# ---- block 1 ----
**Block 1: metal 1**

Bar = 20 um. Supply wires on this layer in grey.
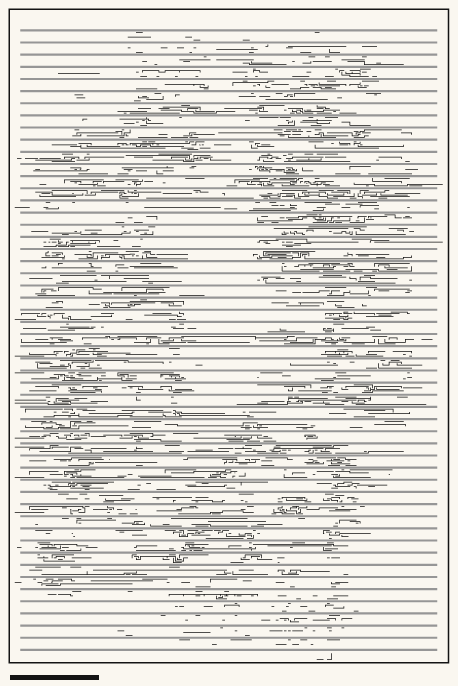

**src/rtl/cpu_bus_mem_ctrl.sv**
```systemverilog
// CPU bus to byte-wide synchronous RAM bridge: splits a 1-4 byte request into
// sequential little-endian byte accesses and returns a held ready handshake.
module cpu_bus_mem_ctrl #(
  parameter int ADDR_W      = 16,
  parameter int WAIT_STATES = 0
) (
  input  logic              i_clk,
  input  logic              i_rst_n,
  input  logic              i_bus_clk,
  input  logic              i_bus_we,
  input  logic [31:0]       i_bus_addr,
  input  logic [31:0]       i_bus_data,
  input  logic [1:0]        i_bus_size,
  output logic [31:0]       o_bus_data,
  output logic              o_bus_data_ready,
  output logic              o_busy,
  output logic              o_mem_en,
  output logic              o_mem_we,
  output logic [ADDR_W-1:0] o_mem_addr,
  output logic [7:0]        o_mem_wdata,
  input  logic [7:0]        i_mem_rdata
);

  typedef enum logic [2:0] {
    IDLE,
    ACCESS,
    WAIT,
    CAPTURE,
    DONE
  } state_e;

  localparam logic [3:0] WaitLoad = 4'((WAIT_STATES > 0) ? (WAIT_STATES - 1) : 0);
  localparam bit         HasWait  = (WAIT_STATES > 0);

  state_e              state_q, state_d;
  logic                we_q, we_d;
  logic [ADDR_W-1:0]   addr_q, addr_d;
  logic [31:0]         data_q, data_d;
  logic [1:0]          last_q, last_d;
  logic [1:0]          k_q, k_d;
  logic [3:0]          wcnt_q, wcnt_d;
  logic [31:0]         bus_data_q, bus_data_d;
  logic                out_of_range;

  assign out_of_range = ((i_bus_addr >> ADDR_W) != 32'd0);

  always_ff @(posedge i_clk or negedge i_rst_n) begin
    if (!i_rst_n) begin
      state_q    <= IDLE;
      we_q       <= 1'b0;
      addr_q     <= '0;
      data_q     <= '0;
      last_q     <= '0;
      k_q        <= '0;
      wcnt_q     <= '0;
      bus_data_q <= '0;
    end else begin
      state_q    <= state_d;
      we_q       <= we_d;
      addr_q     <= addr_d;
      data_q     <= data_d;
      last_q     <= last_d;
      k_q        <= k_d;
      wcnt_q     <= wcnt_d;
      bus_data_q <= bus_data_d;
    end
  end

  // Ready is derived from DONE, so a new request in IDLE always sees ready low.
  always_comb begin
    state_d    = state_q;
    we_d       = we_q;
    addr_d     = addr_q;
    data_d     = data_q;
    last_d     = last_q;
    k_d        = k_q;
    wcnt_d     = wcnt_q;
    bus_data_d = bus_data_q;
    unique case (state_q)
      IDLE: begin
        if (i_bus_clk) begin
          we_d       = i_bus_we;
          addr_d     = i_bus_addr[ADDR_W-1:0];
          data_d     = i_bus_data;
          last_d     = i_bus_size;
          k_d        = 2'd0;
          bus_data_d = 32'd0;
          state_d    = out_of_range ? DONE : ACCESS;
        end
      end
      ACCESS: begin
        wcnt_d  = WaitLoad;
        state_d = HasWait ? WAIT : CAPTURE;
      end
      WAIT: begin
        if (wcnt_q == 4'd0) begin
          state_d = CAPTURE;
        end else begin
          wcnt_d = wcnt_q - 4'd1;
        end
      end
      CAPTURE: begin
        if (!we_q) begin
          bus_data_d[{k_q, 3'b000} +: 8] = i_mem_rdata;
        end
        if (k_q == last_q) begin
          state_d = DONE;
        end else begin
          k_d     = k_q + 2'd1;
          state_d = ACCESS;
        end
      end
      DONE: begin
        if (!i_bus_clk) begin
          state_d = IDLE;
        end
      end
      default: state_d = IDLE;
    endcase
  end

  // Address arithmetic is ADDR_W bits wide, so multi-byte accesses wrap at the top of RAM.
  assign o_mem_en         = (state_q == ACCESS);
  assign o_mem_we         = o_mem_en & we_q;
  assign o_mem_addr       = addr_q + ADDR_W'(k_q);
  assign o_mem_wdata      = data_q[{k_q, 3'b000} +: 8];
  assign o_bus_data       = bus_data_q;
  assign o_bus_data_ready = (state_q == DONE);
  assign o_busy           = (state_q != IDLE);

  a_strobe_single: assert property (@(posedge i_clk) disable iff (!i_rst_n)
    o_mem_en |=> !o_mem_en);
  a_no_strobe_when_ready: assert property (@(posedge i_clk) disable iff (!i_rst_n)
    o_bus_data_ready |-> !o_mem_en);

endmodule

```
**config.mk**
```make
export PLATFORM = sky130hd
export DESIGN_NAME = cpu_bus_mem_ctrl
export DESIGN_NICKNAME = d
export VERILOG_FILES = /design/src/rtl/cpu_bus_mem_ctrl.sv
export SDC_FILE = /design/constraint.sdc
export NUM_CORES = 1
export LEC_CHECK = 0
export ABC_AREA = 1
export CAP_MARGIN = 20
export CELL_PAD_IN_SITES_DETAIL_PLACEMENT = 0
export CELL_PAD_IN_SITES_GLOBAL_PLACEMENT = 1
export CORE_AREA = 2 2 96 144
export CTS_CLUSTER_SIZE = 30
export DETAILED_ROUTE_END_ITERATION = 7
export DIE_AREA = 0 0 98 146
export GPL_ROUTABILITY_DRIVEN = 0
export PLACE_DENSITY = 0.92
export REMOVE_ABC_BUFFERS = 1
export SLEW_MARGIN = 10
export SYNTH_ARGS = -nofsm -noshare
export SYNTH_HDL_FRONTEND = slang
export SYNTH_SLANG_ARGS = --single-unit
```
**constraint.sdc**
```tcl
create_clock -name i_clk -period 3.3 [get_ports i_clk]
set_input_delay 0.33 -clock i_clk [delete_from_list [all_inputs] [get_ports i_clk]]
set_output_delay 0.33 -clock i_clk [all_outputs]
set_load 0.01 [all_outputs]
```
# ---- block 2 ----
**src/rtl/mult_block_reader_if.sv**
```systemverilog
// Block-read and output-stream signals between mult_block_reader and its neighbours.
// master: the reader itself; slave: multiplier plus downstream consumer.
interface mult_block_reader_if #(
  parameter int N = 32
);
  logic         EN_blockRead;
  logic         VALID_memVal;
  logic [N-1:0] memVal_data;
  logic         out_valid;
  logic         out_ready;
  logic [N-1:0] out_data;
  logic         out_last;

  modport master (
    output EN_blockRead,
    input  VALID_memVal,
    input  memVal_data,
    output out_valid,
    input  out_ready,
    output out_data,
    output out_last
  );

  modport slave (
    input  EN_blockRead,
    output VALID_memVal,
    output memVal_data,
    input  out_valid,
    output out_ready,
    input  out_data,
    input  out_last
  );
endinterface

```
**src/rtl/mult_block_reader.sv**
```systemverilog
// Requests product-memory blocks, buffers them in a fall-through FIFO and streams them out
// with a last-word tag, per-block checksum, block counter and sticky protocol-error flags.
module mult_block_reader #(
  parameter int N          = 32,
  parameter int BLOCK_LEN  = 64,
  parameter int FIFO_DEPTH = 64
) (
  input  logic                              CLK,
  input  logic                              rst,
  input  logic                              drain_en,
  mult_block_reader_if.master               bus,
  output logic                              busy,
  output logic                              block_done,
  output logic [N+$clog2(BLOCK_LEN)-1:0]    block_sum,
  output logic [15:0]                       blocks_rcvd,
  output logic                              err_overflow,
  output logic                              err_unexpected
);

  localparam int SUM_W  = N + $clog2(BLOCK_LEN);
  localparam int PTR_W  = $clog2(FIFO_DEPTH);
  localparam int CNT_W  = PTR_W + 1;
  localparam int BEAT_W = $clog2(BLOCK_LEN) + 1;
  localparam logic [CNT_W-1:0]  DEPTH_C   = CNT_W'(FIFO_DEPTH);
  localparam logic [CNT_W-1:0]  BLK_C     = CNT_W'(BLOCK_LEN);
  localparam logic [BEAT_W-1:0] LAST_BEAT = BEAT_W'(BLOCK_LEN - 1);

  typedef enum logic [1:0] {IDLE, REQ, RECV, DONE} state_t;

  state_t              state_q, state_d;
  logic                en_q, en_d;
  logic [BEAT_W-1:0]   beat_q, beat_d;
  logic [SUM_W-1:0]    acc_q, acc_d;
  logic [SUM_W-1:0]    sum_q, sum_d;
  logic [15:0]         blocks_q, blocks_d;
  logic                err_ovf_q, err_ovf_d;
  logic                err_unx_q, err_unx_d;
  logic [PTR_W-1:0]    wr_ptr_q, wr_ptr_d;
  logic [PTR_W-1:0]    rd_ptr_q, rd_ptr_d;
  logic [CNT_W-1:0]    cnt_q, cnt_d;
  logic [N:0]          mem_q [FIFO_DEPTH];

  logic                push, push_last, push_ok, pop, full, fifo_valid;
  logic [CNT_W-1:0]    free_entries;
  logic [N:0]          head;

  assign fifo_valid   = (cnt_q != '0);
  assign full         = (cnt_q == DEPTH_C);
  assign free_entries = DEPTH_C - cnt_q;
  assign pop          = fifo_valid && bus.out_ready;
  assign push_ok      = push && (!full || pop);
  assign head         = mem_q[rd_ptr_q];

  always_comb begin
    state_d   = state_q;
    beat_d    = beat_q;
    acc_d     = acc_q;
    sum_d     = sum_q;
    blocks_d  = blocks_q;
    err_ovf_d = err_ovf_q;
    err_unx_d = err_unx_q;
    push      = 1'b0;
    push_last = 1'b0;
    case (state_q)
      IDLE: begin
        if (bus.VALID_memVal) err_unx_d = 1'b1;
        if (drain_en && (free_entries >= BLK_C)) state_d = REQ;
      end
      REQ, RECV: begin
        // The first beat arrives with beat_q/acc_q already cleared, so REQ and RECV share the update.
        if (bus.VALID_memVal) begin
          push      = 1'b1;
          push_last = (beat_q == LAST_BEAT);
          beat_d    = beat_q + 1'b1;
          acc_d     = acc_q + SUM_W'(bus.memVal_data);
          state_d   = push_last ? DONE : RECV;
        end
      end
      DONE: begin
        if (bus.VALID_memVal) err_unx_d = 1'b1;
        sum_d    = acc_q;
        blocks_d = blocks_q + 16'd1;
        acc_d    = '0;
        beat_d   = '0;
        state_d  = IDLE;
      end
      default: state_d = IDLE;
    endcase
    if (push && full && !pop) err_ovf_d = 1'b1;
    en_d = (state_d == REQ);
  end

  always_comb begin
    wr_ptr_d = wr_ptr_q + PTR_W'(push_ok);
    rd_ptr_d = rd_ptr_q + PTR_W'(pop);
    cnt_d    = cnt_q + CNT_W'(push_ok) - CNT_W'(pop);
  end

  always_ff @(posedge CLK or posedge rst) begin
    if (rst) begin
      state_q   <= IDLE;
      en_q      <= 1'b0;
      beat_q    <= '0;
      acc_q     <= '0;
      sum_q     <= '0;
      blocks_q  <= '0;
      err_ovf_q <= 1'b0;
      err_unx_q <= 1'b0;
      wr_ptr_q  <= '0;
      rd_ptr_q  <= '0;
      cnt_q     <= '0;
    end else begin
      state_q   <= state_d;
      en_q      <= en_d;
      beat_q    <= beat_d;
      acc_q     <= acc_d;
      sum_q     <= sum_d;
      blocks_q  <= blocks_d;
      err_ovf_q <= err_ovf_d;
      err_unx_q <= err_unx_d;
      wr_ptr_q  <= wr_ptr_d;
      rd_ptr_q  <= rd_ptr_d;
      cnt_q     <= cnt_d;
    end
  end

  // Storage is data only; occupancy is tracked by the reset pointers and count.
  always_ff @(posedge CLK) begin
    if (push_ok) mem_q[wr_ptr_q] <= {push_last, bus.memVal_data};
  end

  assign bus.EN_blockRead = en_q;
  assign bus.out_valid    = fifo_valid;
  assign bus.out_data     = fifo_valid ? head[N-1:0] : '0;
  assign bus.out_last     = fifo_valid & head[N];
  assign busy             = (state_q != IDLE);
  assign block_done       = (state_q == DONE);
  assign block_sum        = sum_q;
  assign blocks_rcvd      = blocks_q;
  assign err_overflow     = err_ovf_q;
  assign err_unexpected   = err_unx_q;

endmodule

```
**src/flat_wrapper.sv**
```systemverilog
// flat-port wrapper written by rule: the top's interface ports become plain ports
module mult_block_reader_flat 
#(
  parameter int N          = 32,
  parameter int BLOCK_LEN  = 64,
  parameter int FIFO_DEPTH = 64
)
  (CLK, rst, drain_en, busy, block_done, block_sum, blocks_rcvd, err_overflow, err_unexpected, bus_EN_blockRead, bus_VALID_memVal, bus_memVal_data, bus_out_valid, bus_out_ready, bus_out_data, bus_out_last);
  mult_block_reader_if #(.N(N)) bus_i ();
  input  logic CLK;
  input  logic rst;
  input  logic drain_en;
  output logic busy;
  output logic block_done;
  output logic [N+$clog2(BLOCK_LEN)-1:0] block_sum;
  output logic [15:0] blocks_rcvd;
  output logic err_overflow;
  output logic err_unexpected;
  output wire logic [$bits(bus_i.EN_blockRead)-1:0] bus_EN_blockRead;
  input wire logic [$bits(bus_i.VALID_memVal)-1:0] bus_VALID_memVal;
  input wire logic [$bits(bus_i.memVal_data)-1:0] bus_memVal_data;
  output wire logic [$bits(bus_i.out_valid)-1:0] bus_out_valid;
  input wire logic [$bits(bus_i.out_ready)-1:0] bus_out_ready;
  output wire logic [$bits(bus_i.out_data)-1:0] bus_out_data;
  output wire logic [$bits(bus_i.out_last)-1:0] bus_out_last;
  assign bus_EN_blockRead = bus_i.EN_blockRead;
  assign bus_i.VALID_memVal = bus_VALID_memVal;
  assign bus_i.memVal_data = bus_memVal_data;
  assign bus_out_valid = bus_i.out_valid;
  assign bus_i.out_ready = bus_out_ready;
  assign bus_out_data = bus_i.out_data;
  assign bus_out_last = bus_i.out_last;
  mult_block_reader #(.N(N), .BLOCK_LEN(BLOCK_LEN), .FIFO_DEPTH(FIFO_DEPTH)) u_core (.CLK(CLK), .rst(rst), .drain_en(drain_en), .bus(bus_i), .busy(busy), .block_done(block_done), .block_sum(block_sum), .blocks_rcvd(blocks_rcvd), .err_overflow(err_overflow), .err_unexpected(err_unexpected));
endmodule
```
**config.mk**
```make
export PLATFORM = sky130hd
export DESIGN_NAME = mult_block_reader_flat
export DESIGN_NICKNAME = d
export VERILOG_FILES = /design/src/rtl/mult_block_reader_if.sv /design/src/rtl/mult_block_reader.sv /design/src/flat_wrapper.sv
export SDC_FILE = /design/constraint.sdc
export NUM_CORES = 2
export LEC_CHECK = 0
export ABC_CLOCK_PERIOD_IN_PS = 5600
export CELL_PAD_IN_SITES_DETAIL_PLACEMENT = 0
export CELL_PAD_IN_SITES_GLOBAL_PLACEMENT = 1
export CORE_MARGIN = 3
export CORE_UTILIZATION = 55
export DETAILED_ROUTE_END_ITERATION = 10
export PLACE_DENSITY_LB_ADDON = 0.1
export SLEW_MARGIN = 20
export SYNTH_ARGS = -nofsm -noshare
export SYNTH_HDL_FRONTEND = slang
export SYNTH_SLANG_ARGS = --single-unit
export TNS_END_PERCENT = 100
```
**constraint.sdc**
```tcl
create_clock -name CLK -period 5.6 [get_ports CLK]
set_clock_uncertainty 0.05 [all_clocks]
set_input_delay 1.12 -clock CLK [delete_from_list [all_inputs] [get_ports CLK]]
set_output_delay 1.12 -clock CLK [all_outputs]
set_load 0.005 [all_outputs]
```
# ---- block 3 ----
`config.mk`:
```
export PLATFORM = sky130hd
export DESIGN_NAME = dist_approx_ctrl_flat
export DESIGN_NICKNAME = d
export VERILOG_FILES = /design/src/rtl/dist_approx_ctrl_if.sv /design/src/rtl/dist_approx_ctrl.sv /design/src/flat_wrapper.sv
export SDC_FILE = /design/constraint.sdc
export NUM_CORES = 1
export LEC_CHECK = 0
export ABC_AREA = 1
export CORE_AREA = 3 3 40 42
export DETAILED_ROUTE_END_ITERATION = 16
export DIE_AREA = 0 0 43 45
export GPL_ROUTABILITY_DRIVEN = 0
export PLACE_DENSITY = 0.78
export SLEW_MARGIN = 20
export SYNTH_ARGS = -nofsm -noshare
export SYNTH_HDL_FRONTEND = slang
export SYNTH_SLANG_ARGS = --single-unit
```
`constraint.sdc`:
```
create_clock -name clk -period 1.3 [get_ports clk]
set_input_delay 0.26 -clock clk [delete_from_list [all_inputs] [get_ports clk]]
set_output_delay 0.26 -clock clk [all_outputs]
set_load 0.02 [all_outputs]
```
`src/rtl/dist_approx_ctrl_if.sv`:
```
// Control bundle between dist_approx_ctrl (master) and the datapath/host side (slave).
// The step input exists only when DPCTL_STEP_EN is defined.
interface dist_approx_ctrl_if;
  logic        start;
  logic [4:0]  load;
  logic [11:0] oe;
  logic [1:0]  c1;
  logic [1:0]  c2;
  logic        busy;
  logic        done;
`ifdef DPCTL_STEP_EN
  logic        step;
`endif

  modport master (
`ifdef DPCTL_STEP_EN
    input  step,
`endif
    input  start,
    output load, oe, c1, c2, busy, done
  );

  modport slave (
`ifdef DPCTL_STEP_EN
    output step,
`endif
    output start,
    input  load, oe, c1, c2, busy, done
  );
endinterface

```
`src/rtl/dist_approx_ctrl.sv`:
```
// Sequencer for the max(x, x - x/8 + y/2) distance-approximation datapath.
// Optional feature: define DPCTL_STEP_EN to gate progress through LOAD..MAX2 with bus.step.
module dist_approx_ctrl #(
  parameter logic [1:0] C1_ABS1 = 2'b00,
  parameter logic [1:0] C1_ABS2 = 2'b01,
  parameter logic [1:0] C1_MIN  = 2'b10,
  parameter logic [1:0] C1_MAX  = 2'b11,
  parameter logic [1:0] C2_ADD  = 2'b00,
  parameter logic [1:0] C2_SUB  = 2'b01,
  parameter logic [1:0] C2_MAX  = 2'b10
) (
  input logic                clk,
  input logic                rst,
  dist_approx_ctrl_if.master bus
);

  typedef enum logic [3:0] {
    StIdle, StLoad, StAbs1, StAbs2, StMax, StMin, StSub, StAdd, StMax2, StDone
  } state_e;

  state_e     state_q, state_d;
  logic       valid_q, valid_d;
  logic       adv;
  logic [4:0] load_raw;

`ifdef DPCTL_STEP_EN
  assign adv = bus.step;
`else
  assign adv = 1'b1;
`endif

  always_ff @(posedge clk) begin
    if (rst) begin
      state_q <= StIdle;
      valid_q <= 1'b0;
    end else begin
      state_q <= state_d;
      valid_q <= valid_d;
    end
  end

  always_comb begin
    state_d = state_q;
    valid_d = valid_q;
    unique case (state_q)
      StIdle:  if (bus.start) state_d = StLoad;
      StLoad:  if (adv) state_d = StAbs1;
      StAbs1:  if (adv) state_d = StAbs2;
      StAbs2:  if (adv) state_d = StMax;
      StMax:   if (adv) state_d = StMin;
      StMin:   if (adv) state_d = StSub;
      StSub:   if (adv) state_d = StAdd;
      StAdd:   if (adv) state_d = StMax2;
      StMax2:  if (adv) state_d = StDone;
      StDone: begin
        state_d = StIdle;
        valid_d = 1'b1;
      end
      default: state_d = StIdle;
    endcase
  end

  // Outputs decode state_q only; start never reaches them combinationally.
  always_comb begin
    load_raw = '0;
    bus.oe   = '0;
    bus.c1   = '0;
    bus.c2   = '0;
    bus.busy = 1'b1;
    bus.done = 1'b0;
    unique case (state_q)
      StIdle: begin
        bus.busy   = 1'b0;
        bus.oe[10] = valid_q;
      end
      StLoad: begin
        bus.oe[2]   = 1'b1;
        bus.oe[5]   = 1'b1;
        load_raw[0] = 1'b1;
        load_raw[1] = 1'b1;
      end
      StAbs1: begin
        bus.c1      = C1_ABS1;
        bus.oe[0]   = 1'b1;
        bus.oe[3]   = 1'b1;
        load_raw[0] = 1'b1;
      end
      StAbs2: begin
        bus.c1      = C1_ABS2;
        bus.oe[1]   = 1'b1;
        bus.oe[4]   = 1'b1;
        load_raw[1] = 1'b1;
      end
      StMax: begin
        bus.c1      = C1_MAX;
        bus.oe[1]   = 1'b1;
        bus.oe[6]   = 1'b1;
        load_raw[3] = 1'b1;
        load_raw[2] = 1'b1;
      end
      StMin: begin
        bus.c1      = C1_MIN;
        bus.oe[1]   = 1'b1;
        load_raw[4] = 1'b1;
      end
      StSub: begin
        bus.c2      = C2_SUB;
        bus.oe[7]   = 1'b1;
        bus.oe[9]   = 1'b1;
        bus.oe[11]  = 1'b1;
        load_raw[2] = 1'b1;
      end
      StAdd: begin
        bus.c2      = C2_ADD;
        bus.oe[8]   = 1'b1;
        bus.oe[9]   = 1'b1;
        bus.oe[11]  = 1'b1;
        load_raw[2] = 1'b1;
      end
      StMax2: begin
        bus.c2      = C2_MAX;
        bus.oe[7]   = 1'b1;
        bus.oe[9]   = 1'b1;
        bus.oe[11]  = 1'b1;
        load_raw[2] = 1'b1;
      end
      StDone: begin
        bus.busy   = 1'b0;
        bus.oe[10] = 1'b1;
        bus.done   = 1'b1;
      end
      default: bus.busy = 1'b0;
    endcase
  end

  // A stalled cycle keeps the state's enables and modes but must not capture.
  assign bus.load = load_raw & {5{adv}};

endmodule
```
`src/flat_wrapper.sv`:
```
// flat-port wrapper written by rule: the top's interface ports become plain ports
module dist_approx_ctrl_flat 
#(
  parameter logic [1:0] C1_ABS1 = 2'b00,
  parameter logic [1:0] C1_ABS2 = 2'b01,
  parameter logic [1:0] C1_MIN  = 2'b10,
  parameter logic [1:0] C1_MAX  = 2'b11,
  parameter logic [1:0] C2_ADD  = 2'b00,
  parameter logic [1:0] C2_SUB  = 2'b01,
  parameter logic [1:0] C2_MAX  = 2'b10
)
  (clk, rst, bus_start, bus_load, bus_oe, bus_c1, bus_c2, bus_busy, bus_done);
  dist_approx_ctrl_if bus_i ();
  input logic clk;
  input logic rst;
  input wire logic [$bits(bus_i.start)-1:0] bus_start;
  output wire logic [$bits(bus_i.load)-1:0] bus_load;
  output wire logic [$bits(bus_i.oe)-1:0] bus_oe;
  output wire logic [$bits(bus_i.c1)-1:0] bus_c1;
  output wire logic [$bits(bus_i.c2)-1:0] bus_c2;
  output wire logic [$bits(bus_i.busy)-1:0] bus_busy;
  output wire logic [$bits(bus_i.done)-1:0] bus_done;
  assign bus_i.start = bus_start;
  assign bus_load = bus_i.load;
  assign bus_oe = bus_i.oe;
  assign bus_c1 = bus_i.c1;
  assign bus_c2 = bus_i.c2;
  assign bus_busy = bus_i.busy;
  assign bus_done = bus_i.done;
  dist_approx_ctrl #(.C1_ABS1(C1_ABS1), .C1_ABS2(C1_ABS2), .C1_MIN(C1_MIN), .C1_MAX(C1_MAX), .C2_ADD(C2_ADD), .C2_SUB(C2_SUB), .C2_MAX(C2_MAX)) u_core (.clk(clk), .rst(rst), .bus(bus_i));
endmodule
```
# ---- block 4 ----
[config.mk]
export PLATFORM = sky130hd
export DESIGN_NAME = seg_display_arbiter
export DESIGN_NICKNAME = d
export VERILOG_FILES = /design/src/rtl/seg_display_arbiter.sv
export SDC_FILE = /design/constraint.sdc
export NUM_CORES = 1
export LEC_CHECK = 0
export ABC_AREA = 1
export CORE_AREA = 2 2 112 114
export DETAILED_ROUTE_END_ITERATION = 10
export DIE_AREA = 0 0 114 116
export DONT_BUFFER_PORTS = 1
export GPL_TIMING_DRIVEN = 0
export PLACE_DENSITY = 0.7
export REMOVE_ABC_BUFFERS = 1
export SYNTH_ARGS = -nofsm -noshare
export SYNTH_HDL_FRONTEND = slang
export SYNTH_SLANG_ARGS = --single-unit
export TNS_END_PERCENT = 1
[constraint.sdc]
create_clock -name clk -period 2.4 [get_ports clk]
set_input_delay 0.36 -clock clk [delete_from_list [all_inputs] [get_ports clk]]
set_output_delay 0.36 -clock clk [all_outputs]
set_load 0.005 [all_outputs]
[src/rtl/seg_display_arbiter.sv]
// seg_display_arbiter: 4-digit multiplexed 7-segment driver with dead-time blanking and a
// frame-coherent arbiter that overlays a timed message on top of the base frame.
module seg_display_arbiter #(
    parameter int SCAN_DIV  = 250000,
    parameter int BLANK_CYC = 1000,
    parameter int MSG_HOLD  = 200000000
) (
    input  logic        clk,
    input  logic        rst_n,
    input  logic [27:0] base_seg,
    input  logic        msg_req,
    input  logic [27:0] msg_seg,
    input  logic        blank_all,
    output logic        msg_ack,
    output logic        msg_busy,
    output logic [3:0]  en,
    output logic [6:0]  led5
);

    localparam int CNT_W  = (SCAN_DIV > 1) ? $clog2(SCAN_DIV) : 1;
    localparam int HOLD_W = $clog2(MSG_HOLD + 1);
    localparam logic [CNT_W-1:0]  SLOT_LAST = CNT_W'(SCAN_DIV - 1);
    localparam logic [CNT_W-1:0]  BLANK_END = CNT_W'(BLANK_CYC);
    localparam logic [HOLD_W-1:0] HOLD_LAST = HOLD_W'(MSG_HOLD - 1);

    typedef enum logic [1:0] {
        ARB_IDLE,
        ARB_PEND,
        ARB_SHOW
    } arb_state_e;

    arb_state_e         state_q, state_d;
    logic [CNT_W-1:0]   cnt_q, cnt_d;
    logic [1:0]         digit_q, digit_d;
    logic [27:0]        frame_q, frame_d;
    logic [27:0]        msgbuf_q, msgbuf_d;
    logic [HOLD_W-1:0]  hold_q, hold_d;
    logic               ownerMsg_q, ownerMsg_d;
    logic               armed_q;
    logic               ack_q;
    logic [3:0]         en_q, en_d;
    logic [6:0]         led_q, led_d;

    logic slotEnd;
    logic frameBoundary;
    logic accept;

    // Requests are edge-qualified: a level held high is accepted only once until it drops.
    assign accept        = msg_req && armed_q;
    assign slotEnd       = (cnt_q == SLOT_LAST);
    assign frameBoundary = (digit_q == 2'd0) && (cnt_q == '0);

    always_ff @(posedge clk or negedge rst_n) begin
        if (!rst_n) begin
            state_q    <= ARB_IDLE;
            cnt_q      <= '0;
            digit_q    <= 2'd0;
            frame_q    <= 28'hFFFFFFF;
            msgbuf_q   <= 28'hFFFFFFF;
            hold_q     <= '0;
            ownerMsg_q <= 1'b0;
            armed_q    <= 1'b1;
            ack_q      <= 1'b0;
            en_q       <= 4'b1111;
            led_q      <= 7'h7F;
        end else begin
            state_q    <= state_d;
            cnt_q      <= cnt_d;
            digit_q    <= digit_d;
            frame_q    <= frame_d;
            msgbuf_q   <= msgbuf_d;
            hold_q     <= hold_d;
            ownerMsg_q <= ownerMsg_d;
            armed_q    <= !msg_req;
            ack_q      <= accept;
            en_q       <= en_d;
            led_q      <= led_d;
        end
    end

    always_comb begin
        cnt_d   = slotEnd ? '0 : cnt_q + 1'b1;
        digit_d = slotEnd ? digit_q + 2'd1 : digit_q;
        frame_d = frame_q;
        if (frameBoundary) begin
            frame_d = ownerMsg_d ? msgbuf_q : base_seg;
        end
    end

    // Ownership only changes on a frame boundary; a fresh request always forces PEND.
    always_comb begin
        state_d    = state_q;
        hold_d     = hold_q;
        ownerMsg_d = ownerMsg_q;
        msgbuf_d   = msgbuf_q;
        case (state_q)
            ARB_IDLE: begin
                if (frameBoundary) begin
                    ownerMsg_d = 1'b0;
                end
            end
            ARB_PEND: begin
                if (frameBoundary) begin
                    ownerMsg_d = 1'b1;
                    hold_d     = '0;
                    state_d    = ARB_SHOW;
                end
            end
            ARB_SHOW: begin
                if (hold_q == HOLD_LAST) begin
                    state_d = ARB_IDLE;
                end else begin
                    hold_d = hold_q + 1'b1;
                end
            end
            default: begin
                state_d = ARB_IDLE;
            end
        endcase
        if (accept) begin
            msgbuf_d = msg_seg;
            state_d  = ARB_PEND;
        end
    end

    always_comb begin
        msg_busy = (state_q != ARB_IDLE) || ownerMsg_q;
        en_d     = 4'b1111;
        led_d    = 7'h7F;
        if (!blank_all && (cnt_q >= BLANK_END)) begin
            case (digit_q)
                2'd0: begin en_d = 4'b0111; led_d = frame_q[6:0];   end
                2'd1: begin en_d = 4'b1011; led_d = frame_q[13:7];  end
                2'd2: begin en_d = 4'b1101; led_d = frame_q[20:14]; end
                default: begin en_d = 4'b1110; led_d = frame_q[27:21]; end
            endcase
        end
    end

    assign msg_ack = ack_q;
    assign en      = en_q;
    assign led5    = led_q;

endmodule
**Block 2: clock routing**

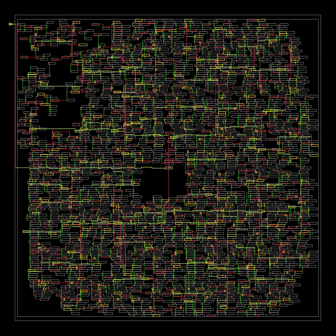
Latency at later pin: 830 ps
# clock sinks: 2235
registers: 2235

==> results.txt, block 2 <==
Implementation results

The number of cells on the worst hold path is listed as 1. Per the hold report, the tightest min-delay path originates at u_core.err_unexpected. Looking at area per cell type in the netlist, the leader is edfxtp_1.

Buffers inserted to repair hold after CTS numbered 0. The register-to-register setup slack is 1710 ps. The met2 wirelength from detailed routing is 109600 um. Final hold analysis gives a worst-case slack of 409.1 ps. The maximum frequency from static timing analysis is 0.1831 GHz. The share of total power dissipated in combinational logic is 0.310. The placement row count is 145. After synthesis, the chip area reported by Yosys is 87810 sq um. The total cells reported by yosys after synthesis is 3973.

From bottom edge to top edge, the die measures 405.6 um. The number of buffers and inverters on the critical path is 3. The number of nets at floorplan is 4064.

The number of buffers on the longest clock path is 3. The number of detailed-route iterations in the first pass is 6. The flow ran to the end, and the final reports show no timing, DRC or antenna violations. The region available for standard cell placement spans 157500 sq um. The met2 track utilization from global routing is 0.4395.

With fillers left out, the area of the finished cells amounts to 100800 sq um. Setup repair after global routing left no endpoint under its margin. The number of nets at the end of the flow is 4447.

The top register by number of flip-flops is u_core.mem_q. The proportion of synthesized chip area in sequential cells is 0.7573. Of the available clock period, the critical path in the final layout requires 0.9752. The startpoint type of the worst setup path is a flop. The worst setup path startpoint is u_core.rd_ptr_q[1]. The tally of OpenROAD warnings is 38. The DRC violation total left in the routed layout is recorded as 0.

The final hold violation count recorded for this run is 0. The dominant logic cell type in the layout is edfxtp_1. The initial antenna violation count is 14.

A synthesized cell averages 22.10 sq um. The critical path endpoint category is an output pin. In this run the remaining antenna-violating nets after routing total 0. The analysis attributes to net switching a power of 0.01477 W. Of the total power, the clock network draws 0.296. Max-slew check failures listed in the final report amount to 0. Leaving out fill and tap cells, the most frequent cells in the layout are edfxtp_1, mux4_2, clkbuf_16. The worst hold path belongs to the class reg -> reg.

The worst min-delay path endpoint is u_core.err_unexpected. The most common cell in the synthesized netlist is edfxtp_1. The cell resize tally after clock tree synthesis is 1.
[block 2: final cells by class]
class                      count  area, sq um  share of cell area
inverter                      35        136.4            0.001354
tap                         2058         2575             0.02556
timing repair buffer         375         3610             0.03583
clock buffer                 258         5709             0.05667
multi-input combinational   1493        20710              0.2056
antenna                        3        7.507          0.00007451
sequential                  2235        66520              0.6602
clock inverter               147         1483             0.01472
[block 2: cell families after synthesis]
logic type,synth area share
xor+xnor,0.005386
simple gates,0.01871
compound gates,0.02324
flops,0.7573
fa+ha+maj,0.007866
mux,0.1746
buf+inv,0.01288
**Block 3: selected gate families**

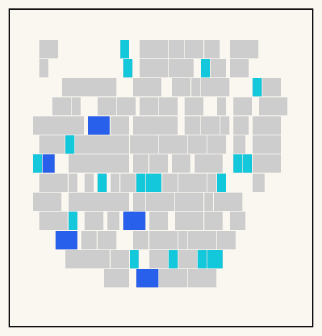
family	colour	cells	most used
inv cells	cyan	17	inv_1
aoi and oai cells	blue	5	a21oi_2

==> results.txt, block 3 <==
Implementation results

The count of library flops with an enable pin is 0. Looking at the clock tree report, the maximum root-to-sink buffer count equals 2. The wire-length estimate of the detail-placed layout is 906.9 um. The run finished, with violations left.

The fraction of the core area occupied by cells at floorplan is 0.3048. The power density over the cells is 853.8 nW/um^2. The antenna diode count is 0. The tally of max-capacitance violations is 0.

In this run the remaining antenna-violating nets after routing total 0. In this build the clock could be raised as far as 0.6778 GHz. In this run the number of H-tree levels came out at 1. In this run the core area contains 13 standard-cell rows. Entering global routing, the biggest net connects 7 pins.

40 cells are multi-input combinational gates. Once routing completed, OpenROAD measured the worst setup slack at -175.3 ps. The finished design was reported to have a net count of 112. The number of detailed-route iterations in the first pass is 3. The number of post-CTS setup repair buffers is 4. The number of global-route vias before repair was 499. The peak fanout along the critical path is 6.

Setup repair after global routing could not meet its margin everywhere. The routed length on met3 is 64 um. Per the skew report, the later register of the worst-skew pair sees a clock latency of 240 ps. As logged by OpenROAD, the buffers inserted on ports number 25. The slew at the pin with the worst max-slew slack is 211.3 ps. Of the total standard cell area in the layout, the multi-input combinational portion is 0.3301. The area share of and-or/or-and cells after synthesis is 0.07348. The script extracted a total leakage power of 0.5180 nW. The internal portion of total power is 0.0004628 W. The final standard cell count with taps included and fillers excluded is 123. In the global route stage, met1 resource usage came out at 0.1542. The tap cell count is 15.

The checks that failed: negative setup slack. The gate family responsible for the most delay along the worst path is simple AND/OR/NAND/NOR gates. The setup violation total in the final timing report is 23. Of the total power, registers draw 0.254.
## block 3: final timing paths
path / start / end / slack, ps / depth (start not counted)
min: u_core.valid_q / u_core.valid_q / 490 / 2
min reg2reg: u_core.valid_q / u_core.valid_q / 490 / 2
max: u_core.state_q[1] / bus_load[2] / -180 / 4
max reg2reg: u_core.state_q[2] / u_core.state_q[3] / 50 / 7
## block 3: state kept, by name, indices dropped and copies added (netlist names)
| name | flops |
|---|---|
| u_core.state_q | 4 |
| u_core.valid_q | 1 |
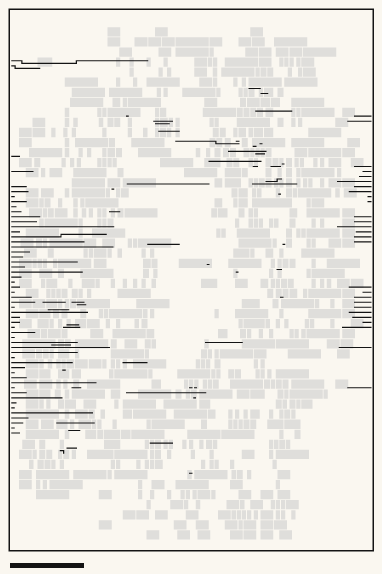
**Above:** block 1 (the metal 3 layer).
Bar = 20 um. Cells faint in the background.
share of all routed wire	6.2%
wire length on this layer	804 um

**Block 1: the metal 2 layer**

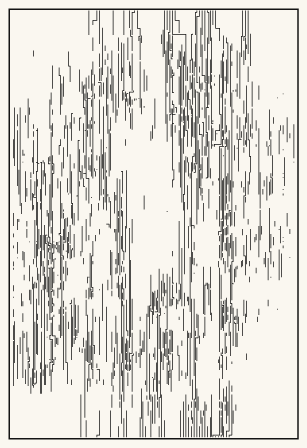
nets with wire on the layer	677
main direction	vertical

Notes on 'metal 1' of block 1 above:
wire length on this layer	5140 um
longest straight run	29.9 um

==> results.txt, block 1 <==
Implementation results

The number of maximum-capacitance violations recorded for the run is 0. Setup slack on the worst path after placement came out at 703.0 ps. STA classifies the critical path endpoint as an output pin. Of the total power, the share spent switching nets is 0.3572. Of the total synthesized cell area, the portion taken by full adders, half adders and majority gates is 0.02821. The highest clock rate this design can be run at is 0.3326 GHz. The slew at the pin with the worst max-slew slack is 866.9 ps. The finished layout holds 908 standard cells, fillers aside.

The via count is 4511. The number of routed nets with antenna violations is 0. The switching power total is 0.001531 W.

The global routing report lists met2 layer usage as 0.3226. Looking at the reg2reg group, the worst path ends at o_bus_data[4]. The group that draws the most power in this run is combinational cells. The first-pass GRT wire length is 21510 um. By area the synthesized netlist is led by dfrtp_1, nand2_1, nand3_1, nor2_1, o21ai_0. The H-tree was split into 3 levels. After detailed routing, the wire length on met1 is 5143 um. The detailed placement HPWL is 9555 um. The antenna diode count is 0.

For reference, the most critical setup path is categorized as reg -> out. In the synthesized netlist, the number of instances is 616. Hold is met by 71.77 ps. Overall routing resource usage recorded by global route was 0.1830. The worst voltage drop across the vdd grid is 0.4464 mV. The detailed router reported a total wirelength of 12910 um. According to the cell report, the number of logic gates is 460. In this run the critical path is formed by ha_1 > inv_1 > fa_1 > nor3_1 > nand3_1 > xor2_1 > clkdlybuf4s50_1.

The number of sequential cells reported for the layout is 92. The source of the worst register-to-register timing path is k_q[0]. The synthesized netlist contains 25 unique library cells. The clock skew after layout is 4.258 ps.

Of the total synthesized cell area, the portion taken by AND, OR, NAND and NOR gates is 0.3412. The flow ran to the end, and the final reports show no timing, DRC or antenna violations. In the final routed layout, each cell accounts on average for 14.22 um. Power attributed to the clock group is 0.00103 W. Looking at the worst setup and hold paths, the clock pins of their registers show a slew of 60 ps.

The placement stage leaves a total instance area of 6200 sq um. In the final report, the number of pins over their slew limit comes to 0.
## block 1: worst max-delay path: cells and delay by family, from the launching register on
| kind | cells | cell delay, ps |
|---|---|---|
| xor+xnor | 1 | 170 |
| fa+ha+maj | 2 | 600 |
| flops | 1 | 360 |
| simple gates | 2 | 600 |
| buf+inv | 2 | 610 |
## block 1: sequential cells by signal, indices dropped and copies added, names as in the netlist
name / flops
we_q: 1
addr_q: 16
data_q: 32
last_q: 2
k_q: 2
o_bus_data: 32
state_q: 3
wcnt_q: 4
**Block 4: clock routing**

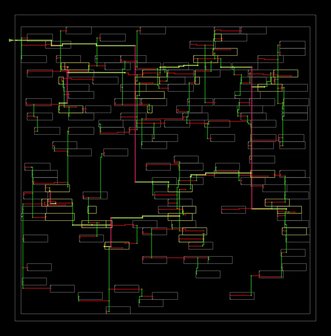
number of buffers inserted during clock tree synthesis: 17
clock network power: 0.00268 W
registers: 120

==> results.txt, block 4 <==
Implementation results

The run finished, with violations left. The final reports fail on negative hold slack. Among logic cells in the layout, the one with the most instances is nand2_1. The number of cells after detailed placement is 1009. The total cells reported by yosys after synthesis is 896.

The wire length on met1 is 7511 um. The post-synthesis cell area is 6524 sq um. In the final layout, the registers with the most flip-flops are frame_q: 28 flops, hold_q: 28 flops, msgbuf_q: 28 flops. The post-CTS hold buffer count recorded in the log is 1.

In the post-synthesis netlist, the biggest area contributors are dfstp_2, dfrtp_1, nand2_1, nand3_1, inv_1. The average vias per placed instance is 5.387. The worst setup path is of the reg -> reg kind.

The final sum of negative setup slack is 0 ps. The endpoint identified for the worst register-to-register timing path is frame_q[21]. The final max-slew violation count is 0. Synthesis handed over a netlist of 896 instances.

The top power consumer group is clock. The instance area at placement is 6563 sq um. Per the power-grid run, VDD falls by no more than 0.5297 mV. In this run the worst path has a maximum fanout of 31. After synthesis, the share of cell area in mux cells is 0.

Counting endpoints that fail hold in the final report gives 120. The worst setup margin is 120.9 ps. The internal portion of the total power is 0.003978 W.

The tree is rooted in a clkbuf_16. The tap cell count is 147. For this run, the detailed router's first-pass iteration total came to 5. Recorded from the global router log, the overflow total was 0. The final hold slack is -357.6 ps. After layout, the setup clock skew is reported as 10.42 ps. The period utilization is 0.9496.

Per the placement log, port buffering inserted 0 buffers. The register-to-register setup slack is 120 ps. The power of the combinational group is 0.000163 W. Signal routing reaches up to met4. The inverter tally of the final layout excluding the clock network is 112.
## block 4: critical path, cell delays in order (launching register included)
cell	delay, ps
dfrtp_1	400
inv_1	150
ha_4	220
nand2_1	60
inv_1	50
nand2_1	100
nor2_4	180
nand3_4	150
inv_12	170
nand2_8	200
nand2_4	260
nand2_1	80
nand3_1	80
nand2_1	70
## block 4: layer usage
layer  up-vias  track usage
li1       2803            -
met1      2656       0.3432
met2       171       0.4230
met3        16      0.06067
met4         0      0.06748
met5         -            0

# ---- block 5 ----
**Block 5: clock routing**

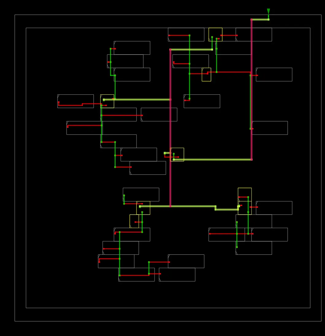

--- src/rtl/display_index_frontend.sv ---
// Display front-end: DISP_SEL digit-mux divider, switch priority encoder, hex-to-7-seg decoder.
// Every output is registered with 1-cycle latency; there is no flow control and all inputs are sampled every cycle.
module display_index_frontend #(
  parameter int DIV_COUNT = 50000
) (
  input  logic       CLK,
  input  logic       RST,
  input  logic [7:0] SWITCHES,
  input  logic [3:0] SEG_IN,
  output logic       DISP_SEL,
  output logic       TICK,
  output logic [3:0] INDEX,
  output logic       INDEX_VALID,
  output logic [7:0] DOUT
);

  localparam int CW = (DIV_COUNT > 1) ? $clog2(DIV_COUNT) : 1;
  localparam logic [CW-1:0] LAST = CW'(DIV_COUNT - 1);

  logic [CW-1:0] cnt;
  logic [2:0]    idx_nxt;
  logic [7:0]    seg_nxt;

  always_ff @(posedge CLK) begin
    if (RST) begin
      cnt      <= '0;
      DISP_SEL <= 1'b0;
      TICK     <= 1'b0;
    end else if (cnt == LAST) begin
      cnt      <= '0;
      DISP_SEL <= ~DISP_SEL;
      TICK     <= 1'b1;
    end else begin
      cnt  <= cnt + 1'b1;
      TICK <= 1'b0;
    end
  end

  // Scan from the top down so the lowest-numbered set switch is assigned last and wins.
  always_comb begin
    idx_nxt = 3'd0;
    for (int i = 7; i >= 0; i--) begin
      if (SWITCHES[i]) idx_nxt = 3'(i);
    end
  end

  always_comb begin
    seg_nxt = 8'h00;
    case (SEG_IN)
      4'h0: seg_nxt = 8'h3F;
      4'h1: seg_nxt = 8'h06;
      4'h2: seg_nxt = 8'h5B;
      4'h3: seg_nxt = 8'h4F;
      4'h4: seg_nxt = 8'h66;
      4'h5: seg_nxt = 8'h6D;
      4'h6: seg_nxt = 8'h7D;
      4'h7: seg_nxt = 8'h07;
      4'h8: seg_nxt = 8'h7F;
      4'h9: seg_nxt = 8'h6F;
      4'hA: seg_nxt = 8'h77;
      4'hB: seg_nxt = 8'h7C;
      4'hC: seg_nxt = 8'h39;
      4'hD: seg_nxt = 8'h5E;
      4'hE: seg_nxt = 8'h79;
      4'hF: seg_nxt = 8'h71;
      default: seg_nxt = 8'h00;
    endcase
  end

  always_ff @(posedge CLK) begin
    if (RST) begin
      INDEX       <= 4'd0;
      INDEX_VALID <= 1'b0;
      DOUT        <= 8'h00;
    end else begin
      INDEX       <= {1'b0, idx_nxt};
      INDEX_VALID <= |SWITCHES;
      DOUT        <= seg_nxt;
    end
  end

endmodule

--- config.mk ---
export PLATFORM = sky130hd
export DESIGN_NAME = display_index_frontend
export DESIGN_NICKNAME = d
export VERILOG_FILES = /design/src/rtl/display_index_frontend.sv
export SDC_FILE = /design/constraint.sdc
export NUM_CORES = 1
export LEC_CHECK = 0
export CELL_PAD_IN_SITES_DETAIL_PLACEMENT = 1
export CELL_PAD_IN_SITES_GLOBAL_PLACEMENT = 1
export CORE_MARGIN = 2
export CORE_UTILIZATION = 40
export CTS_CLUSTER_DIAMETER = 50
export DETAILED_ROUTE_END_ITERATION = 8
export PLACE_DENSITY_LB_ADDON = 0.3
export SLEW_MARGIN = 20
export SYNTH_ARGS = -nofsm -noshare
export SYNTH_HDL_FRONTEND = slang
export SYNTH_SLANG_ARGS = --single-unit
export TNS_END_PERCENT = 1
--- constraint.sdc ---
create_clock -name CLK -period 3.96 [get_ports CLK]
set_input_delay 0.792 -clock CLK [delete_from_list [all_inputs] [get_ports CLK]]
set_output_delay 0.792 -clock CLK [all_outputs]
set_load 0.02 [all_outputs]
# ---- block 6 ----
### src/rtl/regfile_op_ctrl.sv
// Read/execute/write-back sequencer that is the only master on the 8x16 dual-read register file.
// Build option: define RFCTRL_SWAP_EN to build the two-write SWAP path; without it, opcode 111 is a NOP.
//
// state  | meaning
// -------+-----------------------------------------------------------
// IDLE   | waiting for start, command fields latched on accept
// READ   | read addresses presented, operands captured at end of cycle
// EXEC   | ALU result and flags registered
// WRITE  | write-back of result to rd
// WRITE2 | SWAP only: old rd value written to rs
// DONE   | completion pulse, then back to IDLE
module regfile_op_ctrl (
    input  logic        clk,
    input  logic        rst_n,
    input  logic        start,
    input  logic [2:0]  opcode,
    input  logic [2:0]  rd,
    input  logic [2:0]  rs,
    input  logic [2:0]  rt,
    input  logic [15:0] imm,
    output logic        busy,
    output logic        done,
    output logic [15:0] result,
    output logic        zero,
    output logic        carry,
    output logic        WriteEn,
    output logic [2:0]  WriteReg,
    output logic [15:0] WriteData,
    output logic [2:0]  ReadRegEven,
    output logic [2:0]  ReadRegOdd,
    input  logic [15:0] ReadDataEven,
    input  logic [15:0] ReadDataOdd
);

    localparam logic [2:0] OP_NOP  = 3'b000;
    localparam logic [2:0] OP_MOV  = 3'b001;
    localparam logic [2:0] OP_ADD  = 3'b010;
    localparam logic [2:0] OP_SUB  = 3'b011;
    localparam logic [2:0] OP_AND  = 3'b100;
    localparam logic [2:0] OP_OR   = 3'b101;
    localparam logic [2:0] OP_LDI  = 3'b110;
    localparam logic [2:0] OP_SWAP = 3'b111;

    typedef enum logic [2:0] {
        S_IDLE  = 3'd0,
        S_READ  = 3'd1,
        S_EXEC  = 3'd2,
        S_WRITE = 3'd3,
        S_DONE  = 3'd5
`ifdef RFCTRL_SWAP_EN
        , S_WRITE2 = 3'd4
`endif
    } state_t;

    state_t      state_q, state_d;
    logic [2:0]  op_q, rd_q;
    logic [15:0] imm_q, opa_q, opb_q, res_q;
    logic [16:0] sum, diff;
    logic [15:0] alu_res;
    logic        alu_carry;
    logic        swap_in, swap_q, op_writes, op_flags;

    logic        busy_d, done_d, zero_d, carry_d, we_d;
    logic [15:0] result_d, wdata_d;
    logic [2:0]  wreg_d, rre_d, rro_d;

`ifdef RFCTRL_SWAP_EN
    logic [2:0] rs_q;

    always_ff @(posedge clk or negedge rst_n) begin
        if (!rst_n)
            rs_q <= 3'd0;
        else if (state_q == S_IDLE && start)
            rs_q <= rs;
    end

    assign swap_in   = (opcode == OP_SWAP);
    assign swap_q    = (op_q == OP_SWAP);
    assign op_writes = (op_q != OP_NOP);
`else
    assign swap_in   = 1'b0;
    assign swap_q    = 1'b0;
    assign op_writes = (op_q != OP_NOP) && (op_q != OP_SWAP);
`endif
    assign op_flags = (op_q != OP_NOP) && (op_q != OP_SWAP);

    always_ff @(posedge clk or negedge rst_n) begin
        if (!rst_n) begin
            op_q  <= OP_NOP;
            rd_q  <= 3'd0;
            imm_q <= 16'd0;
            opa_q <= 16'd0;
            opb_q <= 16'd0;
            res_q <= 16'd0;
        end else begin
            if (state_q == S_IDLE && start) begin
                op_q  <= opcode;
                rd_q  <= rd;
                imm_q <= imm;
            end
            if (state_q == S_READ) begin
                opa_q <= ReadDataEven;
                opb_q <= ReadDataOdd;
            end
            if (state_q == S_EXEC)
                res_q <= alu_res;
        end
    end

    // 17-bit forms give carry-out for ADD and borrow for SUB in bit 16.
    assign sum  = {1'b0, opa_q} + {1'b0, opb_q};
    assign diff = {1'b0, opa_q} - {1'b0, opb_q};

    always_comb begin
        alu_res   = opa_q;
        alu_carry = 1'b0;
        case (op_q)
            OP_ADD: begin
                alu_res   = sum[15:0];
                alu_carry = sum[16];
            end
            OP_SUB: begin
                alu_res   = diff[15:0];
                alu_carry = diff[16];
            end
            OP_AND:  alu_res = opa_q & opb_q;
            OP_OR:   alu_res = opa_q | opb_q;
            OP_LDI:  alu_res = imm_q;
            default: alu_res = opa_q;
        endcase
    end

    always_ff @(posedge clk or negedge rst_n) begin
        if (!rst_n)
            state_q <= S_IDLE;
        else
            state_q <= state_d;
    end

    // Next-state plus next value of every registered output.
    always_comb begin
        state_d  = state_q;
        busy_d   = busy;
        done_d   = 1'b0;
        we_d     = 1'b0;
        wreg_d   = WriteReg;
        wdata_d  = WriteData;
        result_d = result;
        zero_d   = zero;
        carry_d  = carry;
        rre_d    = ReadRegEven;
        rro_d    = ReadRegOdd;
        case (state_q)
            S_IDLE: begin
                if (start) begin
                    state_d = S_READ;
                    busy_d  = 1'b1;
                    rre_d   = rs;
                    rro_d   = swap_in ? rd : rt;
                end
            end
            S_READ: state_d = S_EXEC;
            S_EXEC: begin
                if (op_flags) begin
                    zero_d  = (alu_res == 16'd0);
                    carry_d = alu_carry;
                end
                if (op_writes) begin
                    state_d = S_WRITE;
                    we_d    = 1'b1;
                    wreg_d  = rd_q;
                    wdata_d = alu_res;
                end else begin
                    state_d = S_DONE;
                    done_d  = 1'b1;
                end
            end
            S_WRITE: begin
                result_d = res_q;
`ifdef RFCTRL_SWAP_EN
                if (swap_q) begin
                    state_d = S_WRITE2;
                    we_d    = 1'b1;
                    wreg_d  = rs_q;
                    wdata_d = opb_q;
                end else begin
                    state_d = S_DONE;
                    done_d  = 1'b1;
                end
`else
                state_d = S_DONE;
                done_d  = 1'b1;
`endif
            end
`ifdef RFCTRL_SWAP_EN
            S_WRITE2: begin
                state_d = S_DONE;
                done_d  = 1'b1;
            end
`endif
            S_DONE: begin
                state_d = S_IDLE;
                busy_d  = 1'b0;
            end
            default: begin
                state_d = S_IDLE;
                busy_d  = 1'b0;
            end
        endcase
    end

    always_ff @(posedge clk or negedge rst_n) begin
        if (!rst_n) begin
            busy        <= 1'b0;
            done        <= 1'b0;
            WriteEn     <= 1'b0;
            WriteReg    <= 3'd0;
            WriteData   <= 16'd0;
            result      <= 16'd0;
            zero        <= 1'b0;
            carry       <= 1'b0;
            ReadRegEven <= 3'd0;
            ReadRegOdd  <= 3'd0;
        end else begin
            busy        <= busy_d;
            done        <= done_d;
            WriteEn     <= we_d;
            WriteReg    <= wreg_d;
            WriteData   <= wdata_d;
            result      <= result_d;
            zero        <= zero_d;
            carry       <= carry_d;
            ReadRegEven <= rre_d;
            ReadRegOdd  <= rro_d;
        end
    end

    logic unused_swap;
    assign unused_swap = swap_q;

endmodule

### config.mk
export PLATFORM = sky130hd
export DESIGN_NAME = regfile_op_ctrl
export DESIGN_NICKNAME = d
export VERILOG_FILES = /design/src/rtl/regfile_op_ctrl.sv
export SDC_FILE = /design/constraint.sdc
export NUM_CORES = 1
export LEC_CHECK = 0
export ABC_CLOCK_PERIOD_IN_PS = 3650
export CELL_PAD_IN_SITES_DETAIL_PLACEMENT = 1
export CELL_PAD_IN_SITES_GLOBAL_PLACEMENT = 2
export CORE_MARGIN = 5
export CORE_UTILIZATION = 34
export CTS_BUF_LIST = sky130_fd_sc_hd__clkbuf_4 sky130_fd_sc_hd__clkbuf_8 sky130_fd_sc_hd__clkbuf_16
export DETAILED_ROUTE_END_ITERATION = 6
export GPL_TIMING_DRIVEN = 1
export PLACE_DENSITY_LB_ADDON = 0.1
export SLEW_MARGIN = 20
export SYNTH_ARGS = -nofsm -noshare
export SYNTH_HDL_FRONTEND = slang
export SYNTH_SLANG_ARGS = --single-unit
### constraint.sdc
create_clock -name clk -period 3.65 [get_ports clk]
set_input_delay 0.73 -clock clk [delete_from_list [all_inputs] [get_ports clk]]
set_output_delay 0.73 -clock clk [all_outputs]
set_load 0.005 [all_outputs]
# ---- block 7 ----
[src/rtl/or3_sweep_ctrl_if.sv]
// Signal bundle between the OR-gate sweep controller and the gate under test.
// The first_err_* signals exist only when SWEEP_ERR_LOG_EN is defined.
interface or3_sweep_ctrl_if #(
    parameter int N_IN = 3
);
    logic            start;
    logic            abort;
    logic [N_IN-1:0] dut_in;
    logic            dut_out;
    logic [N_IN-1:0] vec_idx;
    logic            sample;
    logic            busy;
    logic            done;
    logic            pass;
    logic [N_IN:0]   err_cnt;
`ifdef SWEEP_ERR_LOG_EN
    logic            first_err_vld;
    logic [N_IN-1:0] first_err_vec;
    logic            first_err_obs;
`endif

    modport master (
        input  start, abort, dut_out,
        output dut_in, vec_idx, sample, busy, done, pass, err_cnt
`ifdef SWEEP_ERR_LOG_EN
        , output first_err_vld, first_err_vec, first_err_obs
`endif
    );

    modport slave (
        output start, abort, dut_out,
        input  dut_in, vec_idx, sample, busy, done, pass, err_cnt
`ifdef SWEEP_ERR_LOG_EN
        , input first_err_vld, first_err_vec, first_err_obs
`endif
    );
endinterface

[src/rtl/or3_sweep_ctrl.sv]
// Sweeps every input vector of an N_IN-input OR gate, samples its output and counts mismatches.
// Define SWEEP_ERR_LOG_EN to also capture the vector and observed output of the first mismatch.
module or3_sweep_ctrl #(
    parameter int N_IN          = 3,
    parameter int SETTLE_CYCLES = 5,
    parameter int GAP_CYCLES    = 10
) (
    input  logic              clk,
    input  logic              rst_n,
    or3_sweep_ctrl_if.master  bus
);

    typedef enum logic [2:0] {
        S_IDLE,
        S_DRIVE,
        S_SETTLE,
        S_CHECK,
        S_GAP,
        S_DONE
    } state_t;

    // One counter serves both SETTLE and GAP; it is cleared on entry to either.
    localparam int CNT_MAX = (SETTLE_CYCLES > GAP_CYCLES) ? SETTLE_CYCLES : GAP_CYCLES;
    localparam int CW      = (CNT_MAX > 1) ? $clog2(CNT_MAX) : 1;

    localparam logic [CW-1:0]   SETTLE_LAST = CW'(SETTLE_CYCLES - 1);
    localparam logic [CW-1:0]   GAP_LAST    = CW'(GAP_CYCLES - 1);
    localparam logic [N_IN-1:0] LAST_VEC    = '1;
    localparam logic [N_IN:0]   ERR_MAX     = (N_IN + 1)'(2 ** N_IN);

    state_t          state;
    state_t          state_next;
    logic [CW-1:0]   cnt;
    logic [N_IN-1:0] dut_in_q;
    logic [N_IN-1:0] vec_idx_q;
    logic [N_IN:0]   err_cnt_q;
    logic            sample;
    logic            busy;
    logic            done;
    logic            last_vec;
    logic            mismatch;

    assign last_vec = (vec_idx_q == LAST_VEC);
    assign mismatch = (bus.dut_out !== (|dut_in_q));

    always_ff @(posedge clk or negedge rst_n) begin
        if (!rst_n) begin
            state <= S_IDLE;
        end else begin
            state <= state_next;
        end
    end

    always_comb begin
        state_next = state;
        sample     = 1'b0;
        busy       = 1'b0;
        done       = 1'b0;
        case (state)
            S_IDLE: begin
                if (bus.start) state_next = S_DRIVE;
            end
            S_DRIVE: begin
                busy       = 1'b1;
                state_next = S_SETTLE;
            end
            S_SETTLE: begin
                busy = 1'b1;
                if (cnt == SETTLE_LAST) state_next = S_CHECK;
            end
            S_CHECK: begin
                busy   = 1'b1;
                sample = 1'b1;
                if (last_vec) begin
                    state_next = S_DONE;
                end else if (GAP_CYCLES == 0) begin
                    state_next = S_DRIVE;
                end else begin
                    state_next = S_GAP;
                end
            end
            S_GAP: begin
                busy = 1'b1;
                if (cnt == GAP_LAST) state_next = S_DRIVE;
            end
            S_DONE: begin
                done = 1'b1;
                if (bus.start) state_next = S_DRIVE;
            end
            default: state_next = S_IDLE;
        endcase
        // abort outranks everything, including a simultaneous start
        if (bus.abort) state_next = S_IDLE;
    end

    always_ff @(posedge clk or negedge rst_n) begin
        if (!rst_n) begin
            cnt           <= '0;
            dut_in_q      <= '0;
            vec_idx_q     <= '0;
            err_cnt_q     <= '0;
`ifdef SWEEP_ERR_LOG_EN
            bus.first_err_vld <= 1'b0;
            bus.first_err_vec <= '0;
            bus.first_err_obs <= 1'b0;
`endif
        end else if (bus.abort) begin
            cnt      <= '0;
            dut_in_q <= '0;
`ifdef SWEEP_ERR_LOG_EN
            bus.first_err_vld <= 1'b0;
`endif
        end else begin
            case (state)
                S_IDLE, S_DONE: begin
                    if (bus.start) begin
                        vec_idx_q <= '0;
                        err_cnt_q <= '0;
`ifdef SWEEP_ERR_LOG_EN
                        bus.first_err_vld <= 1'b0;
`endif
                    end
                end
                S_DRIVE: begin
                    dut_in_q <= vec_idx_q;
                    cnt      <= '0;
                end
                S_SETTLE, S_GAP: begin
                    cnt <= cnt + 1'b1;
                end
                S_CHECK: begin
                    cnt <= '0;
                    if (mismatch && (err_cnt_q != ERR_MAX)) err_cnt_q <= err_cnt_q + 1'b1;
                    if (!last_vec) vec_idx_q <= vec_idx_q + 1'b1;
`ifdef SWEEP_ERR_LOG_EN
                    if (mismatch && !bus.first_err_vld) begin
                        bus.first_err_vld <= 1'b1;
                        bus.first_err_vec <= dut_in_q;
                        bus.first_err_obs <= bus.dut_out;
                    end
`endif
                end
                default: begin
                    cnt <= '0;
                end
            endcase
        end
    end

    assign bus.dut_in  = dut_in_q;
    assign bus.vec_idx = vec_idx_q;
    assign bus.err_cnt = err_cnt_q;
    assign bus.sample  = sample;
    assign bus.busy    = busy;
    assign bus.done    = done;
    assign bus.pass    = done && (err_cnt_q == '0);

endmodule

[src/flat_wrapper.sv]
// flat-port wrapper written by rule: the top's interface ports become plain ports
module or3_sweep_ctrl_flat 
#(
    parameter int N_IN          = 3,
    parameter int SETTLE_CYCLES = 5,
    parameter int GAP_CYCLES    = 10
)
  (clk, rst_n, bus_start, bus_abort, bus_dut_out, bus_dut_in, bus_vec_idx, bus_sample, bus_busy, bus_done, bus_pass, bus_err_cnt);
  or3_sweep_ctrl_if #(.N_IN(N_IN)) bus_i ();
  input  logic clk;
  input  logic rst_n;
  input wire logic [$bits(bus_i.start)-1:0] bus_start;
  input wire logic [$bits(bus_i.abort)-1:0] bus_abort;
  input wire logic [$bits(bus_i.dut_out)-1:0] bus_dut_out;
  output wire logic [$bits(bus_i.dut_in)-1:0] bus_dut_in;
  output wire logic [$bits(bus_i.vec_idx)-1:0] bus_vec_idx;
  output wire logic [$bits(bus_i.sample)-1:0] bus_sample;
  output wire logic [$bits(bus_i.busy)-1:0] bus_busy;
  output wire logic [$bits(bus_i.done)-1:0] bus_done;
  output wire logic [$bits(bus_i.pass)-1:0] bus_pass;
  output wire logic [$bits(bus_i.err_cnt)-1:0] bus_err_cnt;
  assign bus_i.start = bus_start;
  assign bus_i.abort = bus_abort;
  assign bus_i.dut_out = bus_dut_out;
  assign bus_dut_in = bus_i.dut_in;
  assign bus_vec_idx = bus_i.vec_idx;
  assign bus_sample = bus_i.sample;
  assign bus_busy = bus_i.busy;
  assign bus_done = bus_i.done;
  assign bus_pass = bus_i.pass;
  assign bus_err_cnt = bus_i.err_cnt;
  or3_sweep_ctrl #(.N_IN(N_IN), .SETTLE_CYCLES(SETTLE_CYCLES), .GAP_CYCLES(GAP_CYCLES)) u_core (.clk(clk), .rst_n(rst_n), .bus(bus_i));
endmodule
[config.mk]
export PLATFORM = sky130hd
export DESIGN_NAME = or3_sweep_ctrl_flat
export DESIGN_NICKNAME = d
export VERILOG_FILES = /design/src/rtl/or3_sweep_ctrl_if.sv /design/src/rtl/or3_sweep_ctrl.sv /design/src/flat_wrapper.sv
export SDC_FILE = /design/constraint.sdc
export NUM_CORES = 1
export LEC_CHECK = 0
export CAP_MARGIN = 20
export CELL_PAD_IN_SITES_DETAIL_PLACEMENT = 1
export CELL_PAD_IN_SITES_GLOBAL_PLACEMENT = 2
export CORE_ASPECT_RATIO = 2
export CORE_UTILIZATION = 32
export DETAILED_ROUTE_END_ITERATION = 12
export GPL_TIMING_DRIVEN = 0
export HOLD_SLACK_MARGIN = 0.15
export PLACE_DENSITY = 0.89
export SETUP_SLACK_MARGIN = 0.05
export SLEW_MARGIN = 20
export SYNTH_ARGS = -nofsm -noshare
export SYNTH_HDL_FRONTEND = slang
export SYNTH_SLANG_ARGS = --single-unit
[constraint.sdc]
create_clock -name clk -period 1.8 [get_ports clk]
set_input_delay 0.36 -clock clk [delete_from_list [all_inputs] [get_ports clk]]
set_output_delay 0.36 -clock clk [all_outputs]
set_load 0.005 [all_outputs]
# ---- block 8 ----
**src/rtl/dma_ctrl_if.sv**
```systemverilog
// Bus bundle between the 6502 core, the DMA controller and the memory decode.
// The slave modport is the DMA controller's view; master is the surrounding system.
interface dma_ctrl_if;
    logic [15:0] i_cpu_addr;
    logic [7:0]  i_cpu_dout;
    logic        i_cpu_we;
    logic        o_cpu_rdy;
    logic [7:0]  i_mem_din;
    logic [15:0] o_mem_addr;
    logic [7:0]  o_mem_dout;
    logic        o_mem_we;
    logic        o_busy;
    logic        o_done;

    modport slave (
        input  i_cpu_addr, i_cpu_dout, i_cpu_we, i_mem_din,
        output o_cpu_rdy, o_mem_addr, o_mem_dout, o_mem_we, o_busy, o_done
    );

    modport master (
        output i_cpu_addr, i_cpu_dout, i_cpu_we, i_mem_din,
        input  o_cpu_rdy, o_mem_addr, o_mem_dout, o_mem_we, o_busy, o_done
    );
endinterface

```
**src/rtl/dma_ctrl.sv**
```systemverilog
// Page-copy DMA controller: snoops a CPU trigger write, stalls the 6502 via RDY,
// copies LEN bytes of a page into a fixed destination, then hands the bus back.
module dma_ctrl #(
    parameter logic [15:0] TRIG_ADDR = 16'h4014,
    parameter logic [15:0] DST_ADDR  = 16'h2004,
    parameter int unsigned LEN       = 256
) (
    input  logic      i_clk,
    input  logic      i_rst,
    dma_ctrl_if.slave bus
);
    localparam logic [7:0] LAST_IDX = 8'(LEN - 1);

    typedef enum logic [2:0] {StIdle, StHalt, StAlign, StRead, StWrite} state_e;

    state_e     state_q, state_d;
    logic [7:0] idx_q, idx_d;
    logic [7:0] page_q, page_d;
    logic       done_q, done_d;

    always_ff @(posedge i_clk) begin
        if (i_rst) begin
            state_q <= StIdle;
            idx_q   <= 8'h00;
            page_q  <= 8'h00;
            done_q  <= 1'b0;
        end else begin
            state_q <= state_d;
            idx_q   <= idx_d;
            page_q  <= page_d;
            done_q  <= done_d;
        end
    end

    always_comb begin
        state_d = state_q;
        idx_d   = idx_q;
        page_d  = page_q;
        done_d  = 1'b0;
        unique case (state_q)
            StIdle: begin
                if (bus.i_cpu_we && (bus.i_cpu_addr == TRIG_ADDR)) begin
                    state_d = StHalt;
                    page_d  = bus.i_cpu_dout;
                    idx_d   = 8'h00;
                end
            end
            // RDY is ignored by the 6502 on writes; wait for the first stalled read.
            StHalt: begin
                if (!bus.i_cpu_we) state_d = StAlign;
            end
            StAlign: state_d = StRead;
            StRead:  state_d = StWrite;
            StWrite: begin
                if (idx_q == LAST_IDX) begin
                    state_d = StIdle;
                    done_d  = 1'b1;
                end else begin
                    idx_d   = idx_q + 8'd1;
                    state_d = StRead;
                end
            end
            default: state_d = StIdle;
        endcase
    end

    always_comb begin
        bus.o_mem_addr = bus.i_cpu_addr;
        bus.o_mem_dout = bus.i_cpu_dout;
        bus.o_mem_we   = bus.i_cpu_we;
        unique case (state_q)
            StIdle, StHalt: ;
            StAlign: begin
                bus.o_mem_addr = {page_q, 8'h00};
                bus.o_mem_we   = 1'b0;
            end
            StRead: begin
                bus.o_mem_addr = {page_q, idx_q};
                bus.o_mem_we   = 1'b0;
            end
            StWrite: begin
                bus.o_mem_addr = DST_ADDR;
                bus.o_mem_dout = bus.i_mem_din;
                bus.o_mem_we   = 1'b1;
            end
            default: ;
        endcase
    end

    // RDY comes from registered state only, never from the CPU bus.
    assign bus.o_cpu_rdy = (state_q == StIdle);
    assign bus.o_busy    = (state_q != StIdle);
    assign bus.o_done    = done_q;
endmodule
```
**src/flat_wrapper.sv**
```systemverilog
// flat-port wrapper written by rule: the top's interface ports become plain ports
module dma_ctrl_flat 
#(
    parameter logic [15:0] TRIG_ADDR = 16'h4014,
    parameter logic [15:0] DST_ADDR  = 16'h2004,
    parameter int unsigned LEN       = 256
)
  (i_clk, i_rst, bus_i_cpu_addr, bus_i_cpu_dout, bus_i_cpu_we, bus_i_mem_din, bus_o_cpu_rdy, bus_o_mem_addr, bus_o_mem_dout, bus_o_mem_we, bus_o_busy, bus_o_done);
  dma_ctrl_if bus_i ();
  input  logic i_clk;
  input  logic i_rst;
  input wire logic [$bits(bus_i.i_cpu_addr)-1:0] bus_i_cpu_addr;
  input wire logic [$bits(bus_i.i_cpu_dout)-1:0] bus_i_cpu_dout;
  input wire logic [$bits(bus_i.i_cpu_we)-1:0] bus_i_cpu_we;
  input wire logic [$bits(bus_i.i_mem_din)-1:0] bus_i_mem_din;
  output wire logic [$bits(bus_i.o_cpu_rdy)-1:0] bus_o_cpu_rdy;
  output wire logic [$bits(bus_i.o_mem_addr)-1:0] bus_o_mem_addr;
  output wire logic [$bits(bus_i.o_mem_dout)-1:0] bus_o_mem_dout;
  output wire logic [$bits(bus_i.o_mem_we)-1:0] bus_o_mem_we;
  output wire logic [$bits(bus_i.o_busy)-1:0] bus_o_busy;
  output wire logic [$bits(bus_i.o_done)-1:0] bus_o_done;
  assign bus_i.i_cpu_addr = bus_i_cpu_addr;
  assign bus_i.i_cpu_dout = bus_i_cpu_dout;
  assign bus_i.i_cpu_we = bus_i_cpu_we;
  assign bus_i.i_mem_din = bus_i_mem_din;
  assign bus_o_cpu_rdy = bus_i.o_cpu_rdy;
  assign bus_o_mem_addr = bus_i.o_mem_addr;
  assign bus_o_mem_dout = bus_i.o_mem_dout;
  assign bus_o_mem_we = bus_i.o_mem_we;
  assign bus_o_busy = bus_i.o_busy;
  assign bus_o_done = bus_i.o_done;
  dma_ctrl #(.TRIG_ADDR(TRIG_ADDR), .DST_ADDR(DST_ADDR), .LEN(LEN)) u_core (.i_clk(i_clk), .i_rst(i_rst), .bus(bus_i));
endmodule
```
**config.mk**
```make
export PLATFORM = sky130hd
export DESIGN_NAME = dma_ctrl_flat
export DESIGN_NICKNAME = d
export VERILOG_FILES = /design/src/rtl/dma_ctrl_if.sv /design/src/rtl/dma_ctrl.sv /design/src/flat_wrapper.sv
export SDC_FILE = /design/constraint.sdc
export NUM_CORES = 1
export LEC_CHECK = 0
export CAP_MARGIN = 20
export CORE_ASPECT_RATIO = 0.9
export CORE_MARGIN = 8
export CORE_UTILIZATION = 55
export CTS_CLUSTER_SIZE = 10
export DETAILED_ROUTE_END_ITERATION = 16
export DONT_BUFFER_PORTS = 1
export GPL_TIMING_DRIVEN = 0
export PLACE_DENSITY_LB_ADDON = 0.2
export SLEW_MARGIN = 20
export SYNTH_ARGS = -nofsm -noshare
export SYNTH_HDL_FRONTEND = slang
export SYNTH_SLANG_ARGS = --single-unit
```
**constraint.sdc**
```tcl
create_clock -name i_clk -period 1.8 [get_ports i_clk]
set_clock_uncertainty 0.1 [all_clocks]
set_input_delay 0.18 -clock i_clk [delete_from_list [all_inputs] [get_ports i_clk]]
set_output_delay 0.18 -clock i_clk [all_outputs]
set_load 0.03 [all_outputs]
```
**Block 8: the metal 3 layer**

Bar = 20 um. Cells faint in the background.
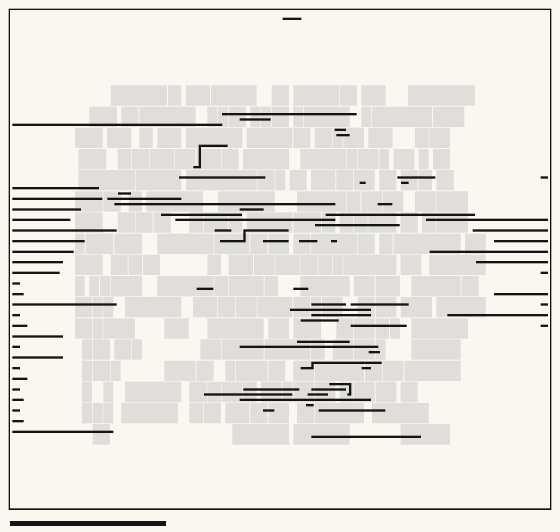
share of all routed wire	10%
longest straight run	28.1 um
wire length on this layer	550 um
nets with wire on the layer	67

==> results.txt, block 8 <==
Implementation results

The run finished, with violations left. The final reports fail on negative setup slack. The destination of the worst register-to-register timing path is u_core.idx_q[3]. The clock tree from TritonCTS is built. The mapped netlist covers 1410 sq um. The tally of max-capacitance violations is 0. The routed wire length is 5315 um.

The floorplan step defined a core boundary enclosing 2446 sq um. Endpoints with negative setup slack in the final report add up to 5. Counting only logic cells after layout, the most numerous master is nand2_1. The proportion of synthesized chip area in sequential cells is 0.2839. Summing over the stages, the warning tally comes to 28.

Per the layout area report, the combinational fraction of cell area is 0.5994. Per the synthesis report, the number of distinct cell types is 43. The register-to-register setup slack is -40 ps. The global routing usage summed across all routing layers is 0.2079. The report lists the number of cells resized after CTS as 49. The fraction of the core area occupied by cells at floorplan is 0.5765.

In the final layout, the share of cells above drive strength 1 is 0.3738. The number of flip-flops and latches is 20. The class of the most critical hold timing path is in -> reg.

The routed design shows a wire length per standard cell of 21.96 um. At the pin with the least slew margin, the transition time is 527.2 ps. Counting plain and timing-repair buffers in the layout gives 32. In the synthesized netlist the async set-or-reset flop fraction comes to 0. The worst endpoint required time is 1880 ps. The first global-routing pass estimated 7797 um of wire. After synthesis, the mean cell area works out to 7.306 sq um.

The Yosys step of the flow raised 0 warnings. The number of buffers and inverters on the critical path is 1. The worst setup margin is -37.87 ps. The number of clock buffers inserted by TritonCTS is 3.

The worst slack after detailed placement is -63.85 ps. Counting I/O delays and the setup requirement, the final critical path takes 1838 ps. The non-clock buffer contribution to total cell area is 0.1484. The initial antenna violation count came to 0.

In the detailed route, the total length drawn on met3 is 550 um. Per the layout area report, the sequential fraction of cell area is 0.2083. Counting instances in the post-synthesis netlist gives the leading cell types as nand2_1, a21oi_1, dfxtp_1.

For reference, the critical path cell chain is or3_4 > clkinv_8 > nand3_4 > o211ai_1 > a31oi_1. The capture point of the critical path was reported as u_core.idx_q[3].
## block 8: cell families after synthesis
family,count (synthesis),share of synthesized area
simple gates,87,0.3301
compound gates,66,0.2990
flops,20,0.2839
buf+inv,18,0.07098
mux,1,0.007099
fa+ha+maj,1,0.008872
## block 8: per-layer routing
layer	up-vias	GRT usage
met5	-	0
met3	16	0.04475
met4	0	0.1125
met2	125	0.3349
met1	818	0.2533
li1	767	-
## block 8: power by group
part           internal, W  switching (W)
Combinational    0.0000598       0.000113
Clock            0.0000785       0.000149
Sequential        0.000439   0.0000000340
**Block 6: the metal 2 layer**

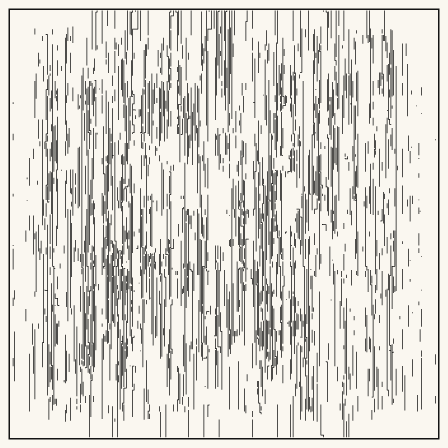
wire length on this layer	12600 um
share of all routed wire	49%
main direction	vertical
longest straight run	81.3 um
nets with wire on the layer	876

**Block 6: metal 1**

Bar = 50 um. Supply wires on this layer in grey.
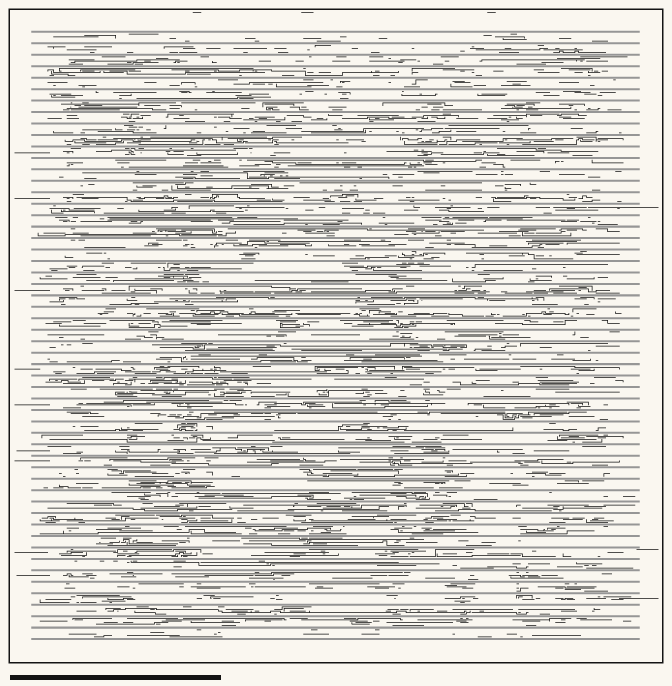
main direction	horizontal
longest straight run	54.7 um
nets with wire on the layer	889
wire length on this layer	11400 um
share of all routed wire	45%

==> results.txt, block 6 <==
Implementation results

Registers represent a cell area share of 0.3203. The switching power total is 0.004989 W. The global routing usage summed across all routing layers is 0.2157. The number of global-route vias before repair came to 6854. The count of library flops with an enable pin is 0.

Of the total synthesized cell area, the portion taken by XOR and XNOR cells is 0.01088. The final timing report counts setup violations totalling 0. The dominant synthesized flop cell is dfrtp_1. The worst-case reg-to-reg setup slack stands at 310 ps. Post-CTS repair ended up resizing 0 cells. Excluding fillers, the count of instances in the completed layout stands at 1171. The gate family responsible for the most delay along the worst path is AND-OR/OR-AND gates. The power of the combinational group is 0.00647 W. The non-clock buffer contribution to total cell area is 0.1566.

Looking at the max-slew report, the worst-margin pin has a slew of 1020 ps. The total leakage power is 4.087 nW. The clock passes through at most 2 buffers.

In the global route stage, met3 resource usage came out at 0.02714. Entering global routing, the biggest net connects 58 pins. According to the floorplan log, the row count is 53.

Ranked by power, first place goes to combinational cells. The dominant logic cell type in the layout is dfrtp_1. In the finished design the tool counted flip-flops and latches totalling 119. The worst register-to-register path has a depth of 11. Of the total power, combinational logic draws 0.609. Yosys stat counts 756 cells in the synthesized netlist.

Of the total power, the share spent switching nets is 0.4698. The worst setup path is captured at a flop. The final-layout clock buffer total is 17.

The final antenna diode tally reported by the flow is 0. The synthesis log from Yosys contains 0 warnings. The flow ran to the end, and the final reports show no timing, DRC or antenna violations. The clock period minus worst slack is 3337 ps. The final weighted congestion in routability-driven placement is 0.8979.

The tap cell count is 275. The timing report gives the clock slew at the launch and capture registers of the worst setup and hold paths as 80 ps. Per the final layout report, the fraction of cells sized above drive strength 1 comes to 0.1574. The count of buffers inserted at the top-level ports is 108. The chip area estimate from yosys synthesis is 7128 sq um.

The most numerous cell type found on the critical path is inv_1.
-- block 6: per-layer routing --
metal | wire length, um | vias to the layer above
met4 | 524 | 0
met2 | 12570 | 122
met1 | 11360 | 3146
met5 | 0 | -
li1 | - | 2947
met3 | 1011 | 33
-- block 6: worst max-delay path by stage --
stage / start / to / slack (ps)
2_1_floorplan: opa_q[0] / zero / 920
3_3_place_gp: opa_q[11] / zero / 340
3_5_place_dp: opa_q[7] / zero / 270
4_1_cts: opa_q[7] / zero / 220
5_1_grt: opa_q[4] / zero / 2
6_report: opa_q[11] / zero / 310
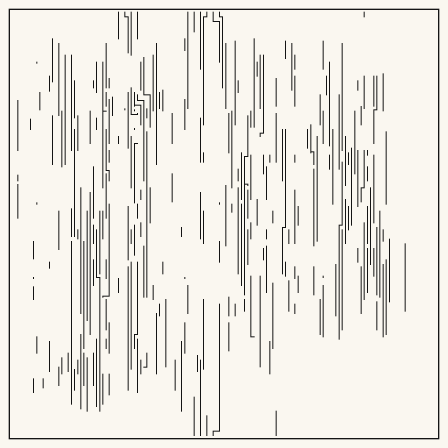
**Above:** block 5 (the metal 2 layer).
longest straight run	24.1 um
wire length on this layer	1590 um
share of all routed wire	52%
nets with wire on the layer	178

**Block 5: the metal 3 layer**

Bar = 20 um. Cells faint in the background.
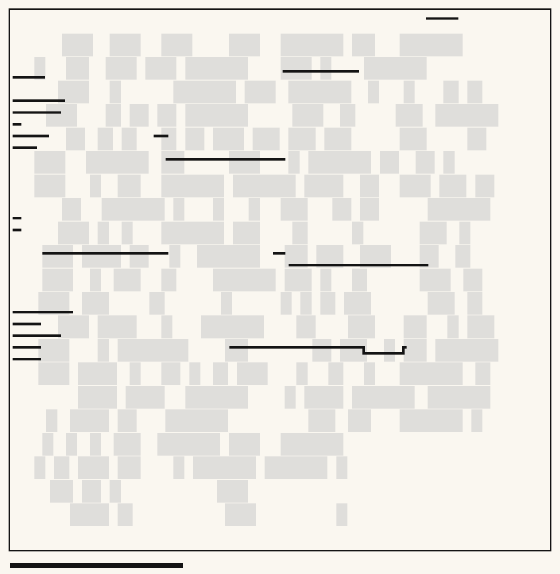
share of all routed wire	4.1%
wire length on this layer	124 um
main direction	horizontal
nets with wire on the layer	17
longest straight run	15.9 um

## Picture notes: 'clock routing' of block 5
number of clock-tree buffers in the layout: 5
# clock sinks: 29
clock network power: 0.000168 W
worst clock skew on the final layout: 11.12 ps

==> results.txt, block 5 <==
Implementation results

The sequential group power is 0.000306 W. The number of buffers other than clock buffers in the final layout is 26. Setup total negative slack on the finished layout was measured at 0 ps.

The top register by number of flip-flops is cnt. The total I/O pin count is 29. The max-slew headroom at the worst pin is 0.6497. Dividing total power by cell area gives a power density of 324.6 nW/um^2. The path depth of the worst reg2reg path is 5. The tally of max-capacitance violations is 0. The number of global-route vias before repair is 1179. The non-clock buffer contribution to total cell area is 0.1529. The post-synth register bit count is 29. The H-tree was split into 2 levels. In this run the remaining antenna-violating nets after routing total 0.

The critical path goes through clkdlybuf4s50_1. TritonRoute reported its final design rule violation total as 0. For this run, combinational gates with multiple inputs come to 110. The top power consumer group is sequential cells. From the final report, the count of setup violators was given as 0. Per the skew report, the later register of the worst-skew pair sees a clock latency of 330 ps. In the post-route analysis, the smallest setup slack over all paths is 1860 ps. The destination of the worst register-to-register timing path is cnt[7]. The floorplan step set the die height to 62.53 um.

The unique cell type count in the Yosys netlist is 38. Counting instances in the post-synthesis netlist gives the leading cell types as dfxtp_1, nor2_1, ha_1, nand2_1, xor2_1. Averaged over all synthesized cells, the footprint is 9.073 sq um.

The run finished with clean final reports.
-- block 5: cell usage in the layout, fill, tap and decap left out, types with 3 or more instances in the layout --
cell,netlist,routed
clkdlybuf4s50_1,0,26
nand2_1,8,8
a21oi_1,5,5
dfxtp_1,29,29
nand4_1,6,6
ha_1,8,8
xnor2_1,5,5
nor4_1,3,3
or3_1,3,3
xor2_1,8,8
o21ai_0,5,5
nor2_1,24,24
clkbuf_4,0,5
nand3_1,4,4
inv_1,6,6
nor2b_1,5,5
**Block 7: the metal 2 layer**

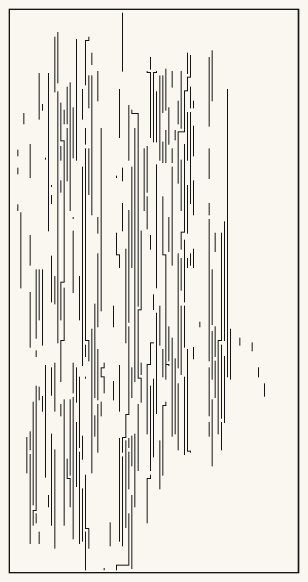
share of all routed wire	59%
wire length on this layer	1770 um
nets with wire on the layer	141

==> results.txt, block 7 <==
Implementation results

The synthesized netlist was found by Yosys to have 111 cells. Clock latency on the worst-skew pair, taken at its later pin, is 250 ps. The top routing layer in use is met4.

After synthesis the cells add up to 1070 sq um. Measured along the x axis, the die boundary spans 42.89 um. The met2 wirelength from detailed routing is 1769 um. Per the GRT congestion report, total overflow comes to 0. The met2 track utilization from global routing is 0.3264. The power of the clock network is 0.000290 W.

The initial DRC count is 13. The share of total power dissipated in the clock network is 0.181. In the power breakdown, the biggest contributor is combinational cells. After layout, the buffer instance count without clock buffers stands at 32. The critical path goes through nand2b_4 > nor2_4 > nor4bb_4 > clkbuf_2. Per the detail_route report, DRC violations left total 0. The non-clock buffer contribution to total cell area is 0.1955. STA lists the startpoint of the worst hold path as bus_abort.

The warning count from the yosys run is 0. The proportion of synthesized chip area in sequential cells is 0.3977. The run finished with clean final reports. For the sequential group, total power comes out at 0.000512 W. The timing report lists the critical path depth as 4 cells. The internal portion of total power is 0.001001 W. Among all flip-flop cells after synthesis, the most frequent one is dfrtp_1. CTS added clock buffers totalling 3. The stat command in Yosys gives a chip area of 1070 sq um. The met3 track demand over resource is 0.01948. Adding up every negative setup slack in the final design gives 0 ps. The instance area at placement is 1279 sq um.

Summing internal, switching and leakage power gives 0.001599 W. The critical path endpoint category is an output pin. The clock-pin transition on the worst setup and hold timing paths is 70 ps. In this run the post-CTS setup repair buffer count came out at 1. The dominant logic cell type in the layout is dfrtp_1. Of the total synthesized cell area, the portion taken by full adders, half adders and majority gates is 0.08187. In this run the worst setup path terminates at bus_pass.

The register-to-register setup slack is 40 ps. Power attributed to combinational cells is 0.000796 W. The die outline height is 83.77 um. Relative to the synthesized area, the layout overhead comes to 35.20%. The area of the die is 3592 sq um.

Measured on the finished design, the core utilization comes to 0.4530. The critical path is of the reg -> out type.
block 7: cell usage after synthesis, types with 3 or more instances:
cell type | count | share of area
nor2_1 | 14 | 0.049
dfrtp_1 | 17 | 0.40
ha_1 | 7 | 0.082
mux2i_1 | 3 | 0.028
nand3_1 | 3 | 0.014
o21ai_0 | 8 | 0.037
nor3_1 | 3 | 0.014
a21oi_1 | 3 | 0.014
xnor2_1 | 3 | 0.025
a22o_1 | 4 | 0.033
nand2_1 | 3 | 0.011
inv_1 | 8 | 0.028


==> screenshots <==
Metal 1.
image #1
Bar = 10 um. Supply wires on this layer in grey.
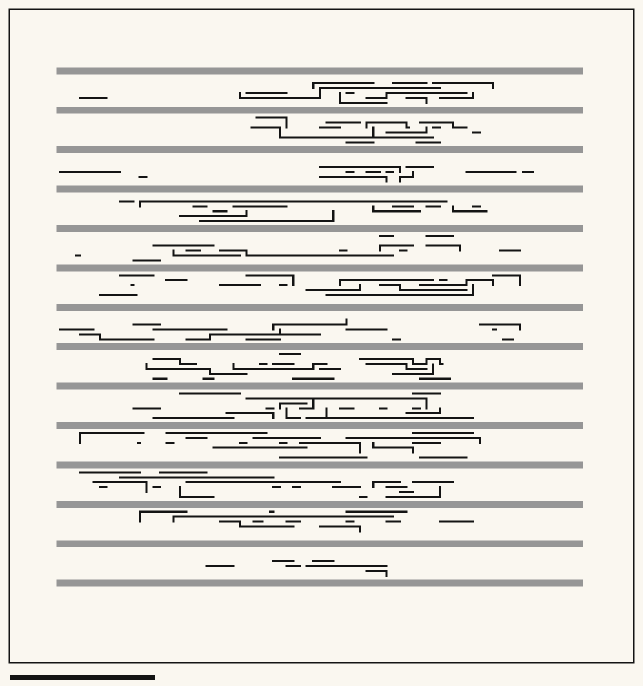
image #2
Bar = 100 um. Supply wires on this layer in grey.
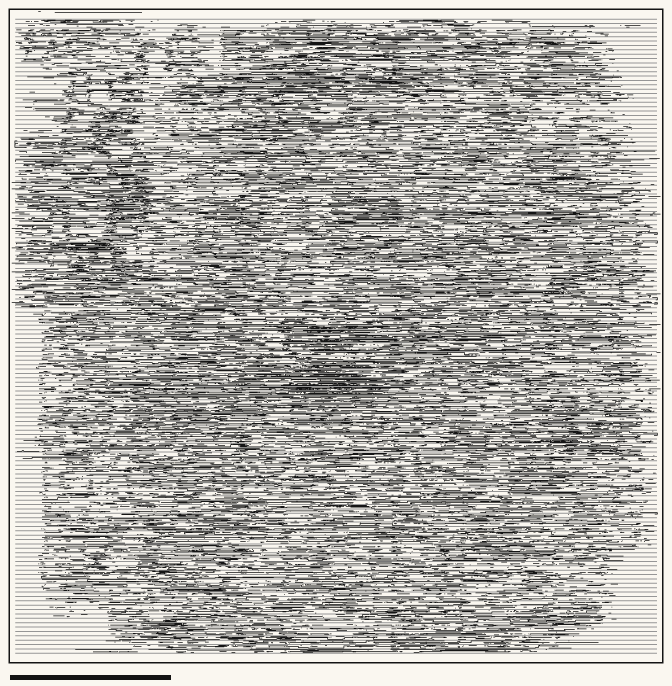
image #3
Bar = 20 um. Supply wires on this layer in grey.
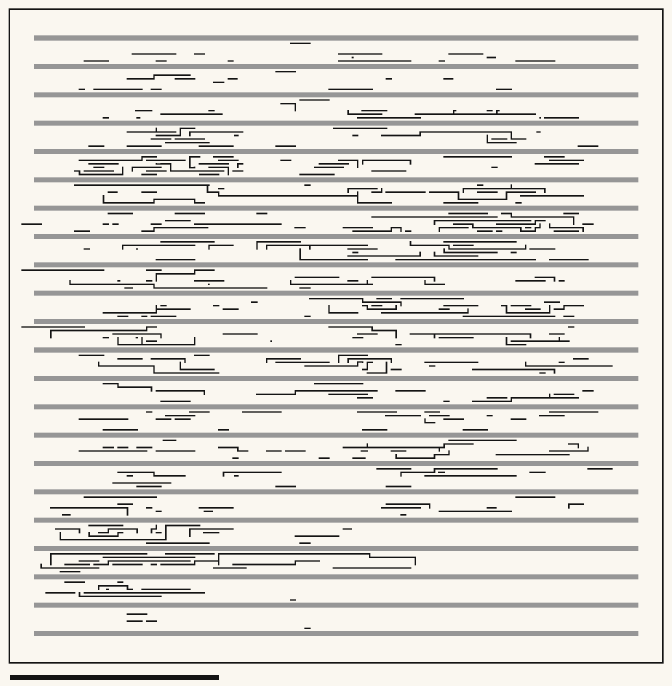
image #4
Bar = 20 um. Supply wires on this layer in grey.
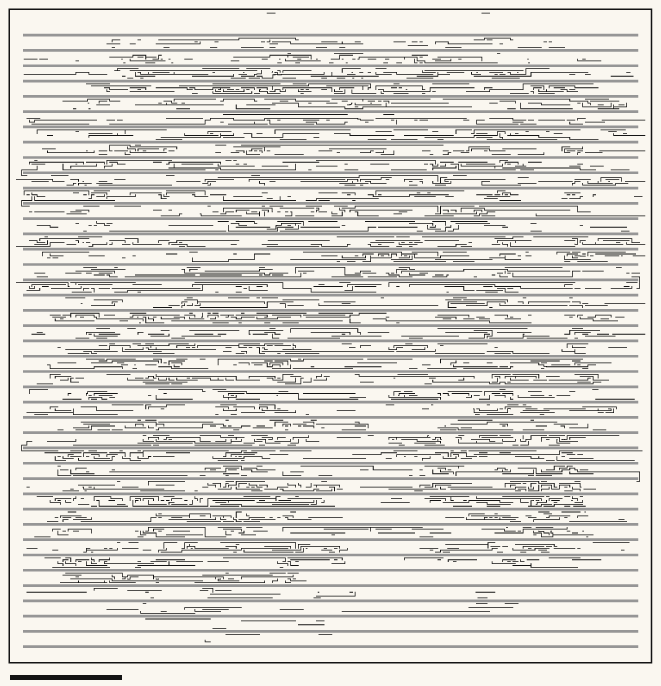
image #5
Bar = 10 um. Supply wires on this layer in grey.
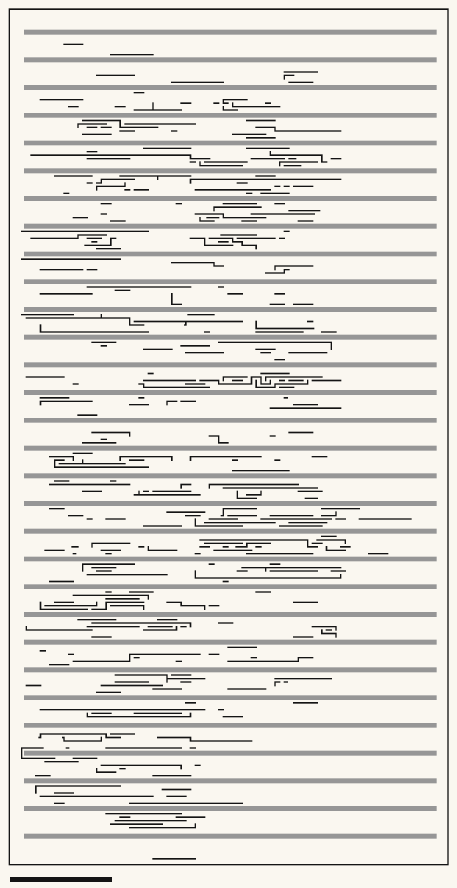
image #6
Bar = 20 um. Supply wires on this layer in grey.
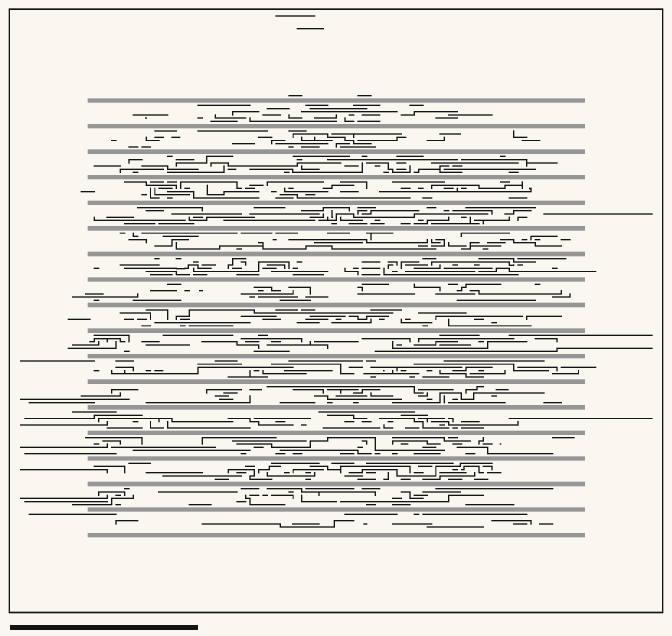
The one with the smallest die is image #1.
image #1: block 3
image #6: block 8
image #4: block 4
image #2: block 2
image #3: block 5
image #5: block 7

Key to image #6:
share of all routed wire	39%
longest straight run	19.3 um
main direction	horizontal
wire length on this layer	2080 um


==> notes/layouts.md <==
Pictures saved along the way, in no particular order.

M4 wires.
Supply wires on this layer in grey.
Plate I
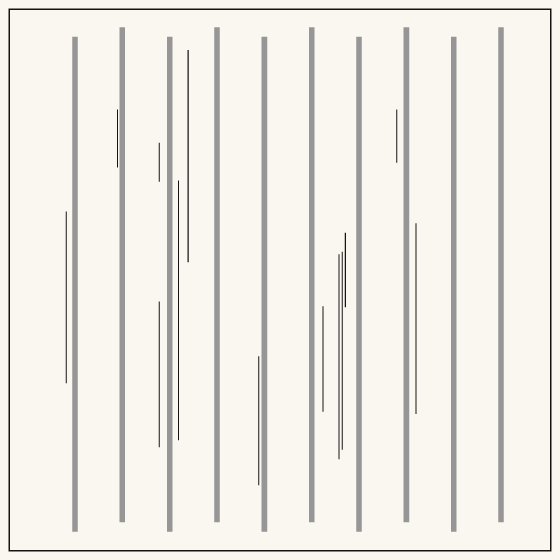
Plate II
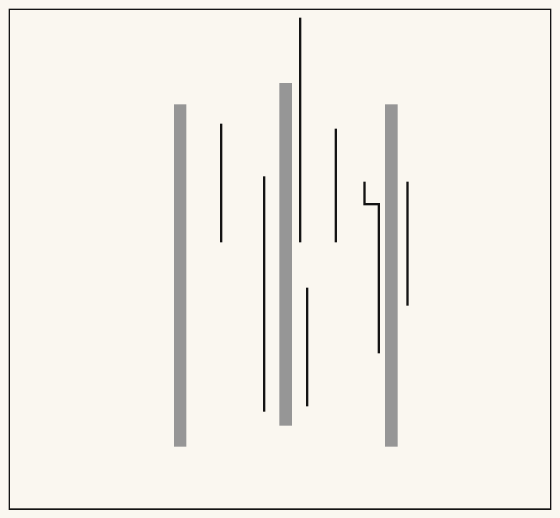
Plate III
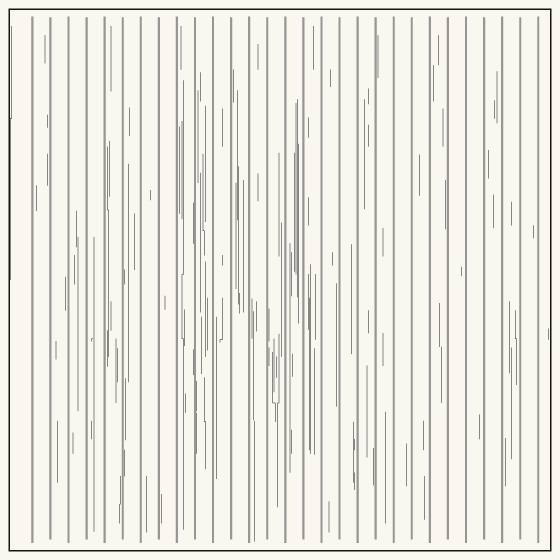
Plate IV
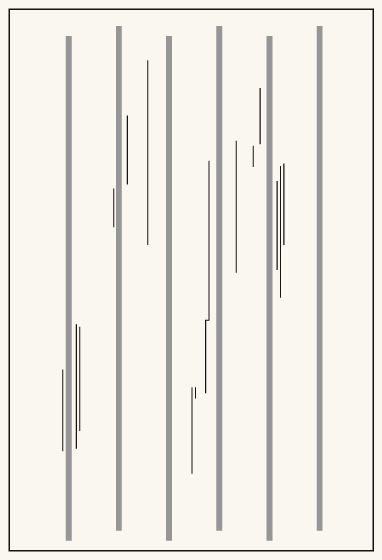
Plate V
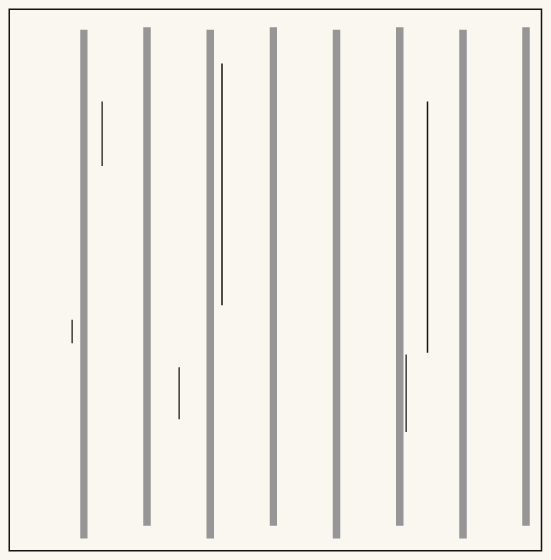
| picture | from |
|---|---|
| Plate IV | block 1 |
| Plate II | block 8 |
| Plate III | block 2 |
| Plate V | block 4 |
| Plate I | block 6 |

Power is estimated from default activity; no workload was simulated.
